=== block 1 ===
Block 1, the metal 1 layer:
Scale bar: 20 um.
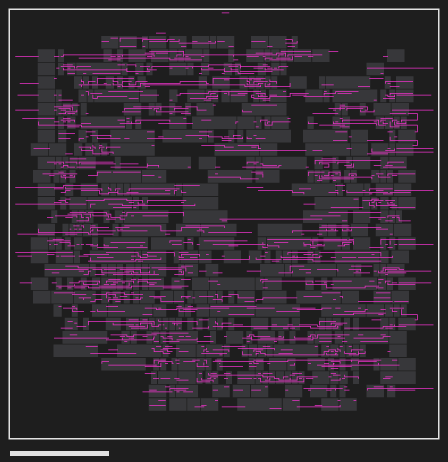
Block 1, metal layers overlaid:
Scale bar: 20 um. Two of the layers only.
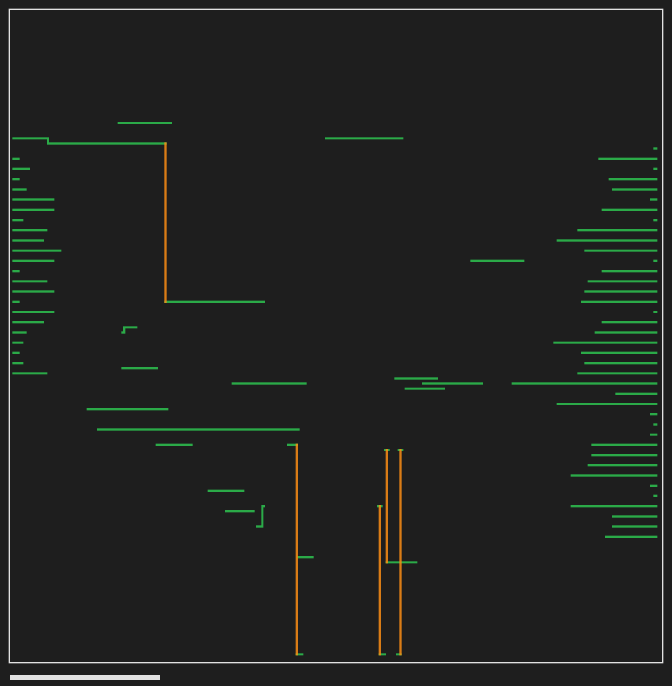
--- src/rtl/tp_rf_pkg.sv ---
// Shared register-file parameters and the write-port controller state type.
package tp_rf_pkg;
    localparam int NREGS = 16;
    localparam int AW    = 5;
    localparam int DW    = 32;

    typedef enum logic {
        CLEAR = 1'b0,
        RUN   = 1'b1
    } state_e;
endpackage

--- src/rtl/rr_arb2.sv ---
// Two-way round-robin arbiter: combinational one-hot grant, zero latency.
// A grant is only issued while en_i is high, and the pointer then moves to the loser.
module rr_arb2 (
    input  logic       clk,
    input  logic       rst_n,
    input  logic       vld0_i,
    input  logic       vld1_i,
    input  logic       en_i,
    output logic [1:0] gnt_o
);
    import tp_rf_pkg::*;

    // 0 favours requester 0 on a tie, 1 favours requester 1
    logic ptr_q;
    logic ptr_d;

    always_comb begin
        gnt_o = 2'b00;
        if (en_i) begin
            if (vld0_i && vld1_i) begin
                gnt_o = ptr_q ? 2'b10 : 2'b01;
            end else if (vld0_i) begin
                gnt_o = 2'b01;
            end else if (vld1_i) begin
                gnt_o = 2'b10;
            end
        end
    end

    always_comb begin
        ptr_d = ptr_q;
        if (gnt_o[0]) begin
            ptr_d = 1'b1;
        end else if (gnt_o[1]) begin
            ptr_d = 1'b0;
        end
    end

    always_ff @(posedge clk or negedge rst_n) begin
        if (!rst_n) begin
            ptr_q <= 1'b0;
        end else begin
            ptr_q <= ptr_d;
        end
    end
endmodule

--- src/rtl/regfile_wb_ctrl.sv ---
// Register-file write port controller: zero-clear sweep, then round-robin write-back.
// Grant to strobe is one cycle; readies stay low during the sweep and on a clear request.
module regfile_wb_ctrl #(
    parameter int NREGS = tp_rf_pkg::NREGS,
    parameter int AW    = tp_rf_pkg::AW,
    parameter int DW    = tp_rf_pkg::DW
) (
    input  logic          clk,
    input  logic          rst_n,
    input  logic          req0_valid,
    output logic          req0_ready,
    input  logic [AW-1:0] req0_addr,
    input  logic [DW-1:0] req0_data,
    input  logic          req1_valid,
    output logic          req1_ready,
    input  logic [AW-1:0] req1_addr,
    input  logic [DW-1:0] req1_data,
    input  logic          clr_req,
    output logic [AW-1:0] rf_addr_c,
    output logic [DW-1:0] rf_din_c,
    output logic          rf_wrback,
    output logic          busy,
    output logic          err_addr
);
    import tp_rf_pkg::*;

    localparam logic [AW:0] NREGS_V = (AW+1)'(NREGS);

    state_e        state_q;
    logic [AW:0]   cnt_q;
    logic [AW-1:0] rf_addr_c_q;
    logic [DW-1:0] rf_din_c_q;
    logic          rf_wrback_q;
    logic          err_addr_q;

    logic [1:0]    gnt;
    logic          arb_en;
    logic [AW-1:0] sel_addr;
    logic [DW-1:0] sel_data;
    logic          addr_ok;

    assign arb_en = (state_q == RUN) && !clr_req;

    rr_arb2 u_arb (
        .clk    (clk),
        .rst_n  (rst_n),
        .vld0_i (req0_valid),
        .vld1_i (req1_valid),
        .en_i   (arb_en),
        .gnt_o  (gnt)
    );

    assign req0_ready = gnt[0];
    assign req1_ready = gnt[1];
    assign sel_addr   = gnt[1] ? req1_addr : req0_addr;
    assign sel_data   = gnt[1] ? req1_data : req0_data;
    assign addr_ok    = {1'b0, sel_addr} < NREGS_V;

    always_ff @(posedge clk or negedge rst_n) begin
        if (!rst_n) begin
            state_q     <= CLEAR;
            cnt_q       <= '0;
            rf_addr_c_q <= '0;
            rf_din_c_q  <= '0;
            rf_wrback_q <= 1'b0;
            err_addr_q  <= 1'b0;
        end else begin
            rf_wrback_q <= 1'b0;
            err_addr_q  <= 1'b0;
            case (state_q)
                CLEAR: begin
                    // cnt == NREGS is the settle cycle in which the last zero strobe is visible
                    if (cnt_q == NREGS_V) begin
                        state_q <= RUN;
                        cnt_q   <= '0;
                    end else begin
                        rf_wrback_q <= 1'b1;
                        rf_addr_c_q <= cnt_q[AW-1:0];
                        rf_din_c_q  <= '0;
                        cnt_q       <= cnt_q + 1'b1;
                    end
                end
                RUN: begin
                    if (clr_req) begin
                        // address 0 is issued on entry so the first zero strobe follows the request directly
                        state_q     <= CLEAR;
                        rf_wrback_q <= 1'b1;
                        rf_addr_c_q <= '0;
                        rf_din_c_q  <= '0;
                        cnt_q       <= (AW+1)'(1);
                    end else if (gnt != 2'b00) begin
                        if (addr_ok) begin
                            rf_wrback_q <= 1'b1;
                            rf_addr_c_q <= sel_addr;
                            rf_din_c_q  <= sel_data;
                        end else begin
                            err_addr_q  <= 1'b1;
                        end
                    end
                end
                default: state_q <= CLEAR;
            endcase
        end
    end

    assign rf_addr_c = rf_addr_c_q;
    assign rf_din_c  = rf_din_c_q;
    assign rf_wrback = rf_wrback_q;
    assign err_addr  = err_addr_q;
    assign busy      = (state_q == CLEAR);
endmodule
--- config.mk ---
export PLATFORM = sky130hd
export DESIGN_NAME = regfile_wb_ctrl
export DESIGN_NICKNAME = d
export VERILOG_FILES = /design/src/rtl/tp_rf_pkg.sv /design/src/rtl/rr_arb2.sv /design/src/rtl/regfile_wb_ctrl.sv
export SDC_FILE = /design/constraint.sdc
export NUM_CORES = 1
export LEC_CHECK = 0
export ABC_AREA = 1
export CAP_MARGIN = 20
export CORE_MARGIN = 4
export CORE_UTILIZATION = 42
export DETAILED_ROUTE_END_ITERATION = 10
export GPL_ROUTABILITY_DRIVEN = 0
export MAX_ROUTING_LAYER = met4
export PLACE_DENSITY = 0.87
export SYNTH_ARGS = -nofsm -noshare
export SYNTH_HDL_FRONTEND = slang
export SYNTH_HIERARCHICAL = 1
export SYNTH_SLANG_ARGS = --single-unit
export TNS_END_PERCENT = 100
--- constraint.sdc ---
create_clock -name clk -period 2 [get_ports clk]
set_input_delay 0.2 -clock clk [delete_from_list [all_inputs] [get_ports clk]]
set_output_delay 0.2 -clock clk [all_outputs]
set_load 0.01 [all_outputs]
==> run notes <==
Reports from this run.

- The flow ran to the end, and the final reports show no timing, DRC or antenna violations.
- Measured against the total synthesized area, the mux share comes to 0.
- Row generation in the floorplan step produced 28 rows.
- The overall die width reads 86.8 um.
- Counting endpoints that fail hold in the final report gives 0.
- The number of iterations in the first detailed-routing pass reads 4.
- For this run, the post-layout net count is 564.
- The highest-count logic cell in the final layout reads sky130_fd_sc_hd__nand2_1.
- The cell internal power dissipation is 2000 uW.
- The cell area after layout is 4050 um2.
- The estimated wirelength of the detail-placed design is 5.70 mm.
- The critical path endpoint reads rf_din_c[0].
- The post-synth area from yosys stat reads 2610 um2.
- In the post-synthesis netlist, the biggest area contributors are sky130_fd_sc_hd__dfrtp_1 (45%), sky130_fd_sc_hd__nand2_1 (26%), sky130_fd_sc_hd__nand3_1 (8.4%).
- In this run the standard cell core region covers 5960 um2.
## Picture notes: 'the metal 1 layer' of block 1
wire length on this layer: 2980 um
nets with wire on the layer: 503
main direction: horizontal
share of all routed wire: 39%
longest straight run: 20.7 um

## Picture notes: 'metal layers overlaid' of block 1
[M4] orange | wire length: 111 um
[M3] green | wire length: 484 um

critical path: stages (launching register included):
cell and delay [ps]:
sky130_fd_sc_hd__dfrtp_1 380, sky130_fd_sc_hd__inv_2 70, sky130_fd_sc_hd__nor2_4 120, sky130_fd_sc_hd__nand2_1 120
sky130_fd_sc_hd__a21oi_4 230, sky130_fd_sc_hd__inv_2 60, sky130_fd_sc_hd__nand2_1 70, sky130_fd_sc_hd__nand2_2 70
sky130_fd_sc_hd__nand2_1 90, sky130_fd_sc_hd__nand3_2 140, sky130_fd_sc_hd__buf_12 180, sky130_fd_sc_hd__nand2_1 70
sky130_fd_sc_hd__nand2_1 50
state kept, by name, indices dropped and copies added (netlist names):
name and count:
rf_din_c 32, state_q 1, err_addr 1, rf_wrback 1, cnt_q 6, rf_addr_c 5
u_arb/ptr_q 1
layout make-up:
cell class / count / share of cell area
clock buffer: 7 / 0.0213
clock inverter: 1 / 0.00217
inverter: 17 / 0.0158
multi-input combinational: 276 / 0.305
sequential: 47 / 0.291
tap: 75 / 0.0232
timing repair buffer: 136 / 0.342

=== block 2 ===
Block 2, metal layers overlaid:
Scale bar: 20 um. Two of the layers only.
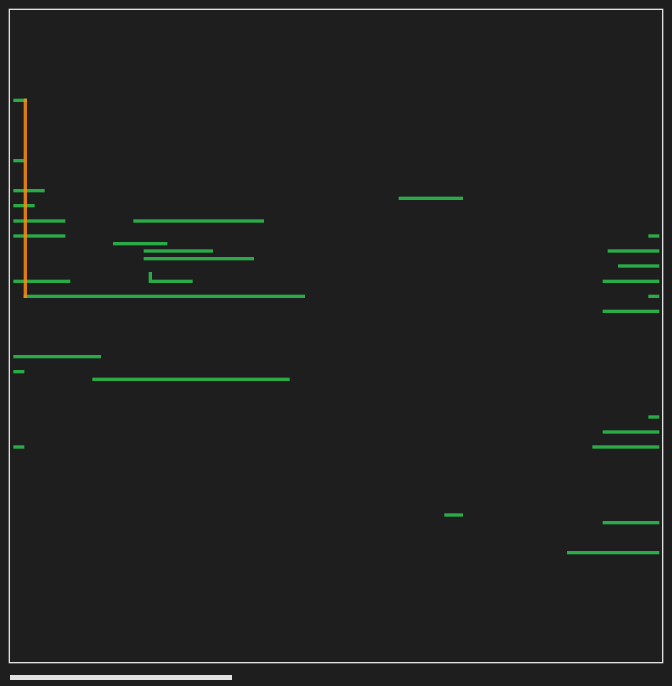
Block 2, wiring heat map:
The die is cut into 12 by 12 equal tiles; white is low, dark blue is high, scaled to the fullest tile. Values are wire area over tile area, all layers added.
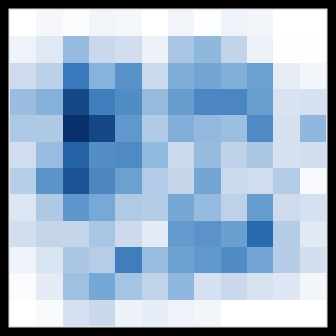
===== src/rtl/executor_movimento.sv =====
// executor_movimento
//   Actuator-side executor for the wall-following controller. It takes the
//   avancar/girar/remover command levels and turns them into timed motor and
//   shovel sequences. It also tracks the robot's grid position and heading,
//   and reports busy/done back to the controller.
//
// Ports
//   clockc2        : system clock, rising edge
//   reset          : synchronous, active-high
//   avancar        : command, advance one grid step
//   girar          : command, rotate (with avancar: CCW turn then step)
//   remover        : command, run one shovel removal (highest priority)
//   parar          : abort the current action / block acceptance in IDLE
//   motor_esq_en   : left wheel enable
//   motor_esq_rev  : left wheel reverse
//   motor_dir_en   : right wheel enable
//   motor_dir_rev  : right wheel reverse
//   pa_ativa       : shovel active
//   busy           : action in progress, commands ignored
//   done           : one-cycle pulse after a normally completed action
//   pos_x, pos_y   : grid position, wraps modulo 2**COORD_W
//   direcao        : heading, 0=N 1=E 2=S 3=W
//   removidos      : completed removals, saturates at 255
module executor_movimento #(
  parameter int unsigned STEP_CYCLES   = 8,
  parameter int unsigned TURN_CYCLES   = 4,
  parameter int unsigned REMOVE_CYCLES = 6,
  parameter int unsigned COORD_W       = 4
) (
  input  logic               clockc2,
  input  logic               reset,
  input  logic               avancar,
  input  logic               girar,
  input  logic               remover,
  input  logic               parar,
  output logic               motor_esq_en,
  output logic               motor_esq_rev,
  output logic               motor_dir_en,
  output logic               motor_dir_rev,
  output logic               pa_ativa,
  output logic               busy,
  output logic               done,
  output logic [COORD_W-1:0] pos_x,
  output logic [COORD_W-1:0] pos_y,
  output logic [1:0]         direcao,
  output logic [7:0]         removidos
);

  localparam int unsigned MAX_A = (STEP_CYCLES > TURN_CYCLES) ? STEP_CYCLES : TURN_CYCLES;
  localparam int unsigned MAX_C = (MAX_A > REMOVE_CYCLES) ? MAX_A : REMOVE_CYCLES;
  localparam int unsigned CNT_W = (MAX_C > 1) ? $clog2(MAX_C) : 1;

  localparam logic [CNT_W-1:0] STEP_LOAD   = CNT_W'(STEP_CYCLES - 1);
  localparam logic [CNT_W-1:0] TURN_LOAD   = CNT_W'(TURN_CYCLES - 1);
  localparam logic [CNT_W-1:0] REMOVE_LOAD = CNT_W'(REMOVE_CYCLES - 1);
  localparam logic [COORD_W-1:0] C_ONE     = COORD_W'(1);

  typedef enum logic [2:0] {
    IDLE    = 3'd0,
    GIRA_H  = 3'd1,
    GIRA_AH = 3'd2,
    AVANCA  = 3'd3,
    REMOVE  = 3'd4
  } state_t;

  state_t             state, state_n;
  logic [CNT_W-1:0]   cnt, cnt_n;
  logic               compound, compound_n;
  logic               done_n;
  logic [COORD_W-1:0] x_n, y_n;
  logic [1:0]         dir_n;
  logic [7:0]         rem_n;

  always_ff @(posedge clockc2) begin
    if (reset) begin
      state     <= IDLE;
      cnt       <= '0;
      compound  <= 1'b0;
      done      <= 1'b0;
      pos_x     <= '0;
      pos_y     <= '0;
      direcao   <= '0;
      removidos <= '0;
    end else begin
      state     <= state_n;
      cnt       <= cnt_n;
      compound  <= compound_n;
      done      <= done_n;
      pos_x     <= x_n;
      pos_y     <= y_n;
      direcao   <= dir_n;
      removidos <= rem_n;
    end
  end

  always_comb begin
    state_n    = state;
    cnt_n      = cnt;
    compound_n = compound;
    done_n     = 1'b0;
    x_n        = pos_x;
    y_n        = pos_y;
    dir_n      = direcao;
    rem_n      = removidos;

    if (state == IDLE) begin
      compound_n = 1'b0;
      if (!parar) begin
        if (remover) begin
          state_n = REMOVE;
          cnt_n   = REMOVE_LOAD;
        end else if (avancar && girar) begin
          state_n    = GIRA_AH;
          cnt_n      = TURN_LOAD;
          compound_n = 1'b1;
        end else if (girar) begin
          state_n = GIRA_H;
          cnt_n   = TURN_LOAD;
        end else if (avancar) begin
          state_n = AVANCA;
          cnt_n   = STEP_LOAD;
        end
      end
    end else if (parar) begin
      // Abort discards the current state's update, including on its final cycle.
      state_n    = IDLE;
      compound_n = 1'b0;
    end else if (cnt != '0) begin
      cnt_n = cnt - 1'b1;
    end else begin
      state_n = IDLE;
      done_n  = 1'b1;
      unique case (state)
        GIRA_H:  dir_n = direcao + 2'd1;
        GIRA_AH: begin
          dir_n = direcao - 2'd1;
          // The compound step runs straight on; it sees the new heading
          // because the heading register updates on this same edge.
          if (compound) begin
            state_n    = AVANCA;
            cnt_n      = STEP_LOAD;
            compound_n = 1'b0;
            done_n     = 1'b0;
          end
        end
        AVANCA: begin
          unique case (direcao)
            2'd0: y_n = pos_y + C_ONE;
            2'd1: x_n = pos_x + C_ONE;
            2'd2: y_n = pos_y - C_ONE;
            default: x_n = pos_x - C_ONE;
          endcase
        end
        REMOVE:  if (removidos != 8'hFF) rem_n = removidos + 8'd1;
        default: ;
      endcase
    end
  end

  always_comb begin
    motor_esq_en  = 1'b0;
    motor_esq_rev = 1'b0;
    motor_dir_en  = 1'b0;
    motor_dir_rev = 1'b0;
    pa_ativa      = 1'b0;
    busy          = (state != IDLE);
    unique case (state)
      AVANCA: begin
        motor_esq_en = 1'b1;
        motor_dir_en = 1'b1;
      end
      GIRA_H: begin
        motor_esq_en  = 1'b1;
        motor_dir_en  = 1'b1;
        motor_dir_rev = 1'b1;
      end
      GIRA_AH: begin
        motor_esq_en  = 1'b1;
        motor_esq_rev = 1'b1;
        motor_dir_en  = 1'b1;
      end
      REMOVE:  pa_ativa = 1'b1;
      default: ;
    endcase
  end

endmodule

===== config.mk =====
export PLATFORM = sky130hd
export DESIGN_NAME = executor_movimento
export DESIGN_NICKNAME = d
export VERILOG_FILES = /design/src/rtl/executor_movimento.sv
export SDC_FILE = /design/constraint.sdc
export NUM_CORES = 1
export LEC_CHECK = 0
export CAP_MARGIN = 0
export CORE_MARGIN = 1.5
export CORE_UTILIZATION = 53
export CTS_CLUSTER_DIAMETER = 40
export DETAILED_ROUTE_END_ITERATION = 7
export PLACE_DENSITY = 0.79
export SLEW_MARGIN = 20
export SYNTH_ARGS = -nofsm -noshare
export SYNTH_HDL_FRONTEND = slang
export SYNTH_SLANG_ARGS = --single-unit

===== constraint.sdc =====
create_clock -name clockc2 -period 5 [get_ports clockc2]
set_input_delay 1 -clock clockc2 [delete_from_list [all_inputs] [get_ports clockc2]]
set_output_delay 1 -clock clockc2 [all_outputs]
set_load 0.02 [all_outputs]

==> run notes <==
Reports from this run.

- Dividing the synthesized area by the synthesized cell count gives 8.60 um2.
- Ranked by instance count, the synthesized netlist is headed by sky130_fd_sc_hd__dfxtp_1 (26), sky130_fd_sc_hd__nor2_1 (17), sky130_fd_sc_hd__a21oi_1 (13), sky130_fd_sc_hd__nand2_1 (11).
- The tool warning count for the run is 30.
- The estimated wirelength of the detail-placed design is 2.66 mm.
- Total global-route track usage over all layers is 0.220.
- The hold buffer count at cts reads 0.
- The number of distinct library cells after synthesis is 49.
- For this run, the leading register cell type out of synthesis is sky130_fd_sc_hd__dfxtp_1.
- The run finished with clean final reports.
- The tree is rooted in a sky130_fd_sc_hd__clkbuf_4.
- The peak ir drop on the vdd network is 0.304 mV.
- The number of buffers and inverters on the critical path reads 3.
- Looking at the critical path, the single cell with the biggest stage delay is sky130_fd_sc_hd__clkdlybuf4s50_1.
- The remaining global-route overflow is 0.
- The max-cap check violation count reads 0.
- The xor and xnor area share after synthesis is 0.0371.
- In the log, the iteration count for the first detailed-route pass is 4.
- Entering global routing, the biggest net connects 35 pins.
- The critical path endpoint has a required time of 4000 ps.
- The final tally of hold violations reads 0.
- The initial antenna violation count is 0.
- The cell-mix breakdown from Yosys lists the simple-gate area share as 0.286.
- The standard cell core area reads 3000 um2.
- The maximum clock frequency reads 332 MHz.
About 'metal layers overlaid' of block 2:
[M4] orange | wire length: 17.7 um
[M3] green | wire length: 157 um

About 'wiring heat map' of block 2:
nearly empty tiles: 8.3%
mean over tiles: 0.16
fullest tile: 0.50
tiles over half the peak: 26%
densest ninth of the die: west

[worst paths after layout]
path                            cells past startpoint  endpoint  slack, ps        from
worst min register to register                      1    cnt[0]        480      cnt[0]
worst min-delay path                                1    cnt[0]        480      cnt[0]
worst max register to register                      8  pos_x[3]       2880  direcao[1]
worst max-delay path                                4      busy       1990    state[0]
[layout make-up]
class | instances | share of cell area
multi-input combinational | 151 | 0.524
sequential | 26 | 0.262
timing repair buffer | 31 | 0.152
tap | 33 | 0.0208
clock inverter | 1 | 0.0151
inverter | 8 | 0.0151
clock buffer | 3 | 0.0113
[per-layer routing]
metal,up-vias,GRT usage,part of all wire
met2,38,0.402,0.51
li1,769,-,-
met4,0,0.0617,0.0048
met3,2,0.0242,0.044
met1,690,0.270,0.45
met5,-,0,0
[registers in the layout, indices dropped and copies added (netlist names)]
signal and cells:
direcao 2, pos_x 4, compound 1, done 1
removidos 8, pos_y 4, state 3, cnt 3
[logic make-up after synthesis]
family	count (synthesis)
compound gates	46
mux	6
simple gates	81
buf+inv	15
flops	26
xor+xnor	7
fa+ha+maj	11

=== block 3 ===
Block 3, a small window of the routed layout:
Scale bar: 5 um. Region (26, 60) to (46, 80) um. Cells in gray, sequential cells in the stronger gray; small squares are vias.
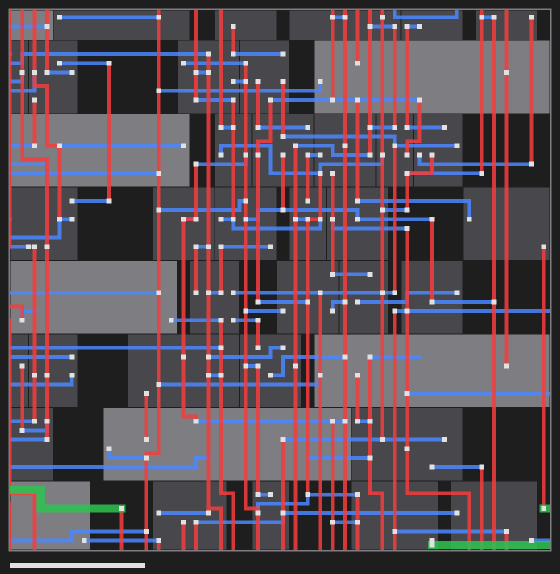
Block 3, track usage over the die:
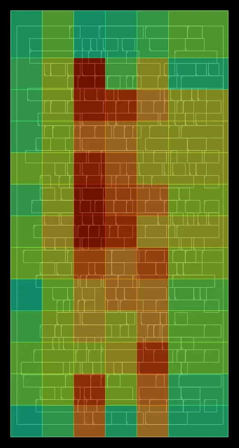
File: src/rtl/led_pkg.sv
// led_pkg: shared mode encodings, initial patterns and prescaler constants
package led_pkg;
  typedef enum logic [1:0] {M_OFF = 2'b00, M_SHL = 2'b01, M_SHR = 2'b10, M_BLINK = 2'b11} mode_t;
  localparam logic [7:0] PAT_OFF = 8'h00;
  localparam logic [7:0] PAT_SHL = 8'h01;
  localparam logic [7:0] PAT_SHR = 8'h80;
  localparam logic [7:0] PAT_BLINK = 8'hFF;
  localparam int DIV_MAX_BOARD = 49_999_999;
  localparam int DIV_MAX_SIM = 5;
  function automatic logic [7:0] init_pat(input mode_t m);
    return m == M_SHL ? PAT_SHL : m == M_SHR ? PAT_SHR : m == M_BLINK ? PAT_BLINK : PAT_OFF;
  endfunction
  function automatic logic [7:0] next_pat(input mode_t m, input logic [7:0] p);
    return m == M_SHL ? {p[6:0], p[7]} : m == M_SHR ? {p[0], p[7:1]} : m == M_BLINK ? ~p : PAT_OFF;
  endfunction
endpackage

File: src/rtl/led_flow_ctrl_tick_gen.sv
// tick_gen: enabled prescaler; step marks the wrap edge, tick is its registered pulse
module tick_gen #(
  parameter int DIV_MAX = 5
) (
  input  logic clk,
  input  logic rst_n,
  input  logic en,
  output logic tick,
  output logic step
);
  localparam int CW = DIV_MAX > 0 ? $clog2(DIV_MAX + 1) : 1;
  logic [CW-1:0] r_cnt;
  assign step = en && r_cnt == CW'(DIV_MAX);
  always_ff @(posedge clk or negedge rst_n)
    if (!rst_n) begin
      r_cnt <= '0;
      tick  <= 1'b0;
    end else begin
      tick <= step;
      if (en) r_cnt <= step ? '0 : r_cnt + CW'(1);
    end
endmodule

File: src/rtl/led_flow_ctrl.sv
// led_flow_ctrl: LED pattern sequencer with mode requests applied on prescaler step edges
module led_flow_ctrl
  import led_pkg::*;
#(
  parameter int DIV_MAX = DIV_MAX_BOARD,
  parameter int LED_W   = 8
) (
  input  logic             clk,
  input  logic             rst_n,
  input  logic             en,
  input  logic             mode_req,
  input  logic [1:0]       mode_sel,
  output logic             mode_ack,
  output logic [1:0]       mode,
  output logic             tick,
  output logic [LED_W-1:0] led
);
  mode_t r_mode, r_pend, w_next_mode;
  logic r_pend_v, r_ack, w_step, w_apply;
  logic [LED_W-1:0] r_led;
  tick_gen #(.DIV_MAX(DIV_MAX)) u_tick (.clk(clk), .rst_n(rst_n), .en(en), .tick(tick), .step(w_step));
  // a request arriving on the step edge itself bypasses the pending register
  always_comb begin
    w_apply     = w_step && (mode_req || r_pend_v);
    w_next_mode = mode_req ? mode_t'(mode_sel) : r_pend;
  end
  always_ff @(posedge clk or negedge rst_n)
    if (!rst_n) begin
      r_mode   <= M_OFF;
      r_pend   <= M_OFF;
      r_pend_v <= 1'b0;
      r_ack    <= 1'b0;
      r_led    <= PAT_OFF;
    end else begin
      r_ack <= w_apply;
      if (w_apply) begin
        r_mode   <= w_next_mode;
        r_led    <= init_pat(w_next_mode);
        r_pend_v <= 1'b0;
      end else begin
        if (w_step) r_led <= next_pat(r_mode, r_led);
        if (mode_req) begin
          r_pend   <= mode_t'(mode_sel);
          r_pend_v <= 1'b1;
        end
      end
    end
  assign mode_ack = r_ack;
  assign mode     = r_mode;
  assign led      = r_led;
endmodule
File: config.mk
export PLATFORM = sky130hd
export DESIGN_NAME = led_flow_ctrl
export DESIGN_NICKNAME = d
export VERILOG_FILES = /design/src/rtl/led_pkg.sv /design/src/rtl/led_flow_ctrl_tick_gen.sv /design/src/rtl/led_flow_ctrl.sv
export SDC_FILE = /design/constraint.sdc
export NUM_CORES = 1
export LEC_CHECK = 0
export ABC_AREA = 0
export ABC_CLOCK_PERIOD_IN_PS = 1880
export CAP_MARGIN = 20
export CORE_ASPECT_RATIO = 2
export CORE_UTILIZATION = 52
export DETAILED_ROUTE_END_ITERATION = 10
export GPL_TIMING_DRIVEN = 0
export PLACE_DENSITY = 0.73
export SLEW_MARGIN = 40
export SYNTH_ARGS = -nofsm -noshare
export SYNTH_HDL_FRONTEND = slang
export SYNTH_SLANG_ARGS = --single-unit
File: constraint.sdc
create_clock -name clk -period 1.88 [get_ports clk]
set_input_delay 0.376 -clock clk [delete_from_list [all_inputs] [get_ports clk]]
set_output_delay 0.376 -clock clk [all_outputs]
set_load 0.05 [all_outputs]
==> run notes <==
Reports from this run.

- u_tick.r_cnt holds more flip-flops than any other register.
- The script parses the final routing iteration and logs DRC violations as 0.
- The path class of the lowest-slack min-delay path reads input pin to asynchronous set/reset pin.
- The flow ran to the end, and the final reports show no timing, DRC or antenna violations.
- The critical path required time is 2110 ps.
- The maximum clock frequency reads 537 MHz.
- By instance count, the cell type seen most on the critical path is sky130_fd_sc_hd__or4_4.
- The starting utilization of the core area reads 0.550.
- The hold buffer count at cts is 0.
- In this run the register-to-register setup slack is 20 ps.
- The number of nets at floorplan is 224.
- The logic share of the area is 0.423.
- The leading power group reads sequential cells.
- The H-tree generated during clock tree synthesis spans 2 levels.
- The number of buffers added on ports reads 16.
- The reg-to-reg critical path startpoint is u_tick.r_cnt[19].
- The dominant kind of cell is logic gates.
- The total power is 1950 uW.
- The number of logged tool warnings reads 28.
- The number of buffers and inverters on the critical path reads 0.
- The layer with the highest usage after global routing reads met2.
- The share of synthesized area occupied by flip-flops and latches is 0.475.
- The normalized max-slew margin reads 0.645.
- The vias after detailed routing reads 1851.
- The clock distribution power reads 746 uW.
- The clock tree root buffer cell is sky130_fd_sc_hd__clkbuf_8.
- The routed length on met3 reads 127 um.
- In the final layout, flip-flops and latches occupy 1040 um2.
- The worst setup path is of the register to register kind.
- Across the routed clock network, the largest skew measured is 11.3 ps.
About 'a small window of the routed layout' of block 3:
[M3] green
[M2] red
[M1] blue
cells with their middle in the window: 32
netlist names of flops here include: led (3), u_tick.r_cnt (2)
most frequent: nor2b_1 (7), o21ai_0 (5), dfrtp_1 (5)
sequential cells in the window: 5

About 'track usage over the die' of block 3:
GRT met1 Usage: 0.255
met3 layer usage reported by global route: 0.0386
Avg WL per Cell: 16.4 um

[metrics by stage]
| stage | cell area [um2] | hold slack, ps |
|---|---|---|
| 2_1_floorplan | 2160 | 80.4 |
| 3_3_place_gp | 2390 | 470 |
| 3_5_place_dp | 2380 | 393 |
| 4_1_cts | 2650 | 67.2 |
| 5_1_grt | 2730 | 88.2 |
| 6_report | 2730 | 48.3 |
[logic make-up after synthesis]
logic type,count (synthesis),synth area share
DFF,41,0.475
AOI/OAI and AO/OA,38,0.108
buffers and inverters,9,0.0214
and+or+nand+nor,99,0.255
xor gates and xnor gates,14,0.0568
muxes,15,0.0777
adders and majority gates,1,0.00580
[cell usage after synthesis (all sizes together)]
library cell  instances
o21a                  1
nand2b                3
and4                  2
o211ai                3
o31ai                 3
nand4                10
or4b                  1
nor2b                11
nand2                22
or3                   3
buf                   4
o41ai                 2
nor2                 13
o22ai                 1
nor4b                 1
a21boi                1
inv                   1
a21oi                 7
and4b                 1
ha                    1
a31oi                 8
xor2                  7
dfrtp                41
or2                   3
clkbuf                4
and2                  1
nor3                  3
nor4                  5
or4                   4
nand3                10
o221ai                1
mux2i                 1
nand4b                1
mux2                 14
o21ai                11
and3                  5
xnor2                 7

=== block 4 ===
Block 4, metal layers overlaid:
Scale bar: 20 um. Two of the layers only.
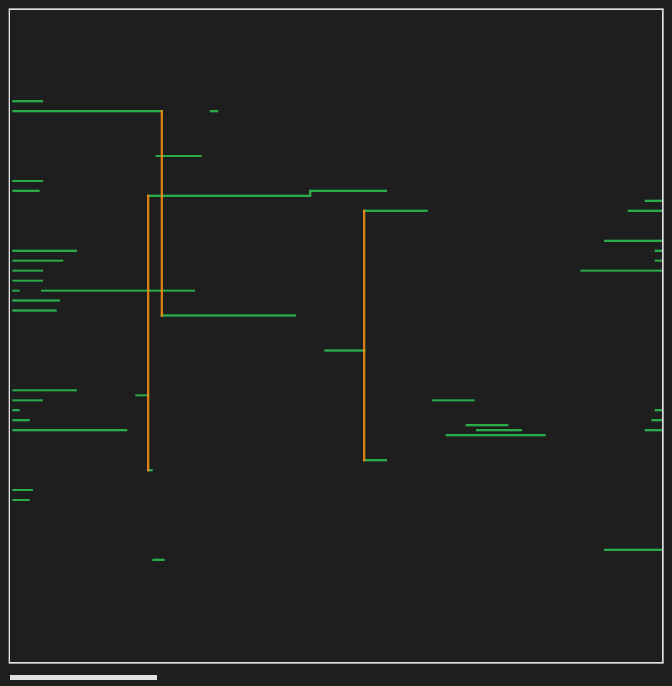
Block 4, track usage over the die:
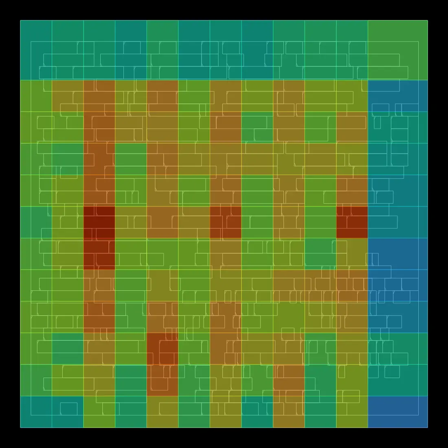
--- config.mk ---
export PLATFORM = sky130hd
export DESIGN_NAME = prim_fifo_sync_unpack
export DESIGN_NICKNAME = d
export VERILOG_FILES = /design/src/rtl/prim_fifo_sync_unpack.sv
export SDC_FILE = /design/constraint.sdc
export NUM_CORES = 1
export LEC_CHECK = 0
export CORE_MARGIN = 2
export CORE_UTILIZATION = 48
export DETAILED_ROUTE_END_ITERATION = 6
export GPL_TIMING_DRIVEN = 0
export PLACE_DENSITY_LB_ADDON = 0.05
export SLEW_MARGIN = 25
export SYNTH_ARGS = -nofsm -noshare
export SYNTH_HDL_FRONTEND = slang
export SYNTH_SLANG_ARGS = --single-unit
export TNS_END_PERCENT = 5
--- constraint.sdc ---
create_clock -name clk_i -period 4.25 [get_ports clk_i]
set_clock_uncertainty 0.2 [all_clocks]
set_input_delay 0.6375 -clock clk_i [delete_from_list [all_inputs] [get_ports clk_i]]
set_output_delay 0.6375 -clock clk_i [all_outputs]
set_load 0.01 [all_outputs]
--- src/rtl/prim_fifo_sync_unpack.sv ---
// Synchronous width-down FIFO. It stores wide words and drains each one as narrow chunks,
// least-significant chunk first. Each word carries its own valid-chunk count.
module prim_fifo_sync_unpack #(
    parameter int unsigned InW    = 32,
    parameter int unsigned OutW   = 8,
    parameter int unsigned Depth  = 2,
    localparam int unsigned Ratio  = InW / OutW,
    localparam int unsigned CntW   = ((Ratio + 1) <= 1) ? 1 : $clog2(Ratio + 1),
    localparam int unsigned DepthW = ((Depth * Ratio + 1) <= 1) ? 1 : $clog2(Depth * Ratio + 1)
) (
    input  logic              clk_i,
    input  logic              rst_ni,
    input  logic              clr_i,
    input  logic              wvalid_i,
    output logic              wready_o,
    input  logic [InW-1:0]    wdata_i,
    input  logic [CntW-1:0]   wcnt_i,
    output logic              rvalid_o,
    input  logic              rready_i,
    output logic [OutW-1:0]   rdata_o,
    output logic              rlast_o,
    output logic              full_o,
    output logic [DepthW-1:0] depth_o,
    output logic              err_o
);

    localparam int unsigned PtrW   = (Depth > 1) ? $clog2(Depth) : 1;
    localparam int unsigned WcountW = $clog2(Depth + 1);
    localparam int unsigned IdxW   = $clog2(Ratio);

    if (InW % OutW != 0) begin : gen_bad_width
        $error("InW must be an integer multiple of OutW");
    end
    if (Depth == 0) begin : gen_bad_depth
        $error("Depth must be at least 1");
    end
    if (Ratio < 2) begin : gen_bad_ratio
        $error("InW/OutW must be at least 2");
    end

    // Storage carries no reset; only the control state below is reset.
    logic [InW-1:0]     mem_data [Depth];
    logic [CntW-1:0]    mem_cnt  [Depth];

    logic [PtrW-1:0]    wptr_q, wptr_d;
    logic [PtrW-1:0]    rptr_q, rptr_d;
    logic [WcountW-1:0] wcount_q, wcount_d;
    logic [IdxW-1:0]    idx_q, idx_d;
    logic [DepthW-1:0]  depth_q, depth_d;
    logic               err_q, err_d;
    logic               under_rst_q;

    logic               accept;
    logic               pop;
    logic               cnt_bad;
    logic [CntW-1:0]    cnt_store;
    logic [CntW-1:0]    cur_cnt;

    function automatic logic [PtrW-1:0] ptr_inc(input logic [PtrW-1:0] p);
        if (Depth == 1) begin
            return '0;
        end
        return (p == PtrW'(Depth - 1)) ? '0 : p + PtrW'(1);
    endfunction

    // Port-level handshakes and status, all derived from registered state.
    always_comb begin
        wready_o  = (wcount_q != WcountW'(Depth)) & ~under_rst_q;
        rvalid_o  = (wcount_q != '0) & ~under_rst_q;
        full_o    = (wcount_q == WcountW'(Depth));
        cur_cnt   = mem_cnt[rptr_q];
        rlast_o   = rvalid_o & (CntW'(idx_q) == (cur_cnt - CntW'(1)));
        // An out-of-range count still stores a full word.
        cnt_bad   = (wcnt_i == '0) | (wcnt_i > CntW'(Ratio));
        cnt_store = cnt_bad ? CntW'(Ratio) : wcnt_i;
        // A flush drops any transfer in the same cycle.
        accept    = wvalid_i & wready_o & ~clr_i;
        pop       = rvalid_o & rready_i & ~clr_i;
        depth_o   = depth_q;
        err_o     = err_q;
    end

    // Select the current chunk of the head word; zero when nothing is valid.
    always_comb begin
        rdata_o = '0;
        if (rvalid_o) begin
            rdata_o = mem_data[rptr_q][idx_q * OutW +: OutW];
        end
    end

    // Next-state for pointers, chunk index, counters and the error flag.
    always_comb begin
        wptr_d   = wptr_q;
        rptr_d   = rptr_q;
        wcount_d = wcount_q;
        idx_d    = idx_q;
        depth_d  = depth_q;
        err_d    = err_q;
        if (clr_i) begin
            wptr_d   = '0;
            rptr_d   = '0;
            wcount_d = '0;
            idx_d    = '0;
            depth_d  = '0;
            err_d    = 1'b0;
        end else begin
            if (accept) begin
                wptr_d = ptr_inc(wptr_q);
            end
            if (pop) begin
                if (rlast_o) begin
                    idx_d  = '0;
                    rptr_d = ptr_inc(rptr_q);
                end else begin
                    idx_d = idx_q + IdxW'(1);
                end
            end
            if (accept && !(pop && rlast_o)) begin
                wcount_d = wcount_q + WcountW'(1);
            end else if (!accept && pop && rlast_o) begin
                wcount_d = wcount_q - WcountW'(1);
            end
            depth_d = depth_q + (accept ? DepthW'(cnt_store) : '0) - DepthW'(pop);
            err_d   = err_q | (accept & cnt_bad);
        end
    end

    // Control state register; under_rst_q blocks traffic for the first cycle after reset.
    always_ff @(posedge clk_i or negedge rst_ni) begin
        if (!rst_ni) begin
            wptr_q      <= '0;
            rptr_q      <= '0;
            wcount_q    <= '0;
            idx_q       <= '0;
            depth_q     <= '0;
            err_q       <= 1'b0;
            under_rst_q <= 1'b1;
        end else begin
            wptr_q      <= wptr_d;
            rptr_q      <= rptr_d;
            wcount_q    <= wcount_d;
            idx_q       <= idx_d;
            depth_q     <= depth_d;
            err_q       <= err_d;
            under_rst_q <= 1'b0;
        end
    end

    // Word storage write.
    always_ff @(posedge clk_i) begin
        if (accept) begin
            mem_data[wptr_q] <= wdata_i;
            mem_cnt[wptr_q]  <= cnt_store;
        end
    end

endmodule

==> run notes <==
Reports from this run.

- The die area is 7910 um2.
- The remaining global-route overflow is 0.
- The number of buffers added on ports is 56.
- The clock buffer count from CTS reads 9.
- The worst hold slack is 318 ps.
- The number of nets at floorplan is 252.
- In the synthesized netlist the dominant register cell turns out to be sky130_fd_sc_hd__edfxtp_1.
- The standard cell core area reads 6910 um2.
- The share of total power dissipated in combinational logic is 0.109.
- The arrival time of data at the critical path endpoint reads 3010 ps.
- The part of the cycle the worst path needs is 0.906.
- The total I/O pin count reads 57.
- The area fraction of clock buffers and clock inverters reads 0.0438.
- The report puts the hold buffer count at CTS at 0.
- The cell-mix breakdown from Yosys lists the XOR/XNOR area share as 0.0202.
- The run finished with clean final reports.
- The DRC violation total after the first TritonRoute iteration is 95.
- The maximum clock frequency reads 260 MHz.
- The portion of synthesized area spent on multiplexers is 0.139.
- The clock-pin transition on the worst setup and hold timing paths reads 80 ps.
- The fraction of registers with async set/reset is 0.146.
- The critical path required time is 3410 ps.
- The area taken by flip-flops and latches reads 2400 um2.
## Picture notes: 'metal layers overlaid' of block 4
[M3] green | wire length: 269 um
[M4] orange | wire length: 99.3 um

## Picture notes: 'track usage over the die' of block 4
final core utilization: 0.638
GRT met1 Usage: 0.245
overall track demand over capacity in global routing: 0.170

-- through the flow --
stage                     setup TNS (ps)  utilization  total power (uW)  cell area [um2]
after global routing                   0        0.638              1710             4400
after detailed placement               0        0.610              1110             4210
after global placement            -40270        0.601              1110             4150
after CTS                              0        0.638              1650             4400
final                                  0        0.638              1640             4400
after floorplan                        0            -              1020             3470
-- how the worst max path moves through the flow --
| stage | from | to | slack, ps | cells after the start |
|---|---|---|---|---|
| after global routing | rptr_q | rlast_o | 250 | 7 |
| after global placement | clr_i | mem_data[0][4] | -1150 | 3 |
| after floorplan | clr_i | mem_cnt[0][0] | 700 | 2 |
| final | rptr_q | rlast_o | 400 | 7 |
| after detailed placement | rptr_q | rlast_o | 760 | 7 |
| after CTS | rptr_q | rlast_o | 380 | 7 |
-- flip-flops by register name, summed over array words and instances (netlist names) --
signal,flops
depth_o,4
err_o,1
idx_q,2
mem_cnt,6
mem_data,64
rptr_q,1
under_rst_q,1
wcount_q,2
wptr_q,1
-- per-layer routing --
metal	wire (um)	up-vias
met5	0	-
met4	99	0
met3	269	8
met2	2920	53
met1	2700	971
li1	-	920

=== block 5 ===
`src/rtl/mips_pkg.sv`:
```
// Shared MIPS datapath definitions: register-file geometry and ALU op encodings
// used by the register file, ALU and control decoder.
package mips_pkg;

  localparam int unsigned DATA_W   = 32;
  localparam int unsigned ADDR_W   = 5;
  localparam int unsigned NREG     = 2 ** ADDR_W;
  localparam int unsigned ZERO_REG = 0;

  typedef enum logic [2:0] {
    ALU_AND = 3'b000,
    ALU_OR  = 3'b001,
    ALU_ADD = 3'b010,
    ALU_SUB = 3'b110,
    ALU_SLT = 3'b111
  } alu_op_t;

endpackage

```
`src/rtl/mips_regfile_read_port.sv`:
```
// One read port of the register file: r0 forced to zero, then write-first
// bypass of the in-flight writeback, else the stored register.
module rf_read_port
  import mips_pkg::*;
#(
  parameter int unsigned DATA_W = mips_pkg::DATA_W,
  parameter int unsigned ADDR_W = mips_pkg::ADDR_W
) (
  input  logic [ADDR_W-1:0]                  addr,
  input  logic                               we,
  input  logic [ADDR_W-1:0]                  wa,
  input  logic [DATA_W-1:0]                  wd,
  input  logic [2**ADDR_W-1:0][DATA_W-1:0]   regs,
  output logic [DATA_W-1:0]                  value
);

  always_comb begin
    value = regs[addr];
    if (addr == ADDR_W'(ZERO_REG)) begin
      value = '0;
    end else if (we && (wa == addr)) begin
      value = wd;
    end
  end

endmodule

```
`src/rtl/mips_regfile.sv`:
```
// MIPS integer register file: two registered read ports with write-first
// bypass, one write port, r0 hardwired to zero.
module mips_regfile
  import mips_pkg::*;
#(
  parameter int unsigned DATA_W = mips_pkg::DATA_W,
  parameter int unsigned ADDR_W = mips_pkg::ADDR_W
) (
  input  logic              clk,
  input  logic              rst,
  input  logic              re,
  input  logic [ADDR_W-1:0] ra1,
  input  logic [ADDR_W-1:0] ra2,
  input  logic              we,
  input  logic [ADDR_W-1:0] wa,
  input  logic [DATA_W-1:0] wd,
  output logic [DATA_W-1:0] rd1,
  output logic [DATA_W-1:0] rd2,
  output logic              rd_valid
);

  localparam int unsigned NREG_L = 2 ** ADDR_W;

  logic [NREG_L-1:0][DATA_W-1:0] regs_q, regs_d;
  logic [DATA_W-1:0]             rd1_q, rd1_d;
  logic [DATA_W-1:0]             rd2_q, rd2_d;
  logic                          rd_valid_q, rd_valid_d;
  logic [DATA_W-1:0]             val1, val2;

  rf_read_port #(.DATA_W(DATA_W), .ADDR_W(ADDR_W)) u_port1 (
    .addr  (ra1),
    .we    (we),
    .wa    (wa),
    .wd    (wd),
    .regs  (regs_q),
    .value (val1)
  );

  rf_read_port #(.DATA_W(DATA_W), .ADDR_W(ADDR_W)) u_port2 (
    .addr  (ra2),
    .we    (we),
    .wa    (wa),
    .wd    (wd),
    .regs  (regs_q),
    .value (val2)
  );

  always_comb begin
    regs_d = regs_q;
    if (we && (wa != ADDR_W'(ZERO_REG))) begin
      regs_d[wa] = wd;
    end
  end

  always_comb begin
    rd1_d      = rd1_q;
    rd2_d      = rd2_q;
    rd_valid_d = 1'b0;
    if (re) begin
      rd1_d      = val1;
      rd2_d      = val2;
      rd_valid_d = 1'b1;
    end
  end

  always_ff @(posedge clk or posedge rst) begin
    if (rst) begin
      regs_q     <= '0;
      rd1_q      <= '0;
      rd2_q      <= '0;
      rd_valid_q <= 1'b0;
    end else begin
      regs_q     <= regs_d;
      rd1_q      <= rd1_d;
      rd2_q      <= rd2_d;
      rd_valid_q <= rd_valid_d;
    end
  end

  assign rd1      = rd1_q;
  assign rd2      = rd2_q;
  assign rd_valid = rd_valid_q;

endmodule

```
`config.mk`:
```
export PLATFORM = sky130hd
export DESIGN_NAME = mips_regfile
export DESIGN_NICKNAME = d
export VERILOG_FILES = /design/src/rtl/mips_pkg.sv /design/src/rtl/mips_regfile_read_port.sv /design/src/rtl/mips_regfile.sv
export SDC_FILE = /design/constraint.sdc
export NUM_CORES = 2
export LEC_CHECK = 0
export CAP_MARGIN = 20
export CORE_MARGIN = 4
export CORE_UTILIZATION = 25
export DETAILED_ROUTE_END_ITERATION = 6
export SLEW_MARGIN = 20
export SYNTH_ARGS = -nofsm -noshare
export SYNTH_HDL_FRONTEND = slang
export SYNTH_SLANG_ARGS = --single-unit
```
`constraint.sdc`:
```
create_clock -name clk -period 54 [get_ports clk]
set_clock_uncertainty 0.1 [all_clocks]
set_input_delay 16.2 -clock clk [delete_from_list [all_inputs] [get_ports clk]]
set_output_delay 16.2 -clock clk [all_outputs]
set_load 0.02 [all_outputs]
```
==> run notes <==
Reports from this run.

- The run finished, with violations left.
- The final reports fail on design-rule violations.
- The layer with the highest usage after global routing is met2.
- The normalized max-slew margin is 0.268.
- The critical path capture point type reads a register.
- The top flip-flop cell by instance count after synthesis reads sky130_fd_sc_hd__dfrtp_1.
- The number of distinct library cells after synthesis reads 41.
- The total I/O pin count is 116.
- In the routed design, unresolved DRC markers number 2.
- The die area reads 235000 um2.
- In the layout the commonest cells are sky130_fd_sc_hd__dfrtp_1 (1089), sky130_fd_sc_hd__mux2_2 (992), sky130_fd_sc_hd__mux4_2 (384), sky130_fd_sc_hd__mux2i_1 (256), sky130_fd_sc_hd__a221oi_1 (160).
- Of the total power, the clock network draws 0.346.
- The detailed router reports a met3 wire length of 13.1 mm.
- The shortest clock period the worst path allows after layout reads 20130 ps.
- Dividing the detail-routed via count by the number of cells gives 5.40.
- The share of synthesized area occupied by flip-flops and latches is 0.479.
- The peak ir drop on the vdd network is 0.0264 mV.
- Setup repair after global routing left no endpoint under its margin.
- The leading power group is sequential cells.
- OpenROAD emitted warnings numbering 34.
- The number of non-filler instances in the completed layout is 6937.
## flip-flops by register name, summed over array words and instances (netlist names)
name / cells
regs_q: 1024
rd1: 32
rd2: 32
rd_valid: 1
## cell families after synthesis
logic type | synth area share
AOI/OAI and AO/OA | 0.0733
xor gates and xnor gates | 0.00138
buffers and inverters | 0.0343
DFF | 0.479
muxes | 0.393
and+or+nand+nor | 0.0194
## metrics by stage
| step | worst slack (ps) | utilization | hold WS [ps] |
|---|---|---|---|
| final | 33870 | 0.287 | 295 |
| after global routing | 33600 | 0.287 | 305 |
| after CTS | 33880 | 0.287 | 297 |
| after detailed placement | 33060 | 0.270 | 283 |
| after global placement | 33140 | 0.270 | 276 |
| after floorplan | 7040 | - | 341 |
## cell type report
| type | instances | area (um2) |
|---|---|---|
| clock buffer | 164 | 3320 |
| multi-input combinational | 2420 | 28000 |
| clock inverter | 49 | 601 |
| inverter | 7 | 36.3 |
| fill | 22600 | 161000 |
| sequential | 1089 | 27300 |
| timing repair buffer | 211 | 1920 |
| tap | 2992 | 3740 |
| antenna | 5 | 12.5 |
## worst reg2reg max path, delay by kind of cell (launching register included)
kind           cells  cell delay [ps]
AND-OR/OR-AND      2              850
flip-flops         1              390
multiplexers       1              470
Block 5, the metal 1 layer:
Scale bar: 100 um.
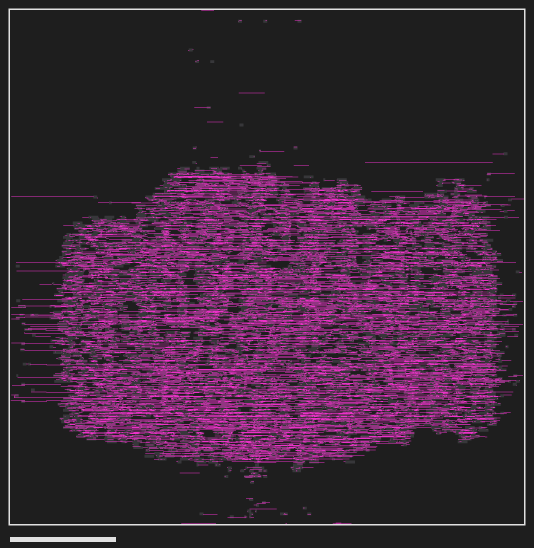
share of all routed wire: 42%
wire length on this layer: 77.4 mm
main direction: horizontal
nets with wire on the layer: 3722

Block 5, wiring heat map:
The die is cut into 24 by 24 equal tiles; white is low, dark blue is high, scaled to the fullest tile. Values are wire area over tile area, all layers added.
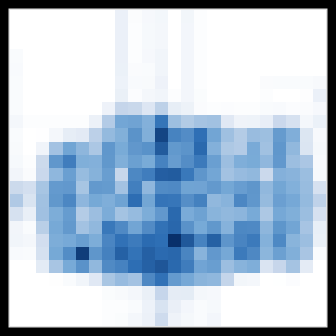
tiles over half the peak: 23%
mean over tiles: 0.13
fullest tile: 0.53
emptiest ninth of the die: north-west
nearly empty tiles: 36%


=== block 6 ===
**src/rtl/packer_pkg.sv**
```systemverilog
// Shared types and width helpers for the variable-length code packer.
package packer_pkg;

  typedef enum logic {
    RUN   = 1'b0,
    DRAIN = 1'b1
  } state_e;

  localparam int DEF_CODE_WIDTH = 10;
  localparam int DEF_LEN_WIDTH  = 4;
  localparam int DEF_WORD_WIDTH = 16;

  // The accumulator must hold a not-yet-extracted word's worth of bits
  // (at most WORD_WIDTH-1 once the threshold logic has acted) plus one code.
  function automatic int accWidth(input int codeW, input int wordW);
    return wordW + codeW - 1;
  endfunction

  // Width of a counter that has to represent 0..maxCount inclusive.
  function automatic int countWidth(input int maxCount);
    return $clog2(maxCount + 1);
  endfunction

  localparam int ACC_W_DEF  = accWidth(DEF_CODE_WIDTH, DEF_WORD_WIDTH);
  localparam int FILL_W_DEF = countWidth(ACC_W_DEF);

endpackage

```
**src/rtl/code_merge.sv**
```systemverilog
// Combinational accumulator update: optional word extraction shift followed
// by insertion of a masked code directly below the surviving valid bits.
module code_merge
  import packer_pkg::*;
#(
  parameter int CODE_WIDTH = DEF_CODE_WIDTH,
  parameter int WORD_WIDTH = DEF_WORD_WIDTH,
  parameter int ACC_W      = ACC_W_DEF,
  parameter int FILL_W     = FILL_W_DEF
) (
  input  logic [ACC_W-1:0]      acc_i,
  input  logic [FILL_W-1:0]     fill_i,
  input  logic [CODE_WIDTH-1:0] code_i,
  input  logic [FILL_W-1:0]     len_i,
  input  logic                  append_i,
  input  logic                  shift_i,
  output logic [ACC_W-1:0]      acc_o
);

  localparam logic [FILL_W-1:0] ACC_F  = FILL_W'(ACC_W);
  localparam logic [FILL_W-1:0] WORD_F = FILL_W'(WORD_WIDTH);

  logic [ACC_W-1:0]  baseAcc;
  logic [FILL_W-1:0] baseFill;
  logic [ACC_W-1:0]  codeExt;
  logic [FILL_W-1:0] insertPos;

  // Shift out the extracted word first so the new code lands at the post-shift
  // position; bits of the code above len_i are dropped by the mask.
  always_comb begin
    baseAcc   = shift_i ? (acc_i << WORD_WIDTH) : acc_i;
    baseFill  = shift_i ? (fill_i - WORD_F) : fill_i;
    codeExt   = {{(ACC_W - CODE_WIDTH){1'b0}}, code_i} & ~({ACC_W{1'b1}} << len_i);
    insertPos = ACC_F - baseFill - len_i;
    acc_o     = baseAcc;
    if (append_i) begin
      acc_o = baseAcc | (codeExt << insertPos);
    end
  end

endmodule

```
**src/rtl/code_packer.sv**
```systemverilog
// Variable-length code packer: concatenates codes MSB-first and emits
// fixed-width words, closing each frame with a zero-padded counted last word.
module code_packer
  import packer_pkg::*;
#(
  parameter int CODE_WIDTH = DEF_CODE_WIDTH,
  parameter int LEN_WIDTH  = DEF_LEN_WIDTH,
  parameter int WORD_WIDTH = DEF_WORD_WIDTH
) (
  input  logic                                clk,
  input  logic                                rst_n,
  input  logic                                in_valid,
  output logic                                in_ready,
  input  logic [CODE_WIDTH-1:0]               in_code,
  input  logic [LEN_WIDTH-1:0]                in_len,
  input  logic                                flush,
  output logic                                out_valid,
  input  logic                                out_ready,
  output logic [WORD_WIDTH-1:0]               out_word,
  output logic [countWidth(WORD_WIDTH)-1:0]   out_bits,
  output logic                                out_last,
  output logic                                len_err
);

  localparam int ACC_W  = accWidth(CODE_WIDTH, WORD_WIDTH);
  localparam int FILL_W = countWidth(ACC_W);
  localparam int BITS_W = countWidth(WORD_WIDTH);

  localparam logic [FILL_W-1:0]    WORD_F = FILL_W'(WORD_WIDTH);
  localparam logic [FILL_W-1:0]    CODE_F = FILL_W'(CODE_WIDTH);
  localparam logic [LEN_WIDTH-1:0] CODE_L = LEN_WIDTH'(CODE_WIDTH);

  state_e            state_q, state_d;
  logic [ACC_W-1:0]  acc_q, acc_d;
  logic [FILL_W-1:0] fill_q, fill_d;
  logic              outValid_q, outValid_d;
  logic [WORD_WIDTH-1:0] outWord_q, outWord_d;
  logic [BITS_W-1:0] outBits_q, outBits_d;
  logic              outLast_q, outLast_d;
  logic              lenErr_q, lenErr_d;

  logic              slotFree;
  logic              haveWord;
  logic              doExtract;
  logic              doResidual;
  logic              inReady;
  logic              doAccept;
  logic              lenOver;
  logic [FILL_W-1:0] lenClamp;
  logic [ACC_W-1:0]  mergedAcc;

  assign slotFree   = !outValid_q || out_ready;
  assign haveWord   = (fill_q >= WORD_F);
  assign doExtract  = haveWord && slotFree;
  assign doResidual = (state_q == DRAIN) && !haveWord && slotFree;
  assign inReady    = (state_q == RUN) && (!haveWord || doExtract);
  assign doAccept   = in_valid && inReady;
  assign lenOver    = (in_len > CODE_L);
  assign lenClamp   = lenOver ? CODE_F : FILL_W'(in_len);

  code_merge #(
    .CODE_WIDTH (CODE_WIDTH),
    .WORD_WIDTH (WORD_WIDTH),
    .ACC_W      (ACC_W),
    .FILL_W     (FILL_W)
  ) u_merge (
    .acc_i    (acc_q),
    .fill_i   (fill_q),
    .code_i   (in_code),
    .len_i    (lenClamp),
    .append_i (doAccept),
    .shift_i  (doExtract),
    .acc_o    (mergedAcc)
  );

  // Next-state logic: word extraction, code accept, and the RUN/DRAIN frame
  // closing sequence that loads the residual word and clears the accumulator.
  always_comb begin
    state_d    = state_q;
    acc_d      = mergedAcc;
    fill_d     = fill_q - (doExtract ? WORD_F : '0) + (doAccept ? lenClamp : '0);
    outValid_d = outValid_q && !out_ready;
    outWord_d  = outWord_q;
    outBits_d  = outBits_q;
    outLast_d  = outLast_q;
    lenErr_d   = lenErr_q || (doAccept && lenOver);

    if (doExtract) begin
      outValid_d = 1'b1;
      outWord_d  = acc_q[ACC_W-1 -: WORD_WIDTH];
      outBits_d  = BITS_W'(WORD_WIDTH);
      outLast_d  = 1'b0;
    end

    case (state_q)
      RUN: begin
        if (flush) begin
          state_d = DRAIN;
        end
      end
      DRAIN: begin
        if (doResidual) begin
          outValid_d = 1'b1;
          outWord_d  = acc_q[ACC_W-1 -: WORD_WIDTH];
          outBits_d  = BITS_W'(fill_q);
          outLast_d  = 1'b1;
          acc_d      = '0;
          fill_d     = '0;
          state_d    = RUN;
        end
      end
      default: state_d = RUN;
    endcase
  end

  // State and output registers; reset drops partial bits and any pending word.
  always_ff @(posedge clk or negedge rst_n) begin
    if (!rst_n) begin
      state_q    <= RUN;
      acc_q      <= '0;
      fill_q     <= '0;
      outValid_q <= 1'b0;
      outWord_q  <= '0;
      outBits_q  <= '0;
      outLast_q  <= 1'b0;
      lenErr_q   <= 1'b0;
    end else begin
      state_q    <= state_d;
      acc_q      <= acc_d;
      fill_q     <= fill_d;
      outValid_q <= outValid_d;
      outWord_q  <= outWord_d;
      outBits_q  <= outBits_d;
      outLast_q  <= outLast_d;
      lenErr_q   <= lenErr_d;
    end
  end

  assign in_ready  = inReady;
  assign out_valid = outValid_q;
  assign out_word  = outWord_q;
  assign out_bits  = outBits_q;
  assign out_last  = outLast_q;
  assign len_err   = lenErr_q;

endmodule

```
**config.mk**
```make
export PLATFORM = sky130hd
export DESIGN_NAME = code_packer
export DESIGN_NICKNAME = d
export VERILOG_FILES = /design/src/rtl/packer_pkg.sv /design/src/rtl/code_merge.sv /design/src/rtl/code_packer.sv
export SDC_FILE = /design/constraint.sdc
export NUM_CORES = 1
export LEC_CHECK = 0
export ABC_AREA = 1
export CORE_MARGIN = 2
export CORE_UTILIZATION = 40
export DETAILED_ROUTE_END_ITERATION = 12
export PLACE_DENSITY_LB_ADDON = 0.3
export SYNTH_ARGS = -nofsm -noshare
export SYNTH_HDL_FRONTEND = slang
export SYNTH_SLANG_ARGS = --single-unit
```
**constraint.sdc**
```tcl
create_clock -name clk -period 7.7 [get_ports clk]
set_input_delay 2.31 -clock clk [delete_from_list [all_inputs] [get_ports clk]]
set_output_delay 2.31 -clock clk [all_outputs]
set_load 0.05 [all_outputs]
```
Block 6, metal layers overlaid:
Scale bar: 20 um. Two of the layers only.
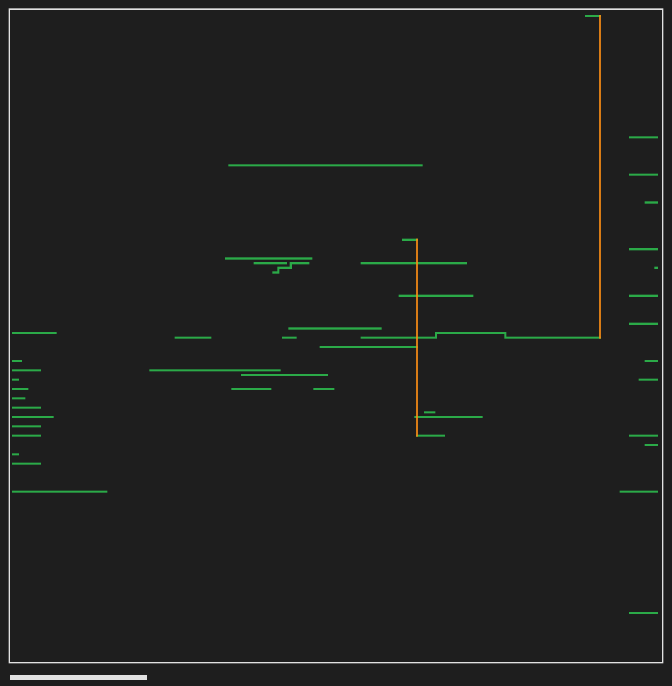
[M3] green | wire length: 298 um
[M4] orange | wire length: 75.5 um

[critical path, cell delays in order]
cell and delay [ps]:
sky130_fd_sc_hd__clkdlybuf4s50_1 450, sky130_fd_sc_hd__inv_1 40, sky130_fd_sc_hd__nand2_2 70, sky130_fd_sc_hd__nand2_2 230, sky130_fd_sc_hd__nand2_1 210, sky130_fd_sc_hd__nand2_1 80, sky130_fd_sc_hd__inv_2 60, sky130_fd_sc_hd__clkdlybuf4s50_1 790
[registers in the layout (all words and copies together) (netlist names)]
signal,count
out_bits,5
fill_q,5
out_last,1
out_word,16
out_valid,1
acc_q,25
len_err,1
state_q,1
[routing by layer]
layer / part of all wire / vias up / track usage
li1: - / 1506 / -
met1: 0.50 / 1344 / 0.248
met2: 0.45 / 67 / 0.281
met3: 0.041 / 5 / 0.0206
met4: 0.010 / 0 / 0.0399
met5: 0 / - / 0
[layout make-up]
cell class | count | area, um2 | area share
multi-input combinational | 315 | 1660 | 0.422
sequential | 55 | 1380 | 0.350
inverter | 56 | 210 | 0.0535
tap | 105 | 131 | 0.0334
clock buffer | 5 | 68.8 | 0.0175
clock inverter | 2 | 37.5 | 0.00955
timing repair buffer | 46 | 448 | 0.114
==> run notes <==
Reports from this run.

- At the pin with the least slew margin, the transition time is 684 ps.
- The final layout reports a setup TNS of 0 ps.
- Ranked by total cell area, the synthesized netlist is headed by sky130_fd_sc_hd__dfrtp_1 (42%), sky130_fd_sc_hd__nand2_1 (14%), sky130_fd_sc_hd__nand3_1 (6.0%).
- The clock latency at the later pin of the worst-skew pair is 300 ps.
- The max-cap check violation count reads 0.
- The overall die width reads 95.0 um.
- The number of cell instances on the worst register-to-register path is 9.
- The critical path in the final layout is reported with a setup slack of 1130 ps.
- Per the synthesis report, the dominant area consumer among library cells is sky130_fd_sc_hd__dfrtp_1.
- The startpoint of the most critical setup path is out_ready.
- The xor and xnor area share after synthesis reads 0.00755.
- The number of nets with antenna violations after detailed routing is 0.
- The final tally of hold violations reads 0.
- The maximum clock insertion buffer count is 2.
- The setup skew after layout is 6.01 ps.
- Hold analysis shows the worst path with a depth of 2.
- The run finished with clean final reports.
- The count of cells resized by post-cts repair reads 0.
- The core region is 8130 um2.
- The routed design has 7.25 mm of wire.

=== block 7 ===
Block 7, a small window of the routed layout:
Scale bar: 5 um. Region (28, 28) to (48, 48) um. Cells in gray, sequential cells in the stronger gray; small squares are vias.
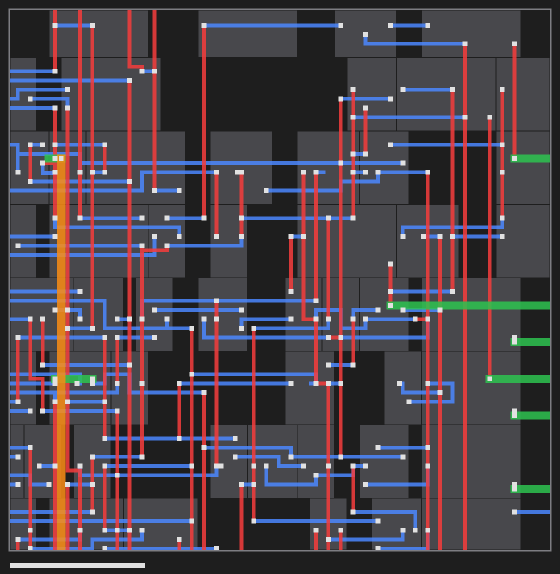
==> src/rtl/mips_multicycle_ctrl_pkg.sv <==
// ============================================================================
// Module      : mips_ctrl_pkg
// Description : Shared constants for the multicycle MIPS main controller:
//               4-bit state encoding, opcode values, ALU-op codes, fault
//               codes and a helper that flags memory-access states.
// Revision    : 1.0 - initial release
// ============================================================================
`default_nettype none

package mips_ctrl_pkg;

  typedef logic [3:0] state_t;

  localparam state_t FETCH  = 4'd0;
  localparam state_t DECODE = 4'd1;
  localparam state_t MEMADR = 4'd2;
  localparam state_t MEMRD  = 4'd3;
  localparam state_t MEMWR  = 4'd4;
  localparam state_t MEMWB  = 4'd5;
  localparam state_t EXEC   = 4'd6;
  localparam state_t ALUWB  = 4'd7;
  localparam state_t BRANCH = 4'd8;
  localparam state_t JUMP   = 4'd9;
  localparam state_t IMMEX  = 4'd10;
  localparam state_t IMMWB  = 4'd11;
  localparam state_t ERR    = 4'd12;

  localparam logic [5:0] OP_RTYPE = 6'b000000;
  localparam logic [5:0] OP_LW    = 6'b100011;
  localparam logic [5:0] OP_LB    = 6'b100000;
  localparam logic [5:0] OP_SW    = 6'b101011;
  localparam logic [5:0] OP_BEQ   = 6'b000100;
  localparam logic [5:0] OP_J     = 6'b000010;
  localparam logic [5:0] OP_ADDI  = 6'b001000;
  localparam logic [5:0] OP_ORI   = 6'b001101;

  localparam logic [1:0] ALU_ADD   = 2'b00;
  localparam logic [1:0] ALU_SUB   = 2'b01;
  localparam logic [1:0] ALU_FUNCT = 2'b10;
  localparam logic [1:0] ALU_OR    = 2'b11;

  localparam logic [1:0] FAULT_NONE    = 2'b00;
  localparam logic [1:0] FAULT_ILLEGAL = 2'b01;
  localparam logic [1:0] FAULT_TIMEOUT = 2'b10;

  // States that own the shared memory port and may stall on mem_ready.
  function automatic logic is_mem_state(input state_t s);
    return (s == FETCH) || (s == MEMRD) || (s == MEMWR);
  endfunction

endpackage

`default_nettype wire

==> src/rtl/mips_multicycle_ctrl_mem_wait_timer.sv <==
// ============================================================================
// Module      : mem_wait_timer
// Description : Counts stalled cycles of a memory access and flags expiry.
//   clk     in  rising-edge clock
//   rst_n   in  async active-low reset
//   clr     in  return the count to zero
//   busy    in  a memory access is pending this cycle (mem_ready low)
//   expired out pending access has already waited MEM_TIMEOUT cycles
// Revision    : 1.0 - initial release
// ============================================================================
`default_nettype none

module mem_wait_timer #(
  parameter int MEM_TIMEOUT = 15
) (
  input  logic clk,
  input  logic rst_n,
  input  logic clr,
  input  logic busy,
  output logic expired
);

  logic [7:0] r_wait_cnt;

  always_ff @(posedge clk or negedge rst_n) begin
    if (!rst_n) begin
      r_wait_cnt <= 8'd0;
    end else if (clr) begin
      r_wait_cnt <= 8'd0;
    end else if (busy) begin
      r_wait_cnt <= r_wait_cnt + 8'd1;
    end
  end

  // Expiry needs the access to still be pending, so a completion in the
  // same cycle always wins over the timeout.
  assign expired = busy && (r_wait_cnt == 8'(MEM_TIMEOUT));

endmodule

`default_nettype wire

==> src/rtl/mips_multicycle_ctrl.sv <==
// ============================================================================
// Module      : mips_multicycle_ctrl
// Description : Multicycle MIPS main controller. Moore FSM decoded from the
//               state register; pc_wr/ir_wr in FETCH and instr_done in MEMWR
//               are additionally qualified by mem_ready.
//   Inputs : clk, rst_n (async, active low), op[5:0], zero, mem_ready
//   Outputs: pc_wr, pc_wr_cond, iord, mem_rd, mem_wr, ir_wr, mem2reg,
//            reg_dst, reg_wr, wb_byte, alu_src_a, alu_src_b[1:0], zext_imm,
//            alu_op[ALUOP_W-1:0], pc_src[1:0], fault, fault_code[1:0],
//            instr_done
//   Optional: MC_CTRL_PERF_EN adds cyc_cnt/ret_cnt[PERF_W-1:0]
// Revision    : 1.0 - initial release
// ============================================================================
`default_nettype none

module mips_multicycle_ctrl
  import mips_ctrl_pkg::*;
#(
  parameter int ALUOP_W     = 2,
  parameter int MEM_TIMEOUT = 15,
  parameter int PERF_W      = 32
) (
  input  logic               clk,
  input  logic               rst_n,
  input  logic [5:0]         op,
  input  logic               zero,
  input  logic               mem_ready,
  output logic               pc_wr,
  output logic               pc_wr_cond,
  output logic               iord,
  output logic               mem_rd,
  output logic               mem_wr,
  output logic               ir_wr,
  output logic               mem2reg,
  output logic               reg_dst,
  output logic               reg_wr,
  output logic               wb_byte,
  output logic               alu_src_a,
  output logic [1:0]         alu_src_b,
  output logic               zext_imm,
  output logic [ALUOP_W-1:0] alu_op,
  output logic [1:0]         pc_src,
  output logic               fault,
  output logic [1:0]         fault_code,
  output logic               instr_done
`ifdef MC_CTRL_PERF_EN
  ,
  output logic [PERF_W-1:0]  cyc_cnt,
  output logic [PERF_W-1:0]  ret_cnt
`endif
);

  logic       r_run;
  state_t     r_state;
  logic       r_fault;
  logic [1:0] r_fault_code;
  logic       w_busy;
  logic       w_expired;
  logic [1:0] w_alu_code;

  // The branch decision is made in the datapath (pc_wr_cond & zero).
  logic w_unused_zero;
  assign w_unused_zero = zero;

  assign w_busy = r_run && is_mem_state(r_state) && !mem_ready;

  // A memory state is only left on completion or timeout, and every other
  // state holds the count at zero, so clearing whenever not stalled is the
  // same as clearing on each state change.
  mem_wait_timer #(
    .MEM_TIMEOUT (MEM_TIMEOUT)
  ) u_wait_timer (
    .clk     (clk),
    .rst_n   (rst_n),
    .clr     (!w_busy),
    .busy    (w_busy),
    .expired (w_expired)
  );

  always_ff @(posedge clk or negedge rst_n) begin
    if (!rst_n) begin
      r_run        <= 1'b0;
      r_state      <= FETCH;
      r_fault      <= 1'b0;
      r_fault_code <= FAULT_NONE;
    end else if (!r_run) begin
      r_run <= 1'b1;
    end else if (w_expired) begin
      r_state      <= ERR;
      r_fault      <= 1'b1;
      r_fault_code <= FAULT_TIMEOUT;
    end else begin
      case (r_state)
        FETCH:   if (mem_ready) r_state <= DECODE;
        DECODE: begin
          case (op)
            OP_LW, OP_LB, OP_SW: r_state <= MEMADR;
            OP_RTYPE:            r_state <= EXEC;
            OP_BEQ:              r_state <= BRANCH;
            OP_J:                r_state <= JUMP;
            OP_ADDI, OP_ORI:     r_state <= IMMEX;
            default: begin
              r_state      <= ERR;
              r_fault      <= 1'b1;
              r_fault_code <= FAULT_ILLEGAL;
            end
          endcase
        end
        MEMADR:  r_state <= (op == OP_SW) ? MEMWR : MEMRD;
        MEMRD:   if (mem_ready) r_state <= MEMWB;
        MEMWR:   if (mem_ready) r_state <= FETCH;
        EXEC:    r_state <= ALUWB;
        IMMEX:   r_state <= IMMWB;
        MEMWB, ALUWB, BRANCH, JUMP, IMMWB: r_state <= FETCH;
        ERR:     r_state <= ERR;
        default: r_state <= FETCH;
      endcase
    end
  end

  // Output decode; forced to zero while not running so an asserted reset
  // silences every strobe immediately.
  always_comb begin
    pc_wr      = 1'b0;
    pc_wr_cond = 1'b0;
    iord       = 1'b0;
    mem_rd     = 1'b0;
    mem_wr     = 1'b0;
    ir_wr      = 1'b0;
    mem2reg    = 1'b0;
    reg_dst    = 1'b0;
    reg_wr     = 1'b0;
    wb_byte    = 1'b0;
    alu_src_a  = 1'b0;
    alu_src_b  = 2'd0;
    zext_imm   = 1'b0;
    w_alu_code = ALU_ADD;
    pc_src     = 2'd0;
    fault      = 1'b0;
    fault_code = FAULT_NONE;
    instr_done = 1'b0;
    if (r_run) begin
      fault      = r_fault;
      fault_code = r_fault_code;
      case (r_state)
        FETCH: begin
          mem_rd    = 1'b1;
          alu_src_b = 2'd1;
          ir_wr     = mem_ready;
          pc_wr     = mem_ready;
        end
        DECODE: alu_src_b = 2'd3;
        MEMADR: begin
          alu_src_a = 1'b1;
          alu_src_b = 2'd2;
        end
        MEMRD: begin
          mem_rd = 1'b1;
          iord   = 1'b1;
        end
        MEMWR: begin
          mem_wr     = 1'b1;
          iord       = 1'b1;
          instr_done = mem_ready;
        end
        MEMWB: begin
          reg_wr     = 1'b1;
          mem2reg    = 1'b1;
          wb_byte    = (op == OP_LB);
          instr_done = 1'b1;
        end
        EXEC: begin
          alu_src_a  = 1'b1;
          w_alu_code = ALU_FUNCT;
        end
        ALUWB: begin
          reg_wr     = 1'b1;
          reg_dst    = 1'b1;
          instr_done = 1'b1;
        end
        BRANCH: begin
          alu_src_a  = 1'b1;
          w_alu_code = ALU_SUB;
          pc_wr_cond = 1'b1;
          pc_src     = 2'd1;
          instr_done = 1'b1;
        end
        JUMP: begin
          pc_wr      = 1'b1;
          pc_src     = 2'd2;
          instr_done = 1'b1;
        end
        IMMEX: begin
          alu_src_a = 1'b1;
          alu_src_b = 2'd2;
          if (op == OP_ORI) begin
            w_alu_code = ALU_OR;
            zext_imm   = 1'b1;
          end
        end
        IMMWB: begin
          reg_wr     = 1'b1;
          instr_done = 1'b1;
        end
        default: ;
      endcase
    end
  end

  // Zero-extends the 2-bit code when ALUOP_W is wider.
  assign alu_op = ALUOP_W'(w_alu_code);

`ifdef MC_CTRL_PERF_EN
  logic [PERF_W-1:0] r_cyc_cnt;
  logic [PERF_W-1:0] r_ret_cnt;

  always_ff @(posedge clk or negedge rst_n) begin
    if (!rst_n) begin
      r_cyc_cnt <= '0;
      r_ret_cnt <= '0;
    end else begin
      if (r_run && (r_state != ERR)) r_cyc_cnt <= r_cyc_cnt + PERF_W'(1);
      if (instr_done)                r_ret_cnt <= r_ret_cnt + PERF_W'(1);
    end
  end

  assign cyc_cnt = r_cyc_cnt;
  assign ret_cnt = r_ret_cnt;
`else
  localparam int c_unused_perf_w = PERF_W;
`endif

endmodule

`default_nettype wire

==> config.mk <==
export PLATFORM = sky130hd
export DESIGN_NAME = mips_multicycle_ctrl
export DESIGN_NICKNAME = d
export VERILOG_FILES = /design/src/rtl/mips_multicycle_ctrl_pkg.sv /design/src/rtl/mips_multicycle_ctrl_mem_wait_timer.sv /design/src/rtl/mips_multicycle_ctrl.sv
export SDC_FILE = /design/constraint.sdc
export NUM_CORES = 1
export LEC_CHECK = 0
export CORE_UTILIZATION = 50
export CTS_BUF_LIST = sky130_fd_sc_hd__clkbuf_16
export CTS_CLUSTER_SIZE = 12
export DETAILED_ROUTE_END_ITERATION = 6
export PLACE_DENSITY = 0.87
export SLEW_MARGIN = 15
export SYNTH_ARGS = -nofsm -noshare
export SYNTH_HDL_FRONTEND = slang
export SYNTH_SLANG_ARGS = --single-unit
==> constraint.sdc <==
create_clock -name clk -period 4.76 [get_ports clk]
set_clock_uncertainty 0.2 [all_clocks]
set_input_delay 0.476 -clock clk [delete_from_list [all_inputs] [get_ports clk]]
set_output_delay 0.476 -clock clk [all_outputs]
set_load 0.05 [all_outputs]
==> run notes <==
Reports from this run.

- The run finished with clean final reports.
- Counting flops per register, the top entry is u_wait_timer.r_wait_cnt.
- The total power reads 743 uW.
- The fraction of area in registers reads 0.258.
- The type of origin of the critical path reads an input pin.
- The buffering overhead is 0.194.
- The net switching power of the design is 344 uW.
- Synthesis produced a netlist whose cell count is 155.
- The pin closest to its max-slew limit shows a slew of 691 ps.
- The synthesized netlist was found by Yosys to have 155 cells.
- The placement row count reads 17.
- The dominant kind of cell is logic gates.
- The normalized max-slew margin is 0.537.
- The relative contribution of combinational cells to total power reads 0.510.
- The most instantiated library cell after synthesis reads sky130_fd_sc_hd__nor2_1.
- The number of warnings printed during yosys synthesis reads 0.
- The hold buffer count at cts reads 0.
- In this run, synthesis inferred 0 flip-flops with an integrated enable.
- The average detailed-routed wire length per instance reads 14.3 um.
- The post-placement cell area is 1470 um2.
- In this run the standard cell core region covers 2230 um2.
- The global-route wire length before repair reads 4.87 mm.
- The clock-pin transition on the worst setup and hold timing paths reads 50 ps.
- The clock tree buffer count of the final layout is 3.
- STA on the placed design reports a worst setup slack of 1500 ps.
- The arrival time of data at the critical path endpoint reads 2610 ps.
About 'a small window of the routed layout' of block 7:
[M3] green
[M1] blue
[M4] orange
[M2] red
cells with their middle in the window: 47
most frequent: clkdlybuf4s50_1 (15)
sequential cells in the window: 0

-- logic make-up (layout without fill, tap and decap cells) --
family | after synthesis | after routing | synth area share
adder cells (fa/ha/maj) | 1 | 1 | 0.0105
other | 1 | 1 | 0.00316
flip-flops | 16 | 16 | 0.337
AND-OR/OR-AND | 32 | 32 | 0.166
XOR/XNOR | 9 | 9 | 0.0664
AND/OR/NAND/NOR | 81 | 81 | 0.357
buffers and inverters | 15 | 39 | 0.0590
-- per-layer routing --
layer / routed length (um) / up-vias
met3: 105 / 6
li1: - / 590
met5: 0 / -
met1: 1240 / 565
met4: 38 / 0
met2: 1570 / 40
-- worst max-delay path: stages --
cell                              delay (ps)
sky130_fd_sc_hd__clkdlybuf4s50_1         560
sky130_fd_sc_hd__nor4_1                  520
sky130_fd_sc_hd__and4b_1                 260
sky130_fd_sc_hd__clkdlybuf4s50_1         800
-- final timing paths --
kind	to	slack, ps
setup / recovery	wb_byte	1480
hold / removal	u_wait_timer.r_wait_cnt[0]	280
setup reg to reg	r_fault	2370
hold reg to reg	u_wait_timer.r_wait_cnt[0]	280
max in group asynchronous	r_state[0]	3470
min in group asynchronous	u_wait_timer.r_wait_cnt[7]	450

=== block 8 ===
**src/rtl/wb_select_buffer_if.sv**
```systemverilog
// Write-back select request/response bundle: producer-side request fields and
// consumer-side buffered result, with master (producer/consumer) and slave (buffer) views.
interface wb_select_buffer_if #(
    parameter int WIDTH = 64,
    parameter int NSRC  = 5,
    parameter int SELW  = $clog2(NSRC + 1)
);
    logic                  in_valid;
    logic                  in_ready;
    logic [SELW-1:0]       sel;
    logic [NSRC*WIDTH-1:0] src;
    logic                  flag_in;
    logic [2:0]            ext_mode;
    logic                  out_valid;
    logic                  out_ready;
    logic [WIDTH-1:0]      out_data;
    logic                  out_err;

    modport master (
        output in_valid, sel, src, flag_in, ext_mode, out_ready,
        input  in_ready, out_valid, out_data, out_err
    );

    modport slave (
        input  in_valid, sel, src, flag_in, ext_mode, out_ready,
        output in_ready, out_valid, out_data, out_err
    );
endinterface

```
**src/rtl/wb_select_buffer.sv**
```systemverilog
// Registered write-back source selector: picks a source or the compare flag, applies
// load-style extension, and queues the result in a 2-entry valid/ready buffer.
module wb_select_buffer #(
    parameter int WIDTH = 64,
    parameter int NSRC  = 5,
    parameter int SELW  = $clog2(NSRC + 1)
) (
    input  logic                clk,
    input  logic                reset_n,
    wb_select_buffer_if.slave   bus
);
    typedef struct packed {
        logic             err;
        logic [WIDTH-1:0] data;
    } entry_t;

    typedef enum logic [1:0] {EMPTY, ONE, FULL} state_t;

    logic [WIDTH-1:0] sel_val;
    logic             sel_err;
    logic [WIDTH-1:0] ext_val;
    logic [WIDTH-1:0] sx32;
    logic [WIDTH-1:0] zx32;
    entry_t           entry_d;

    state_t state_q;
    entry_t head_q;
    entry_t tail_q;
    logic   in_ready_q;
    logic   out_valid_q;
    logic   accept;
    logic   release_w;

    always_comb begin
        sel_val = '0;
        sel_err = 1'b0;
        for (int k = 0; k < NSRC; k++) begin
            if (bus.sel == SELW'(k)) sel_val = bus.src[k*WIDTH +: WIDTH];
        end
        if (bus.sel == SELW'(NSRC)) sel_val = {{(WIDTH-1){1'b0}}, bus.flag_in};
        else if (int'(bus.sel) > NSRC) sel_err = 1'b1;
    end

    // A 32-bit datapath has nothing to extend a word into, so the word modes pass through.
    if (WIDTH > 32) begin : g_ext32
        assign sx32 = {{(WIDTH-32){sel_val[31]}}, sel_val[31:0]};
        assign zx32 = {{(WIDTH-32){1'b0}}, sel_val[31:0]};
    end else begin : g_pass32
        assign sx32 = sel_val;
        assign zx32 = sel_val;
    end

    always_comb begin
        ext_val = sel_val;
        case (bus.ext_mode)
            3'b001:  ext_val = {{(WIDTH-8){sel_val[7]}}, sel_val[7:0]};
            3'b010:  ext_val = {{(WIDTH-16){sel_val[15]}}, sel_val[15:0]};
            3'b011:  ext_val = sx32;
            3'b100:  ext_val = {{(WIDTH-8){1'b0}}, sel_val[7:0]};
            3'b101:  ext_val = {{(WIDTH-16){1'b0}}, sel_val[15:0]};
            3'b110:  ext_val = zx32;
            default: ext_val = sel_val;
        endcase
        if (sel_err) ext_val = '0;
        entry_d = '{err: sel_err, data: ext_val};
    end

    assign accept    = bus.in_valid && in_ready_q;
    assign release_w = out_valid_q && bus.out_ready;

    // Ready/valid are registered alongside the occupancy so neither depends on out_ready.
    always_ff @(posedge clk or negedge reset_n) begin
        if (!reset_n) begin
            state_q     <= EMPTY;
            head_q      <= '0;
            tail_q      <= '0;
            in_ready_q  <= 1'b1;
            out_valid_q <= 1'b0;
        end else begin
            case (state_q)
                EMPTY: begin
                    if (accept) begin
                        head_q      <= entry_d;
                        state_q     <= ONE;
                        out_valid_q <= 1'b1;
                    end
                end
                ONE: begin
                    if (accept && release_w) begin
                        head_q <= entry_d;
                    end else if (accept) begin
                        tail_q     <= entry_d;
                        state_q    <= FULL;
                        in_ready_q <= 1'b0;
                    end else if (release_w) begin
                        state_q     <= EMPTY;
                        out_valid_q <= 1'b0;
                    end
                end
                FULL: begin
                    if (release_w) begin
                        head_q     <= tail_q;
                        state_q    <= ONE;
                        in_ready_q <= 1'b1;
                    end
                end
                default: begin
                    state_q     <= EMPTY;
                    in_ready_q  <= 1'b1;
                    out_valid_q <= 1'b0;
                end
            endcase
        end
    end

    assign bus.in_ready  = in_ready_q;
    assign bus.out_valid = out_valid_q;
    assign bus.out_data  = head_q.data;
    assign bus.out_err   = head_q.err;
endmodule

```
**src/flat_wrapper.sv**
```systemverilog
// flat-port wrapper written by rule: the top's interface ports become plain ports
module wb_select_buffer_flat 
#(
    parameter int WIDTH = 64,
    parameter int NSRC  = 5,
    parameter int SELW  = $clog2(NSRC + 1)
)
  (clk, reset_n, bus_in_valid, bus_sel, bus_src, bus_flag_in, bus_ext_mode, bus_out_ready, bus_in_ready, bus_out_valid, bus_out_data, bus_out_err);
  wb_select_buffer_if #(.WIDTH(WIDTH), .NSRC(NSRC), .SELW(SELW)) bus_i ();
  input  logic clk;
  input  logic reset_n;
  input wire logic [$bits(bus_i.in_valid)-1:0] bus_in_valid;
  input wire logic [$bits(bus_i.sel)-1:0] bus_sel;
  input wire logic [$bits(bus_i.src)-1:0] bus_src;
  input wire logic [$bits(bus_i.flag_in)-1:0] bus_flag_in;
  input wire logic [$bits(bus_i.ext_mode)-1:0] bus_ext_mode;
  input wire logic [$bits(bus_i.out_ready)-1:0] bus_out_ready;
  output wire logic [$bits(bus_i.in_ready)-1:0] bus_in_ready;
  output wire logic [$bits(bus_i.out_valid)-1:0] bus_out_valid;
  output wire logic [$bits(bus_i.out_data)-1:0] bus_out_data;
  output wire logic [$bits(bus_i.out_err)-1:0] bus_out_err;
  assign bus_i.in_valid = bus_in_valid;
  assign bus_i.sel = bus_sel;
  assign bus_i.src = bus_src;
  assign bus_i.flag_in = bus_flag_in;
  assign bus_i.ext_mode = bus_ext_mode;
  assign bus_i.out_ready = bus_out_ready;
  assign bus_in_ready = bus_i.in_ready;
  assign bus_out_valid = bus_i.out_valid;
  assign bus_out_data = bus_i.out_data;
  assign bus_out_err = bus_i.out_err;
  wb_select_buffer #(.WIDTH(WIDTH), .NSRC(NSRC), .SELW(SELW)) u_core (.clk(clk), .reset_n(reset_n), .bus(bus_i));
endmodule
```
**config.mk**
```make
export PLATFORM = sky130hd
export DESIGN_NAME = wb_select_buffer_flat
export DESIGN_NICKNAME = d
export VERILOG_FILES = /design/src/rtl/wb_select_buffer_if.sv /design/src/rtl/wb_select_buffer.sv /design/src/flat_wrapper.sv
export SDC_FILE = /design/constraint.sdc
export NUM_CORES = 1
export LEC_CHECK = 0
export CAP_MARGIN = 20
export CORE_AREA = 5 5 171 140
export DETAILED_ROUTE_END_ITERATION = 6
export DIE_AREA = 0 0 176 145
export PLACE_DENSITY_LB_ADDON = 0.05
export SETUP_SLACK_MARGIN = 0.05
export SLEW_MARGIN = 20
export SYNTH_ARGS = -nofsm -noshare
export SYNTH_HDL_FRONTEND = slang
export SYNTH_SLANG_ARGS = --single-unit
```
**constraint.sdc**
```tcl
create_clock -name clk -period 2.34 [get_ports clk]
set_input_delay 0.468 -clock clk [delete_from_list [all_inputs] [get_ports clk]]
set_output_delay 0.468 -clock clk [all_outputs]
set_load 0.01 [all_outputs]
```
==> run notes <==
Reports from this run.

- The path class of the lowest-slack min-delay path is input pin to asynchronous set/reset pin.
- The detail-routed via count per cell is 5.50.
- The run finished with clean final reports.
- The fraction of registers with async set/reset reads 1.00.
- The setup skew after layout reads 8.93 ps.
- The highest-count logic cell in the final layout is sky130_fd_sc_hd__clkdlybuf4s50_1.
- The normalized max-slew margin reads 0.624.
- Leaving out filler cells and counting taps, the final layout contains 1569.
- The global-route wire length before repair reads 50.5 mm.
- In this run the number of H-tree levels came out at 4.
- The layout filler cell count reads 1921.
- In the post-synthesis netlist, the biggest area contributors are sky130_fd_sc_hd__dfrtp_1 (40%), sky130_fd_sc_hd__mux2i_1 (7.9%), sky130_fd_sc_hd__a22oi_1 (4.0%).
- The largest net degree at the start of global routing is 58.
- The overall die width reads 176 um.
- The worst setup path is captured at a register.
## area by class of cell
cell class / count / area share
sequential: 134 / 0.249
multi-input combinational: 667 / 0.338
timing repair buffer: 451 / 0.338
tap: 280 / 0.0260
clock buffer: 20 / 0.0331
inverter: 5 / 0.00139
clock inverter: 12 / 0.0149
## power breakdown
| part | internal, uW | total [uW] | switching, uW |
|---|---|---|---|
| combinational | 757 | 1240 | 486 |
| clock | 1920 | 2940 | 1020 |
| sequential | 2320 | 2320 | 0 |
## how the worst max path moves through the flow
stage                          from                       to  depth (start not counted)
2_1_floorplan            bus_sel[0]        u_core.tail_q[21]                          9
3_3_place_gp             bus_sel[1]  u_core.bus.out_data[50]                          7
3_5_place_dp           bus_src[135]  u_core.bus.out_data[30]                          7
4_1_cts         u_core.bus.in_ready             bus_in_ready                          1
5_1_grt        u_core.bus.out_valid            bus_out_valid                          1
6_report                 bus_sel[1]  u_core.bus.out_data[30]                          7
## cells by family after synthesis
kind of cell,after synthesis,synth area share
and+or+nand+nor,229,0.126
muxes,81,0.118
AOI/OAI and AO/OA,356,0.294
buffers and inverters,97,0.0618
DFF,134,0.399
xor gates and xnor gates,1,0.00104
Block 8, track usage over the die:
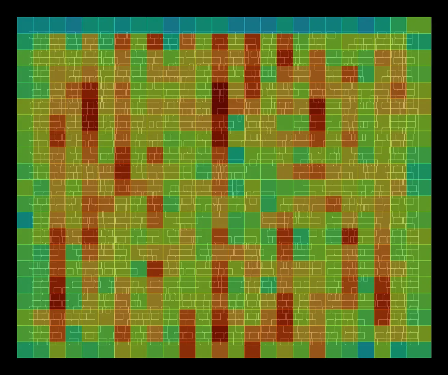
met2 global-route usage: 0.413
met3 layer usage reported by global route: 0.0710


=== block 9 ===
==> src/rtl/bvh_update_scheduler_if.sv <==
// Command/completion bus between the BVH update scheduler and the build/refit kernel dispatcher.
interface bvh_update_scheduler_if #(
  parameter int NCH = 4
) ();
  localparam int IDW = $clog2(NCH);

  logic           cmd_valid;
  logic           cmd_ready;
  logic [IDW-1:0] cmd_ch;
  logic           cmd_rebuild;
  logic           done_valid;
  logic [IDW-1:0] done_ch;

  modport master (
    output cmd_valid, cmd_ch, cmd_rebuild,
    input  cmd_ready, done_valid, done_ch
  );

  modport slave (
    input  cmd_valid, cmd_ch, cmd_rebuild,
    output cmd_ready, done_valid, done_ch
  );
endinterface

==> src/rtl/bvh_update_scheduler.sv <==
// Per-BLAS refit/rebuild scheduler: tracks change and refit counts per channel and
// issues one command per cycle max to the kernel dispatcher with round-robin grant.
module bvh_update_ch #(
  parameter int CNT_W     = 8,
  parameter int REFIT_MAX = 8
) (
  input  logic             clk,
  input  logic             rst_n,
  input  logic             chg,
  input  logic             load,
  input  logic             hs,
  input  logic             hs_rebuild,
  input  logic             done,
  input  logic             high_ray_load,
  input  logic [CNT_W-1:0] thresh,
  output logic             is_pend,
  output logic             rebuild_req,
  output logic             pending,
  output logic             busy
);
  typedef enum logic [1:0] {S_IDLE, S_PEND, S_OFFER, S_FLIGHT} st_t;

  localparam logic [CNT_W-1:0] CNT_MAX = '1;
  localparam logic [CNT_W-1:0] RMAX    = CNT_W'(REFIT_MAX);

  st_t              st;
  logic [CNT_W-1:0] chg_cnt;
  logic [CNT_W-1:0] refit_cnt;
  logic             dirty;

  assign is_pend     = (st == S_PEND);
  assign rebuild_req = ((chg_cnt >= thresh) && high_ray_load) || (refit_cnt >= RMAX);

  always_ff @(posedge clk or negedge rst_n) begin
    if (!rst_n) begin
      st        <= S_IDLE;
      chg_cnt   <= '0;
      refit_cnt <= '0;
      dirty     <= 1'b0;
      pending   <= 1'b0;
      busy      <= 1'b0;
    end else begin
      // A change landing on the rebuild handshake counts after the clear.
      if (hs && hs_rebuild)
        chg_cnt <= {{(CNT_W-1){1'b0}}, chg};
      else if (chg && chg_cnt != CNT_MAX)
        chg_cnt <= chg_cnt + CNT_W'(1);

      if (hs) begin
        if (hs_rebuild)
          refit_cnt <= '0;
        else if (refit_cnt != CNT_MAX)
          refit_cnt <= refit_cnt + CNT_W'(1);
      end

      case (st)
        S_IDLE: if (chg) begin
          st      <= S_PEND;
          pending <= 1'b1;
        end
        S_PEND: if (load) st <= S_OFFER;
        S_OFFER: begin
          if (chg) dirty <= 1'b1;
          if (hs) begin
            st      <= S_FLIGHT;
            pending <= 1'b0;
            busy    <= 1'b1;
          end
        end
        S_FLIGHT: begin
          if (done) begin
            dirty <= 1'b0;
            busy  <= 1'b0;
            if (dirty || chg) begin
              st      <= S_PEND;
              pending <= 1'b1;
            end else begin
              st <= S_IDLE;
            end
          end else if (chg) begin
            dirty <= 1'b1;
          end
        end
        default: st <= S_IDLE;
      endcase
    end
  end
endmodule

module bvh_update_scheduler #(
  parameter int NCH       = 4,
  parameter int CNT_W     = 8,
  parameter int REFIT_MAX = 8
) (
  input  logic                  clk,
  input  logic                  rst_n,
  input  logic [NCH-1:0]        scene_change,
  input  logic                  high_ray_load,
  input  logic [CNT_W-1:0]      thresh,
  bvh_update_scheduler_if.master cif,
  output logic [NCH-1:0]        busy,
  output logic [NCH-1:0]        pending,
  output logic                  err
);
  localparam int IDW = $clog2(NCH);

  logic [IDW-1:0] rr;
  logic [IDW-1:0] grant;
  logic [IDW-1:0] grant_nxt;
  logic [IDW:0]   idx;
  logic           found;
  logic           can_load;
  logic           hs;
  logic [NCH-1:0] pend_v;
  logic [NCH-1:0] rb_req;
  logic [NCH-1:0] load_v;
  logic [NCH-1:0] hs_v;
  logic [NCH-1:0] done_v;

  assign hs       = cif.cmd_valid && cif.cmd_ready;
  assign can_load = !cif.cmd_valid || cif.cmd_ready;

  // First PEND channel at or after rr, wrapping mod NCH.
  always_comb begin
    found = 1'b0;
    grant = '0;
    idx   = '0;
    for (int k = 0; k < NCH; k++) begin
      idx = {1'b0, rr} + (IDW+1)'(k);
      if (idx >= (IDW+1)'(NCH)) idx = idx - (IDW+1)'(NCH);
      if (!found && pend_v[idx[IDW-1:0]]) begin
        found = 1'b1;
        grant = idx[IDW-1:0];
      end
    end
  end

  assign grant_nxt = (grant == IDW'(NCH-1)) ? '0 : grant + IDW'(1);

  for (genvar i = 0; i < NCH; i++) begin : g_sel
    assign load_v[i] = can_load && found && (grant == IDW'(i));
    assign hs_v[i]   = hs && (cif.cmd_ch == IDW'(i));
    assign done_v[i] = cif.done_valid && (cif.done_ch == IDW'(i));
  end

  bvh_update_ch #(.CNT_W(CNT_W), .REFIT_MAX(REFIT_MAX)) u_ch [NCH-1:0] (
    .clk           (clk),
    .rst_n         (rst_n),
    .chg           (scene_change),
    .load          (load_v),
    .hs            (hs_v),
    .hs_rebuild    (cif.cmd_rebuild),
    .done          (done_v),
    .high_ray_load (high_ray_load),
    .thresh        (thresh),
    .is_pend       (pend_v),
    .rebuild_req   (rb_req),
    .pending       (pending),
    .busy          (busy)
  );

  always_ff @(posedge clk or negedge rst_n) begin
    if (!rst_n) begin
      rr              <= '0;
      cif.cmd_valid   <= 1'b0;
      cif.cmd_ch      <= '0;
      cif.cmd_rebuild <= 1'b0;
      err             <= 1'b0;
    end else begin
      // done_ch out of range matches no channel, so it also flags.
      err <= cif.done_valid && !(|(done_v & busy));
      if (can_load) begin
        cif.cmd_valid <= found;
        if (found) begin
          cif.cmd_ch      <= grant;
          cif.cmd_rebuild <= rb_req[grant];
          rr              <= grant_nxt;
        end
      end
    end
  end
endmodule

==> src/flat_wrapper.sv <==
// flat-port wrapper written by rule: the top's interface ports become plain ports
module bvh_update_scheduler_flat 
#(
  parameter int NCH       = 4,
  parameter int CNT_W     = 8,
  parameter int REFIT_MAX = 8
)
  (clk, rst_n, scene_change, high_ray_load, thresh, busy, pending, err, cif_cmd_valid, cif_cmd_ch, cif_cmd_rebuild, cif_cmd_ready, cif_done_valid, cif_done_ch);
  bvh_update_scheduler_if #(.NCH(NCH)) cif_i ();
  input  logic clk;
  input  logic rst_n;
  input  logic [NCH-1:0] scene_change;
  input  logic high_ray_load;
  input  logic [CNT_W-1:0] thresh;
  output logic [NCH-1:0] busy;
  output logic [NCH-1:0] pending;
  output logic err;
  output wire logic [$bits(cif_i.cmd_valid)-1:0] cif_cmd_valid;
  output wire logic [$bits(cif_i.cmd_ch)-1:0] cif_cmd_ch;
  output wire logic [$bits(cif_i.cmd_rebuild)-1:0] cif_cmd_rebuild;
  input wire logic [$bits(cif_i.cmd_ready)-1:0] cif_cmd_ready;
  input wire logic [$bits(cif_i.done_valid)-1:0] cif_done_valid;
  input wire logic [$bits(cif_i.done_ch)-1:0] cif_done_ch;
  assign cif_cmd_valid = cif_i.cmd_valid;
  assign cif_cmd_ch = cif_i.cmd_ch;
  assign cif_cmd_rebuild = cif_i.cmd_rebuild;
  assign cif_i.cmd_ready = cif_cmd_ready;
  assign cif_i.done_valid = cif_done_valid;
  assign cif_i.done_ch = cif_done_ch;
  bvh_update_scheduler #(.NCH(NCH), .CNT_W(CNT_W), .REFIT_MAX(REFIT_MAX)) u_core (.clk(clk), .rst_n(rst_n), .scene_change(scene_change), .high_ray_load(high_ray_load), .thresh(thresh), .cif(cif_i), .busy(busy), .pending(pending), .err(err));
endmodule
==> config.mk <==
export PLATFORM = sky130hd
export DESIGN_NAME = bvh_update_scheduler_flat
export DESIGN_NICKNAME = d
export VERILOG_FILES = /design/src/rtl/bvh_update_scheduler_if.sv /design/src/rtl/bvh_update_scheduler.sv /design/src/flat_wrapper.sv
export SDC_FILE = /design/constraint.sdc
export NUM_CORES = 1
export LEC_CHECK = 0
export CORE_MARGIN = 2
export CORE_UTILIZATION = 60
export CTS_CLUSTER_SIZE = 14
export DETAILED_ROUTE_END_ITERATION = 6
export PLACE_DENSITY = 0.84
export SYNTH_ARGS = -nofsm -noshare
export SYNTH_HDL_FRONTEND = slang
export SYNTH_HIERARCHICAL = 1
export SYNTH_SLANG_ARGS = --single-unit
==> constraint.sdc <==
create_clock -name clk -period 4.05 [get_ports clk]
set_clock_uncertainty 0.2 [all_clocks]
set_input_delay 0.6075 -clock clk [delete_from_list [all_inputs] [get_ports clk]]
set_output_delay 0.6075 -clock clk [all_outputs]
set_load 0.03 [all_outputs]
Block 9, metal layers overlaid:
Scale bar: 20 um. Two of the layers only.
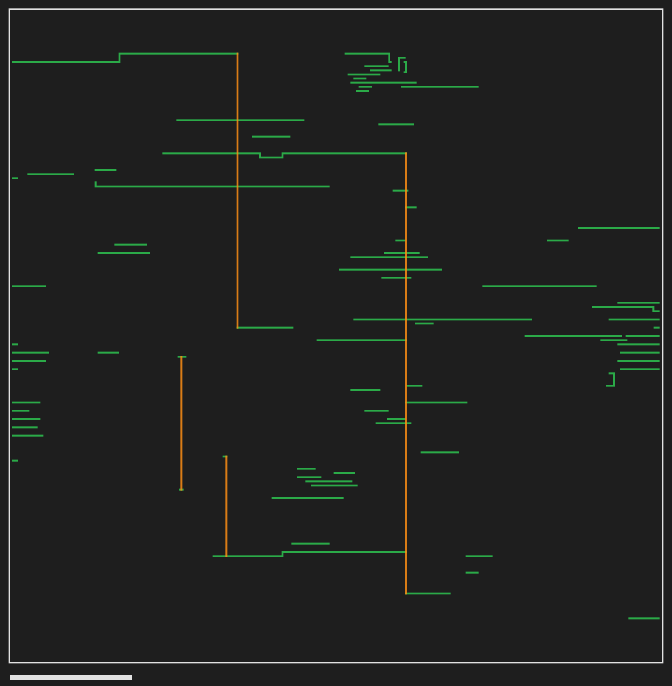
[M3] green | wire length: 615 um
[M4] orange | wire length: 155 um

Block 9, the metal 1 layer:
Scale bar: 20 um.
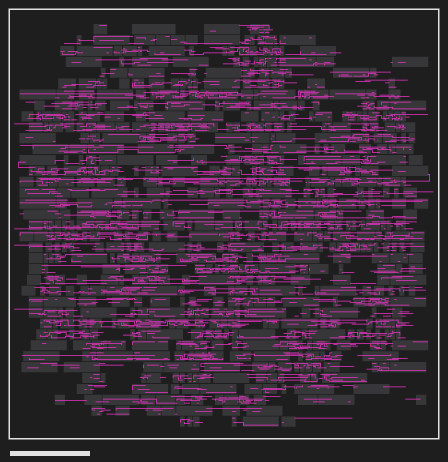
longest straight run: 54.3 um
nets with wire on the layer: 737

Block 9, track usage over the die:
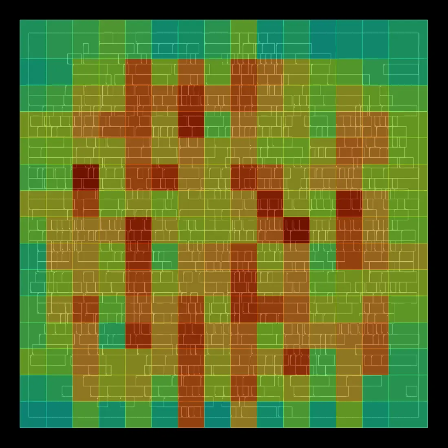
most crowded layer after global routing: met2
final core utilization: 0.680
met2 global-route usage: 0.440
overall track demand over capacity in global routing: 0.254
Avg WL per Cell: 15.8 um

==> run notes <==
Reports from this run.

- STA classifies the critical path endpoint as a register.
- The clock latency at the later pin of the worst-skew pair reads 370 ps.
- The number of buffers added on ports is 31.
- Counting flops and latches in the post-synthesis netlist gives 91.
- The hold buffer count at cts reads 0.
- The number of non-filler instances in the completed layout is 866.
- The peak fanout along the critical path is 6.
- The total of endpoints with negative setup slack in the final report reads 0.
- The cell taking the most area after synthesis reads sky130_fd_sc_hd__dfrtp_1.
- The height of the die reads 107 um.
- The count of cells resized by post-cts repair reads 0.
- The power density over cell area reads 641 nW/um2.
- The critical path required time reads 4110 ps.
- The starting utilization of the core area is 0.617.
- The script logs the ratio of routed vias to standard cells as 5.98.
- The cell total after placement is 850.
- The vias after detailed routing reads 5175.
- The startpoint of the most critical setup path reads u_core/u_ch[1]/st[1].
- The flow ran to the end, and the final reports show no timing, DRC or antenna violations.
- The dominant cell type by count on the critical path is sky130_fd_sc_hd__ha_1.
- The share of the synthesized area in the top cell type reads 0.359.
- The share of the Yosys chip area taken by registers is 0.359.
- The post-placement cell area reads 6780 um2.
- The initial antenna violation count reads 0.
- The count of library flops with an enable pin reads 0.
- The number of cell instances on the worst register-to-register path is 9.
- The post-CTS setup repair buffer count reads 0.
- After synthesis, the most frequently instantiated cells are sky130_fd_sc_hd__dfrtp_1 (91), sky130_fd_sc_hd__inv_1 (71), sky130_fd_sc_hd__ha_1 (68), sky130_fd_sc_hd__nor2_1 (68), sky130_fd_sc_hd__nand2_1 (50).
- The area of the multi-input gates reads 3710 um2.
[layer usage]
metal | routed length, um | GRT usage
met5 | 0 | 0
met2 | 6820 | 0.440
met3 | 614 | 0.0432
met4 | 155 | 0.0751
met1 | 6070 | 0.328
[logic make-up after synthesis]
family                     synth area share
and+or+nand+nor                       0.210
AOI/OAI and AO/OA                     0.175
DFF                                   0.359
buffers and inverters                0.0557
adders and majority gates             0.134
muxes                                0.0575
xor gates and xnor gates            0.00829
[where the power goes]
| part | switching, uW | internal [uW] |
|---|---|---|
| combinational | 1190 | 1010 |
| clock | 318 | 321 |
| sequential | 402 | 1240 |
| total | 1910 | 2560 |
[layout make-up]
cell class / instances / share of cell area
multi-input cells: 513 / 0.531
flip-flops and latches: 91 / 0.326
repair buffers: 37 / 0.0505
inverters: 73 / 0.0392
well taps: 136 / 0.0244
clock buffers: 13 / 0.0227
clock inverters: 3 / 0.00663
[critical path: cells and delay by family, from the launching register on]
| kind | cells | cell delay (ps) |
|---|---|---|
| AOI/OAI and AO/OA | 2 | 640 |
| adders and majority gates | 2 | 470 |
| buffers and inverters | 2 | 200 |
| DFF | 1 | 410 |
| muxes | 2 | 700 |
| and+or+nand+nor | 1 | 130 |

=== block 10 ===
Block 10, wiring heat map:
The die is cut into 30 by 30 equal tiles; white is low, dark blue is high, scaled to the fullest tile. Values are wire area over tile area, all layers added.
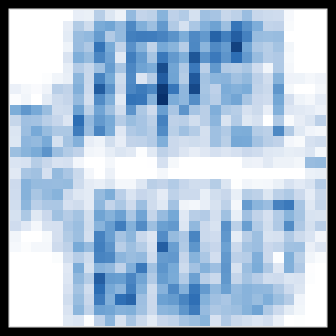
## config.mk

```make
export PLATFORM = sky130hd
export DESIGN_NAME = mesh_link_port
export DESIGN_NICKNAME = d
export VERILOG_FILES = /design/src/rtl/mesh_link_port_pkg.sv /design/src/rtl/mesh_link_port_fifo.sv /design/src/rtl/mesh_link_port.sv
export SDC_FILE = /design/constraint.sdc
export NUM_CORES = 1
export LEC_CHECK = 0
export ABC_AREA = 1
export CORE_UTILIZATION = 49
export DETAILED_ROUTE_END_ITERATION = 10
export PLACE_DENSITY = 0.85
export SLEW_MARGIN = 10
export SYNTH_ARGS = -nofsm -noshare
export SYNTH_HDL_FRONTEND = slang
export SYNTH_SLANG_ARGS = --single-unit
```

## constraint.sdc

```tcl
create_clock -name clk -period 2.8 [get_ports clk]
set_input_delay 0.56 -clock clk [delete_from_list [all_inputs] [get_ports clk]]
set_output_delay 0.56 -clock clk [all_outputs]
set_load 0.005 [all_outputs]
```

## src/rtl/mesh_link_port_pkg.sv

```systemverilog
// mesh_link_port_pkg: shared word type and queue-state decode for the mesh link port
package mesh_link_port_pkg;

    typedef logic [31:0] word;

    localparam int WORD_BITS = $bits(word);

    typedef enum logic [1:0] {
        Q_EMPTY,
        Q_PARTIAL,
        Q_FULL
    } qstate_t;

    function automatic qstate_t q_state(input int count, input int depth);
        return (count == 0) ? Q_EMPTY : ((count == depth) ? Q_FULL : Q_PARTIAL);
    endfunction

endpackage

```

## src/rtl/mesh_link_port_fifo.sv

```systemverilog
// link_fifo: circular-buffer queue that registers one side of the mesh link
module link_fifo
    import mesh_link_port_pkg::*;
#(
    parameter int WIDTH = 32,
    parameter int DEPTH = 4
) (
    input  logic                     clk,
    input  logic                     reset,
    input  logic                     push,
    input  logic                     pop,
    input  logic [WIDTH-1:0]         din,
    output logic [WIDTH-1:0]         dout,
    output logic [$clog2(DEPTH):0]   count,
    output logic                     full,
    output logic                     empty
);

    localparam int AW = $clog2(DEPTH);
    localparam int CW = AW + 1;

    logic [WIDTH-1:0] r_mem [DEPTH];
    logic [AW-1:0]    r_wr;
    logic [AW-1:0]    r_rd;
    logic [CW-1:0]    r_count;
    qstate_t          w_state;
    logic             w_push;
    logic             w_pop;

    assign w_state = q_state(int'(r_count), DEPTH);
    assign full    = (w_state == Q_FULL);
    assign empty   = (w_state == Q_EMPTY);
    assign w_push  = push & ~full;
    assign w_pop   = pop & ~empty;
    assign dout    = r_mem[r_rd];
    assign count   = r_count;

    // pointers wrap naturally because DEPTH is a power of two
    always_ff @(posedge clk) begin
        if (reset) begin
            r_wr    <= '0;
            r_rd    <= '0;
            r_count <= '0;
        end else begin
            if (w_push) r_wr <= r_wr + 1'b1;
            if (w_pop)  r_rd <= r_rd + 1'b1;
            r_count <= r_count + CW'(w_push) - CW'(w_pop);
        end
    end

    // storage needs no reset; the pointers define which entries are live
    always_ff @(posedge clk) begin
        if (w_push && !reset) r_mem[r_wr] <= din;
    end

endmodule

```

## src/rtl/mesh_link_port.sv

```systemverilog
// mesh_link_port: tile-side endpoint of a mesh link with registered TX/RX queues
module mesh_link_port
    import mesh_link_port_pkg::*;
#(
    parameter int WORD_W   = WORD_BITS,
    parameter int TX_DEPTH = 4,
    parameter int RX_DEPTH = 4
) (
    input  logic              clk,
    input  logic              reset,
    input  logic [WORD_W-1:0] tx_data,
    input  logic              tx_valid,
    output logic              tx_ready,
    output logic [WORD_W-1:0] rx_data,
    output logic              rx_valid,
    input  logic              rx_ready,
    output logic [WORD_W-1:0] send_data,
    output logic              send_ready,
    input  logic              send_done,
    input  logic [WORD_W-1:0] recv_data,
    output logic              recv_ready,
    input  logic              recv_valid,
    output logic              link_err
);

    localparam int TCW = $clog2(TX_DEPTH) + 1;
    localparam int RCW = $clog2(RX_DEPTH) + 1;

    logic [TCW-1:0] w_tx_count;
    logic [RCW-1:0] w_rx_count;
    logic           w_tx_full;
    logic           w_tx_empty;
    logic           w_rx_full;
    logic           w_rx_empty;
    logic           w_err;
    logic           r_err;

    link_fifo #(.WIDTH(WORD_W), .DEPTH(TX_DEPTH)) u_tx (
        .clk   (clk),
        .reset (reset),
        .push  (tx_valid),
        .pop   (send_done),
        .din   (tx_data),
        .dout  (send_data),
        .count (w_tx_count),
        .full  (w_tx_full),
        .empty (w_tx_empty)
    );

    link_fifo #(.WIDTH(WORD_W), .DEPTH(RX_DEPTH)) u_rx (
        .clk   (clk),
        .reset (reset),
        .push  (recv_valid),
        .pop   (rx_ready),
        .din   (recv_data),
        .dout  (rx_data),
        .count (w_rx_count),
        .full  (w_rx_full),
        .empty (w_rx_empty)
    );

    assign tx_ready   = (w_tx_count != TCW'(TX_DEPTH));
    assign send_ready = (w_tx_count != '0);
    assign recv_ready = (w_rx_count != RCW'(RX_DEPTH));
    assign rx_valid   = (w_rx_count != '0);
    assign w_err      = (send_done & w_tx_empty) | (recv_valid & w_rx_full);
    assign link_err   = r_err;

    // sticky flag for link-side handshake violations
    always_ff @(posedge clk) begin
        if (reset) r_err <= 1'b0;
        else if (w_err) r_err <= 1'b1;
    end

endmodule
```

==> run notes <==
Reports from this run.

- The run finished with clean final reports.
- Entering global routing, the biggest net connects 65 pins.
- The most common logic cells in the final layout are sky130_fd_sc_hd__edfxtp_1 (256), sky130_fd_sc_hd__nor2_1 (146), sky130_fd_sc_hd__clkdlybuf4s50_1 (138), sky130_fd_sc_hd__o21ai_0 (84), sky130_fd_sc_hd__o22ai_1 (64).
- The buffering overhead reads 0.120.
- The power density over cell area reads 847 nW/um2.
- The die area is 22200 um2.
- The layout report lists the clock-cell share of area as 0.0600.
- The most instantiated library cell after synthesis reads sky130_fd_sc_hd__edfxtp_1.
- The overall die width is 149 um.
- Of the total power, the share spent switching nets is 0.276.
- The cell taking the most area after synthesis is sky130_fd_sc_hd__edfxtp_1.
- The logs give a warning total of 32.
- Between the synthesized netlist and the finished layout, the area growth was recorded as 23.1%.
- The top flip-flop cell by instance count after synthesis reads sky130_fd_sc_hd__edfxtp_1.
- The final report gives the core utilization as 0.619.
- In the routed layout, each cell is associated on average with a via count of 5.45.
- The relative contribution of combinational cells to total power reads 0.257.
- The DRC violation total after the first TritonRoute iteration is 485.
- The number of iterations in the first detailed-routing pass reads 5.
- The clock network power share reads 0.293.
- The placement row count reads 53.
- Of the total synthesized cell area, the portion taken by AND, OR, NAND and NOR gates is 0.0765.
- The total power is 11000 uW.
## Picture notes: 'wiring heat map' of block 10
fullest tile: 0.55
mean over tiles: 0.16
nearly empty tiles: 16%
tiles over half the peak: 16%

-- final timing paths --
path | end | slack, ps | startpoint
setup reg to reg | u_rx.count[2] | 770 | u_rx.count[1]
setup / recovery | rx_data[27] | 70 | register
hold / removal | register | 500 | u_rx.r_rd[1]
hold reg to reg | register | 500 | u_rx.r_rd[1]
-- what timing repair did --
item                                    in CTS  in global routing
gates cloned                                 0                  0
gates resized                                3                  6
endpoints found under the setup margin       5                 15
hold buffers                                 0                  0
-- power by group through the flow --
stage	clock (uW)	combinational [uW]	sequential, uW
5_1_grt	3440	3090	5000
3_5_place_dp	0	2810	5050
6_report	3240	2840	4970
2_1_floorplan	0	1510	5000
4_1_cts	3290	2840	4970
3_3_place_gp	0	2720	5030
-- registers in the layout, summed over array words and instances, names as in the netlist, named ones only --
register,cells
u_tx.r_rd,2
link_err,1
u_rx.count,3
u_rx.r_rd,2
u_tx.r_wr,2
u_tx.count,3
u_tx.r_mem,128
u_rx.r_mem,128
u_rx.r_wr,2
-- layer usage --
layer / GRT usage / up-vias / routed length, um
li1: - / 3093 / -
met1: 0.235 / 3203 / 8770
met2: 0.344 / 234 / 11400
met3: 0.0242 / 47 / 1140
met4: 0.0816 / 0 / 665
met5: 0 / - / 0

=== block 11 ===
Block 11, metal layers overlaid:
Scale bar: 10 um. Two of the layers only.
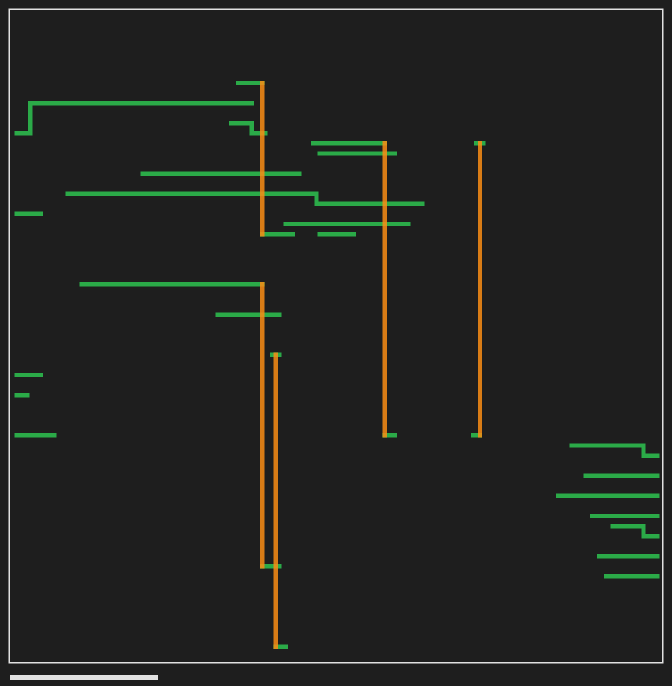
==> src/rtl/hazard_stall_ctrl_if.sv <==
// Hazard-control bundle between the ID-side hazard detector and the pipeline register controls.
// The slave side is the stall/flush scheduler; the master side is the pipeline that feeds it.
interface hazard_stall_ctrl_if;
    logic [4:0] IF_ID_RS1;
    logic [4:0] IF_ID_RS2;
    logic [4:0] ID_EX_RD;
    logic       ID_EX_MEMREAD;
    logic       MDIV_START;
    logic       BRANCH_TAKEN;
    logic       IMEM_BUSYWAIT;
    logic       DMEM_BUSYWAIT;
    logic       PC_STALL;
    logic       IF_ID_STALL;
    logic       IF_ID_FLUSH;
    logic       ID_EX_STALL;
    logic       ID_EX_FLUSH;
    logic       EX_MEM_STALL;
    logic       EX_MEM_FLUSH;
    logic       MDIV_BUSY;
    logic       MDIV_DONE;

    modport master (
        output IF_ID_RS1, IF_ID_RS2, ID_EX_RD, ID_EX_MEMREAD, MDIV_START,
               BRANCH_TAKEN, IMEM_BUSYWAIT, DMEM_BUSYWAIT,
        input  PC_STALL, IF_ID_STALL, IF_ID_FLUSH, ID_EX_STALL, ID_EX_FLUSH,
               EX_MEM_STALL, EX_MEM_FLUSH, MDIV_BUSY, MDIV_DONE
    );

    modport slave (
        input  IF_ID_RS1, IF_ID_RS2, ID_EX_RD, ID_EX_MEMREAD, MDIV_START,
               BRANCH_TAKEN, IMEM_BUSYWAIT, DMEM_BUSYWAIT,
        output PC_STALL, IF_ID_STALL, IF_ID_FLUSH, ID_EX_STALL, ID_EX_FLUSH,
               EX_MEM_STALL, EX_MEM_FLUSH, MDIV_BUSY, MDIV_DONE
    );
endinterface

==> src/rtl/hazard_stall_ctrl.sv <==
// Stall/flush scheduler for the 5-stage RV32IM pipeline: memory freezes, M-extension EX occupancy,
// taken-branch flushes and load-use bubbles, resolved with a fixed priority each cycle.
module hazard_stall_ctrl #(
    parameter int unsigned MDIV_LATENCY = 32,
    parameter int unsigned CNT_W        = 6
) (
    input logic                 CLK,
    input logic                 RESET,
    hazard_stall_ctrl_if.slave  bus
);

    localparam logic [0:0]       ST_RUN   = 1'b0;
    localparam logic [0:0]       ST_MDIV  = 1'b1;
    localparam logic [CNT_W-1:0] CNT_LOAD = CNT_W'(MDIV_LATENCY - 1);

    logic [0:0]       state_q, state_d;
    logic [CNT_W-1:0] cnt_q, cnt_d;

    logic mem_busy;
    logic load_use;
    logic cnt_zero;

    logic pc_stall, if_id_stall, if_id_flush, id_ex_stall, id_ex_flush;
    logic ex_mem_stall, ex_mem_flush, mdiv_busy, mdiv_done;

    assign mem_busy = bus.IMEM_BUSYWAIT | bus.DMEM_BUSYWAIT;
    assign cnt_zero = (cnt_q == '0);
    assign load_use = bus.ID_EX_MEMREAD && (bus.ID_EX_RD != 5'd0) &&
                      ((bus.ID_EX_RD == bus.IF_ID_RS1) || (bus.ID_EX_RD == bus.IF_ID_RS2));

    always_comb begin
        state_d      = state_q;
        cnt_d        = cnt_q;
        pc_stall     = 1'b0;
        if_id_stall  = 1'b0;
        if_id_flush  = 1'b0;
        id_ex_stall  = 1'b0;
        id_ex_flush  = 1'b0;
        ex_mem_stall = 1'b0;
        ex_mem_flush = 1'b0;
        mdiv_busy    = 1'b0;
        mdiv_done    = 1'b0;

        if (!RESET) begin
            mdiv_busy = (state_q == ST_MDIV);
            if (mem_busy) begin
                // Whole pipeline frozen; the divider keeps counting so DONE only slips, never stretches.
                pc_stall     = 1'b1;
                if_id_stall  = 1'b1;
                id_ex_stall  = 1'b1;
                ex_mem_stall = 1'b1;
                if (!cnt_zero) begin
                    cnt_d = cnt_q - 1'b1;
                end
            end else if (state_q == ST_MDIV) begin
                if (!cnt_zero) begin
                    pc_stall     = 1'b1;
                    if_id_stall  = 1'b1;
                    id_ex_stall  = 1'b1;
                    ex_mem_flush = 1'b1;
                    cnt_d        = cnt_q - 1'b1;
                end else begin
                    // MDIV_START is still high for the same op here, so it must not retrigger.
                    mdiv_done = 1'b1;
                    state_d   = ST_RUN;
                end
            end else if (bus.BRANCH_TAKEN) begin
                if_id_flush = 1'b1;
                id_ex_flush = 1'b1;
            end else if (bus.MDIV_START) begin
                pc_stall     = 1'b1;
                if_id_stall  = 1'b1;
                id_ex_stall  = 1'b1;
                ex_mem_flush = 1'b1;
                state_d      = ST_MDIV;
                cnt_d        = CNT_LOAD;
            end else if (load_use) begin
                pc_stall    = 1'b1;
                if_id_stall = 1'b1;
                id_ex_flush = 1'b1;
            end
        end
    end

    always_ff @(posedge CLK) begin
        if (RESET) begin
            state_q <= ST_RUN;
            cnt_q   <= '0;
        end else begin
            state_q <= state_d;
            cnt_q   <= cnt_d;
        end
    end

    assign bus.PC_STALL     = pc_stall;
    assign bus.IF_ID_STALL  = if_id_stall;
    assign bus.IF_ID_FLUSH  = if_id_flush;
    assign bus.ID_EX_STALL  = id_ex_stall;
    assign bus.ID_EX_FLUSH  = id_ex_flush;
    assign bus.EX_MEM_STALL = ex_mem_stall;
    assign bus.EX_MEM_FLUSH = ex_mem_flush;
    assign bus.MDIV_BUSY    = mdiv_busy;
    assign bus.MDIV_DONE    = mdiv_done;

    // A register is either held or loaded with a bubble, never both.
    a_ifid_excl:  assert property (@(posedge CLK) !(if_id_stall && if_id_flush));
    a_idex_excl:  assert property (@(posedge CLK) !(id_ex_stall && id_ex_flush));
    a_exmem_excl: assert property (@(posedge CLK) !(ex_mem_stall && ex_mem_flush));
    a_done_run:   assert property (@(posedge CLK) disable iff (RESET) mdiv_done |-> mdiv_busy);

endmodule
==> src/flat_wrapper.sv <==
// flat-port wrapper written by rule: the top's interface ports become plain ports
module hazard_stall_ctrl_flat 
#(
    parameter int unsigned MDIV_LATENCY = 32,
    parameter int unsigned CNT_W        = 6
)
  (CLK, RESET, bus_IF_ID_RS1, bus_IF_ID_RS2, bus_ID_EX_RD, bus_ID_EX_MEMREAD, bus_MDIV_START, bus_BRANCH_TAKEN, bus_IMEM_BUSYWAIT, bus_DMEM_BUSYWAIT, bus_PC_STALL, bus_IF_ID_STALL, bus_IF_ID_FLUSH, bus_ID_EX_STALL, bus_ID_EX_FLUSH, bus_EX_MEM_STALL, bus_EX_MEM_FLUSH, bus_MDIV_BUSY, bus_MDIV_DONE);
  hazard_stall_ctrl_if bus_i ();
  input logic CLK;
  input logic RESET;
  input wire logic [$bits(bus_i.IF_ID_RS1)-1:0] bus_IF_ID_RS1;
  input wire logic [$bits(bus_i.IF_ID_RS2)-1:0] bus_IF_ID_RS2;
  input wire logic [$bits(bus_i.ID_EX_RD)-1:0] bus_ID_EX_RD;
  input wire logic [$bits(bus_i.ID_EX_MEMREAD)-1:0] bus_ID_EX_MEMREAD;
  input wire logic [$bits(bus_i.MDIV_START)-1:0] bus_MDIV_START;
  input wire logic [$bits(bus_i.BRANCH_TAKEN)-1:0] bus_BRANCH_TAKEN;
  input wire logic [$bits(bus_i.IMEM_BUSYWAIT)-1:0] bus_IMEM_BUSYWAIT;
  input wire logic [$bits(bus_i.DMEM_BUSYWAIT)-1:0] bus_DMEM_BUSYWAIT;
  output wire logic [$bits(bus_i.PC_STALL)-1:0] bus_PC_STALL;
  output wire logic [$bits(bus_i.IF_ID_STALL)-1:0] bus_IF_ID_STALL;
  output wire logic [$bits(bus_i.IF_ID_FLUSH)-1:0] bus_IF_ID_FLUSH;
  output wire logic [$bits(bus_i.ID_EX_STALL)-1:0] bus_ID_EX_STALL;
  output wire logic [$bits(bus_i.ID_EX_FLUSH)-1:0] bus_ID_EX_FLUSH;
  output wire logic [$bits(bus_i.EX_MEM_STALL)-1:0] bus_EX_MEM_STALL;
  output wire logic [$bits(bus_i.EX_MEM_FLUSH)-1:0] bus_EX_MEM_FLUSH;
  output wire logic [$bits(bus_i.MDIV_BUSY)-1:0] bus_MDIV_BUSY;
  output wire logic [$bits(bus_i.MDIV_DONE)-1:0] bus_MDIV_DONE;
  assign bus_i.IF_ID_RS1 = bus_IF_ID_RS1;
  assign bus_i.IF_ID_RS2 = bus_IF_ID_RS2;
  assign bus_i.ID_EX_RD = bus_ID_EX_RD;
  assign bus_i.ID_EX_MEMREAD = bus_ID_EX_MEMREAD;
  assign bus_i.MDIV_START = bus_MDIV_START;
  assign bus_i.BRANCH_TAKEN = bus_BRANCH_TAKEN;
  assign bus_i.IMEM_BUSYWAIT = bus_IMEM_BUSYWAIT;
  assign bus_i.DMEM_BUSYWAIT = bus_DMEM_BUSYWAIT;
  assign bus_PC_STALL = bus_i.PC_STALL;
  assign bus_IF_ID_STALL = bus_i.IF_ID_STALL;
  assign bus_IF_ID_FLUSH = bus_i.IF_ID_FLUSH;
  assign bus_ID_EX_STALL = bus_i.ID_EX_STALL;
  assign bus_ID_EX_FLUSH = bus_i.ID_EX_FLUSH;
  assign bus_EX_MEM_STALL = bus_i.EX_MEM_STALL;
  assign bus_EX_MEM_FLUSH = bus_i.EX_MEM_FLUSH;
  assign bus_MDIV_BUSY = bus_i.MDIV_BUSY;
  assign bus_MDIV_DONE = bus_i.MDIV_DONE;
  hazard_stall_ctrl #(.MDIV_LATENCY(MDIV_LATENCY), .CNT_W(CNT_W)) u_core (.CLK(CLK), .RESET(RESET), .bus(bus_i));
endmodule
==> config.mk <==
export PLATFORM = sky130hd
export DESIGN_NAME = hazard_stall_ctrl_flat
export DESIGN_NICKNAME = d
export VERILOG_FILES = /design/src/rtl/hazard_stall_ctrl_if.sv /design/src/rtl/hazard_stall_ctrl.sv /design/src/flat_wrapper.sv
export SDC_FILE = /design/constraint.sdc
export NUM_CORES = 1
export LEC_CHECK = 0
export ABC_CLOCK_PERIOD_IN_PS = 2300
export CAP_MARGIN = 40
export CORE_UTILIZATION = 34
export CTS_CLUSTER_DIAMETER = 120
export DETAILED_ROUTE_END_ITERATION = 7
export PLACE_DENSITY_LB_ADDON = 0.12
export SETUP_SLACK_MARGIN = 0.2
export SLEW_MARGIN = 20
export SYNTH_ARGS = -nofsm -noshare
export SYNTH_HDL_FRONTEND = slang
export SYNTH_SLANG_ARGS = --single-unit
==> constraint.sdc <==
create_clock -name CLK -period 2.3 [get_ports CLK]
set_input_delay 0.575 -clock CLK [delete_from_list [all_inputs] [get_ports CLK]]
set_output_delay 0.575 -clock CLK [all_outputs]
set_load 0.01 [all_outputs]
==> run notes <==
Reports from this run.

- The flow ran to the end, but the final reports show violations.
- The final reports fail on design-rule violations.
- The critical path capture point type is an output pin.
- Across the run, the number of max-cap violations was 0.
- The cell count in the Yosys report is 79.
- The wire-length estimate of the detail-placed layout is 1.55 mm.
- The top flip-flop cell by instance count after synthesis reads sky130_fd_sc_hd__dfxtp_1.
- The average detailed-routed wire length per instance is 15.1 um.
- The cell internal power dissipation is 671 uW.
- The routed length on met2 reads 1.34 mm.
- The remaining design rule violation count is 2.
- The static power due to leakage is 0.000577 uW.
- The library cells used most frequently in the layout, excluding fill and tap cells, are sky130_fd_sc_hd__buf_4 (30), sky130_fd_sc_hd__xor2_1 (10).
- The startpoint identified for the worst register-to-register timing path is u_core.state_q.
- The normalized max-slew margin is 0.773.
- The placement row count reads 14.
- The pre-CTS setup slack is -814 ps.
- Entering global routing, the biggest net connects 8 pins.
Notes on 'metal layers overlaid' of block 11 above:
[M3] green | wire length: 140 um
[M4] orange | wire length: 88.4 um

[flip-flops by register name (all words and copies together) (netlist names)]
| register | count |
|---|---|
| u_core.state_q | 1 |
| u_core.cnt_q | 6 |
[layout make-up]
type,instances,area (um2),share of cell area
Clock buffer,4,26.3,0.0203
Sequential cell,7,143,0.110
Timing Repair Buffer,64,500,0.388
Tap cell,16,20.0,0.0155
Inverter,3,11.3,0.00872
Multi-Input combinational cell,66,591,0.457
[worst min path at each step]
stage,from,end,slack (ps),cells after the start
floorplan,u_core.cnt_q[0],u_core.cnt_q[0],480,1
global placement,u_core.cnt_q[0],u_core.cnt_q[0],540,2
detailed placement,u_core.cnt_q[0],u_core.cnt_q[0],540,2
CTS,u_core.cnt_q[0],u_core.cnt_q[0],550,2
global route,u_core.cnt_q[4],u_core.cnt_q[4],600,2
finish,u_core.cnt_q[4],u_core.cnt_q[4],580,2
[stage by stage]
| stage | std cells | hold WS (ps) | area (um2) |
|---|---|---|---|
| after floorplan | 79 | 478 | 618 |
| after global routing | 160 | 602 | 1290 |
| after detailed placement | 145 | 545 | 1090 |
| final | 160 | 585 | 1290 |
| after global placement | 145 | 535 | 1090 |
| after CTS | 154 | 545 | 1220 |


==> screenshots <==
Wiring heat map.
image #1
The die is cut into 17 by 17 equal tiles; white is low, dark blue is high, scaled to the fullest tile. Values are wire area over tile area, all layers added.
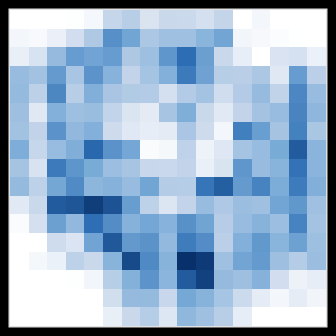
image #2
The die is cut into 19 by 19 equal tiles; white is low, dark blue is high, scaled to the fullest tile. Values are wire area over tile area, all layers added.
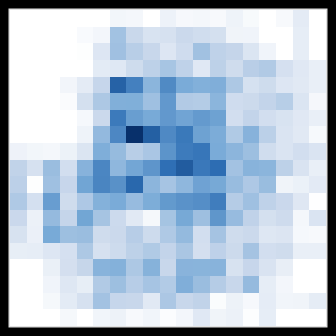
image #3
The die is cut into 10 by 10 equal tiles; white is low, dark blue is high, scaled to the fullest tile. Values are wire area over tile area, all layers added.
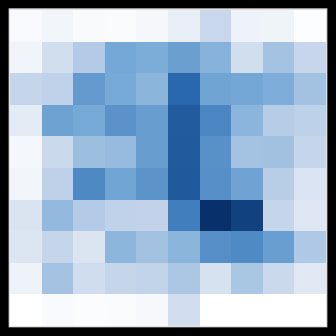
image #4
The die is cut into 35 by 29 equal tiles; white is low, dark blue is high, scaled to the fullest tile. Values are wire area over tile area, all layers added.
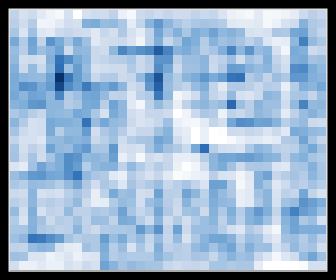
image #5
The die is cut into 18 by 18 equal tiles; white is low, dark blue is high, scaled to the fullest tile. Values are wire area over tile area, all layers added.
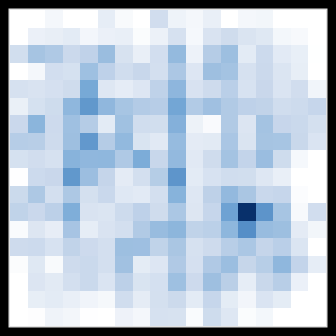
image #6
The die is cut into 10 by 19 equal tiles; white is low, dark blue is high, scaled to the fullest tile. Values are wire area over tile area, all layers added.
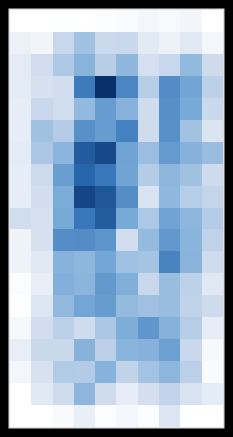
Block 6 is image #2.
Block 7 is image #3.
Block 4 is image #5.
Block 1 is image #1.
Block 3 is image #6.
Block 8 is image #4.

Key to image #4:
tiles over half the peak: 14%
densest ninth of the die: west
nearly empty tiles: 1.3%


==> notes/layouts.md <==
Pictures saved along the way, in no particular order.

Metal layers overlaid.
panel A
Scale bar: 50 um. Two of the layers only.
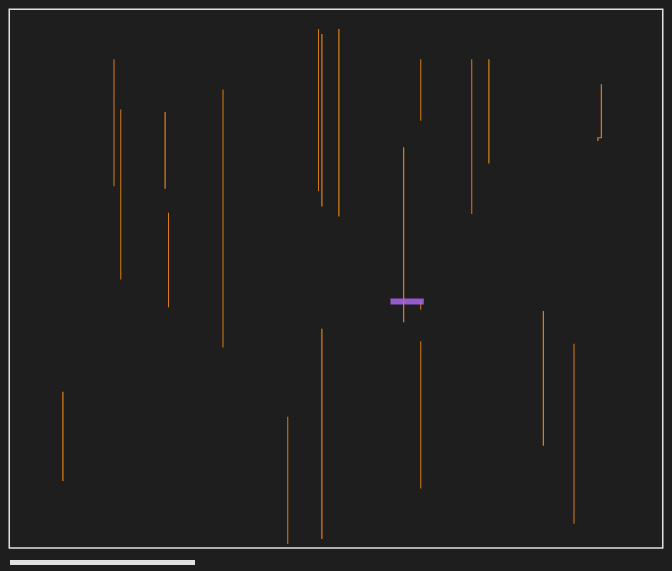
panel B
Scale bar: 10 um. Two of the layers only.
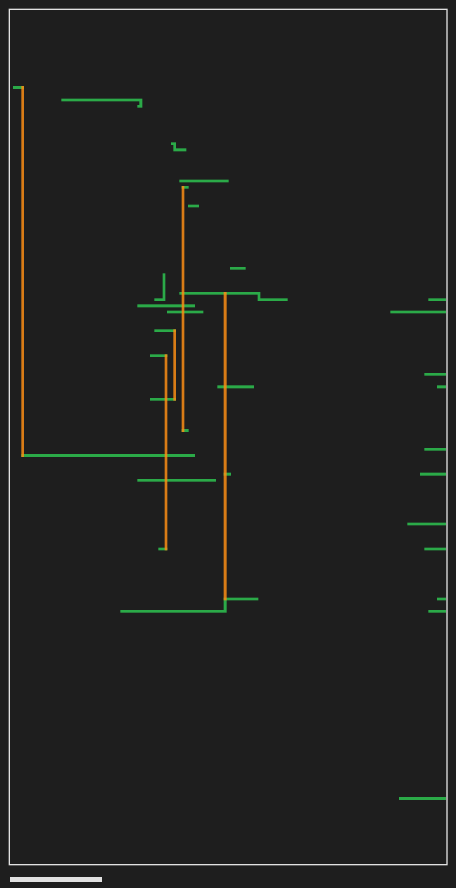
panel C
Scale bar: 50 um. Two of the layers only.
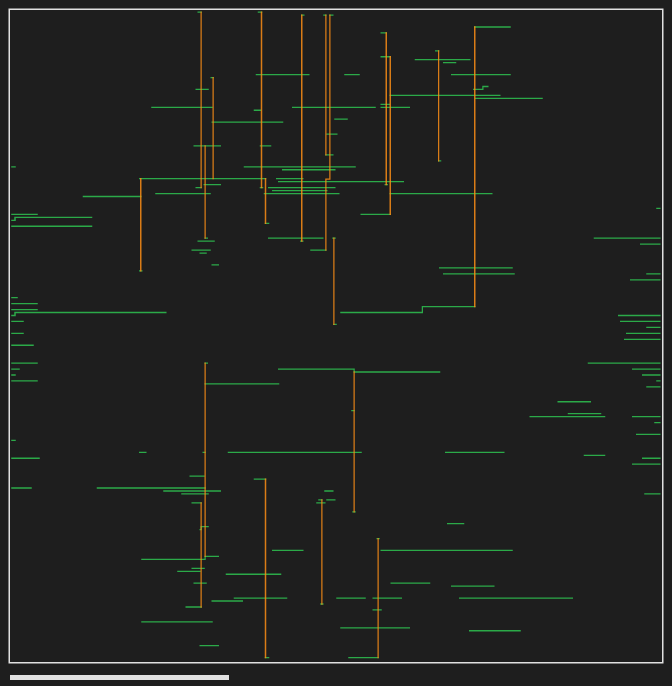
panel D
Scale bar: 20 um. Two of the layers only.
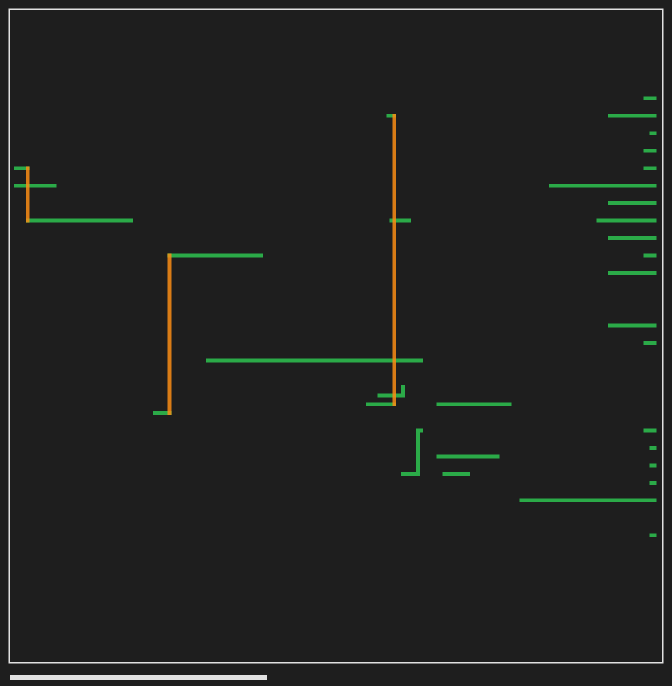
panel E
Scale bar: 100 um. Two of the layers only.
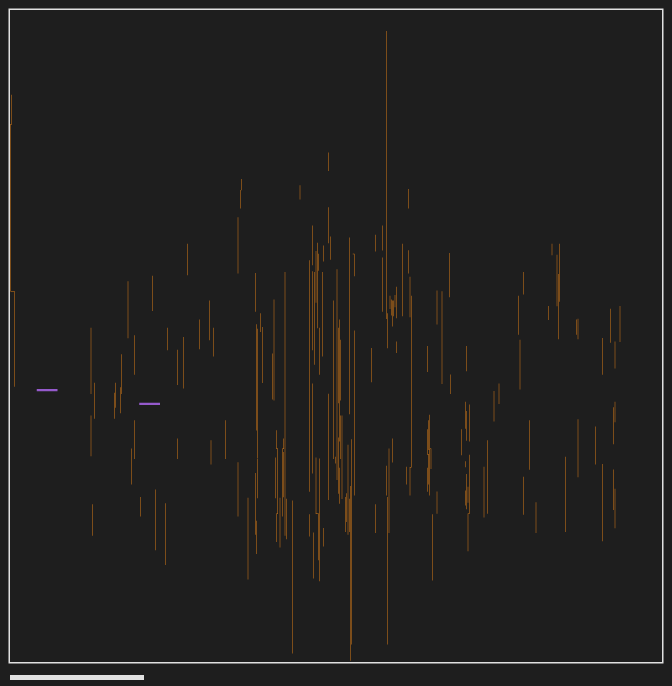
panel D -> block 7
panel A -> block 8
panel C -> block 10
panel E -> block 5
panel B -> block 3
Of these, most wire: panel E
Of these, least wire: panel D

No activity file was given, so power comes from the tool's default toggle rates.
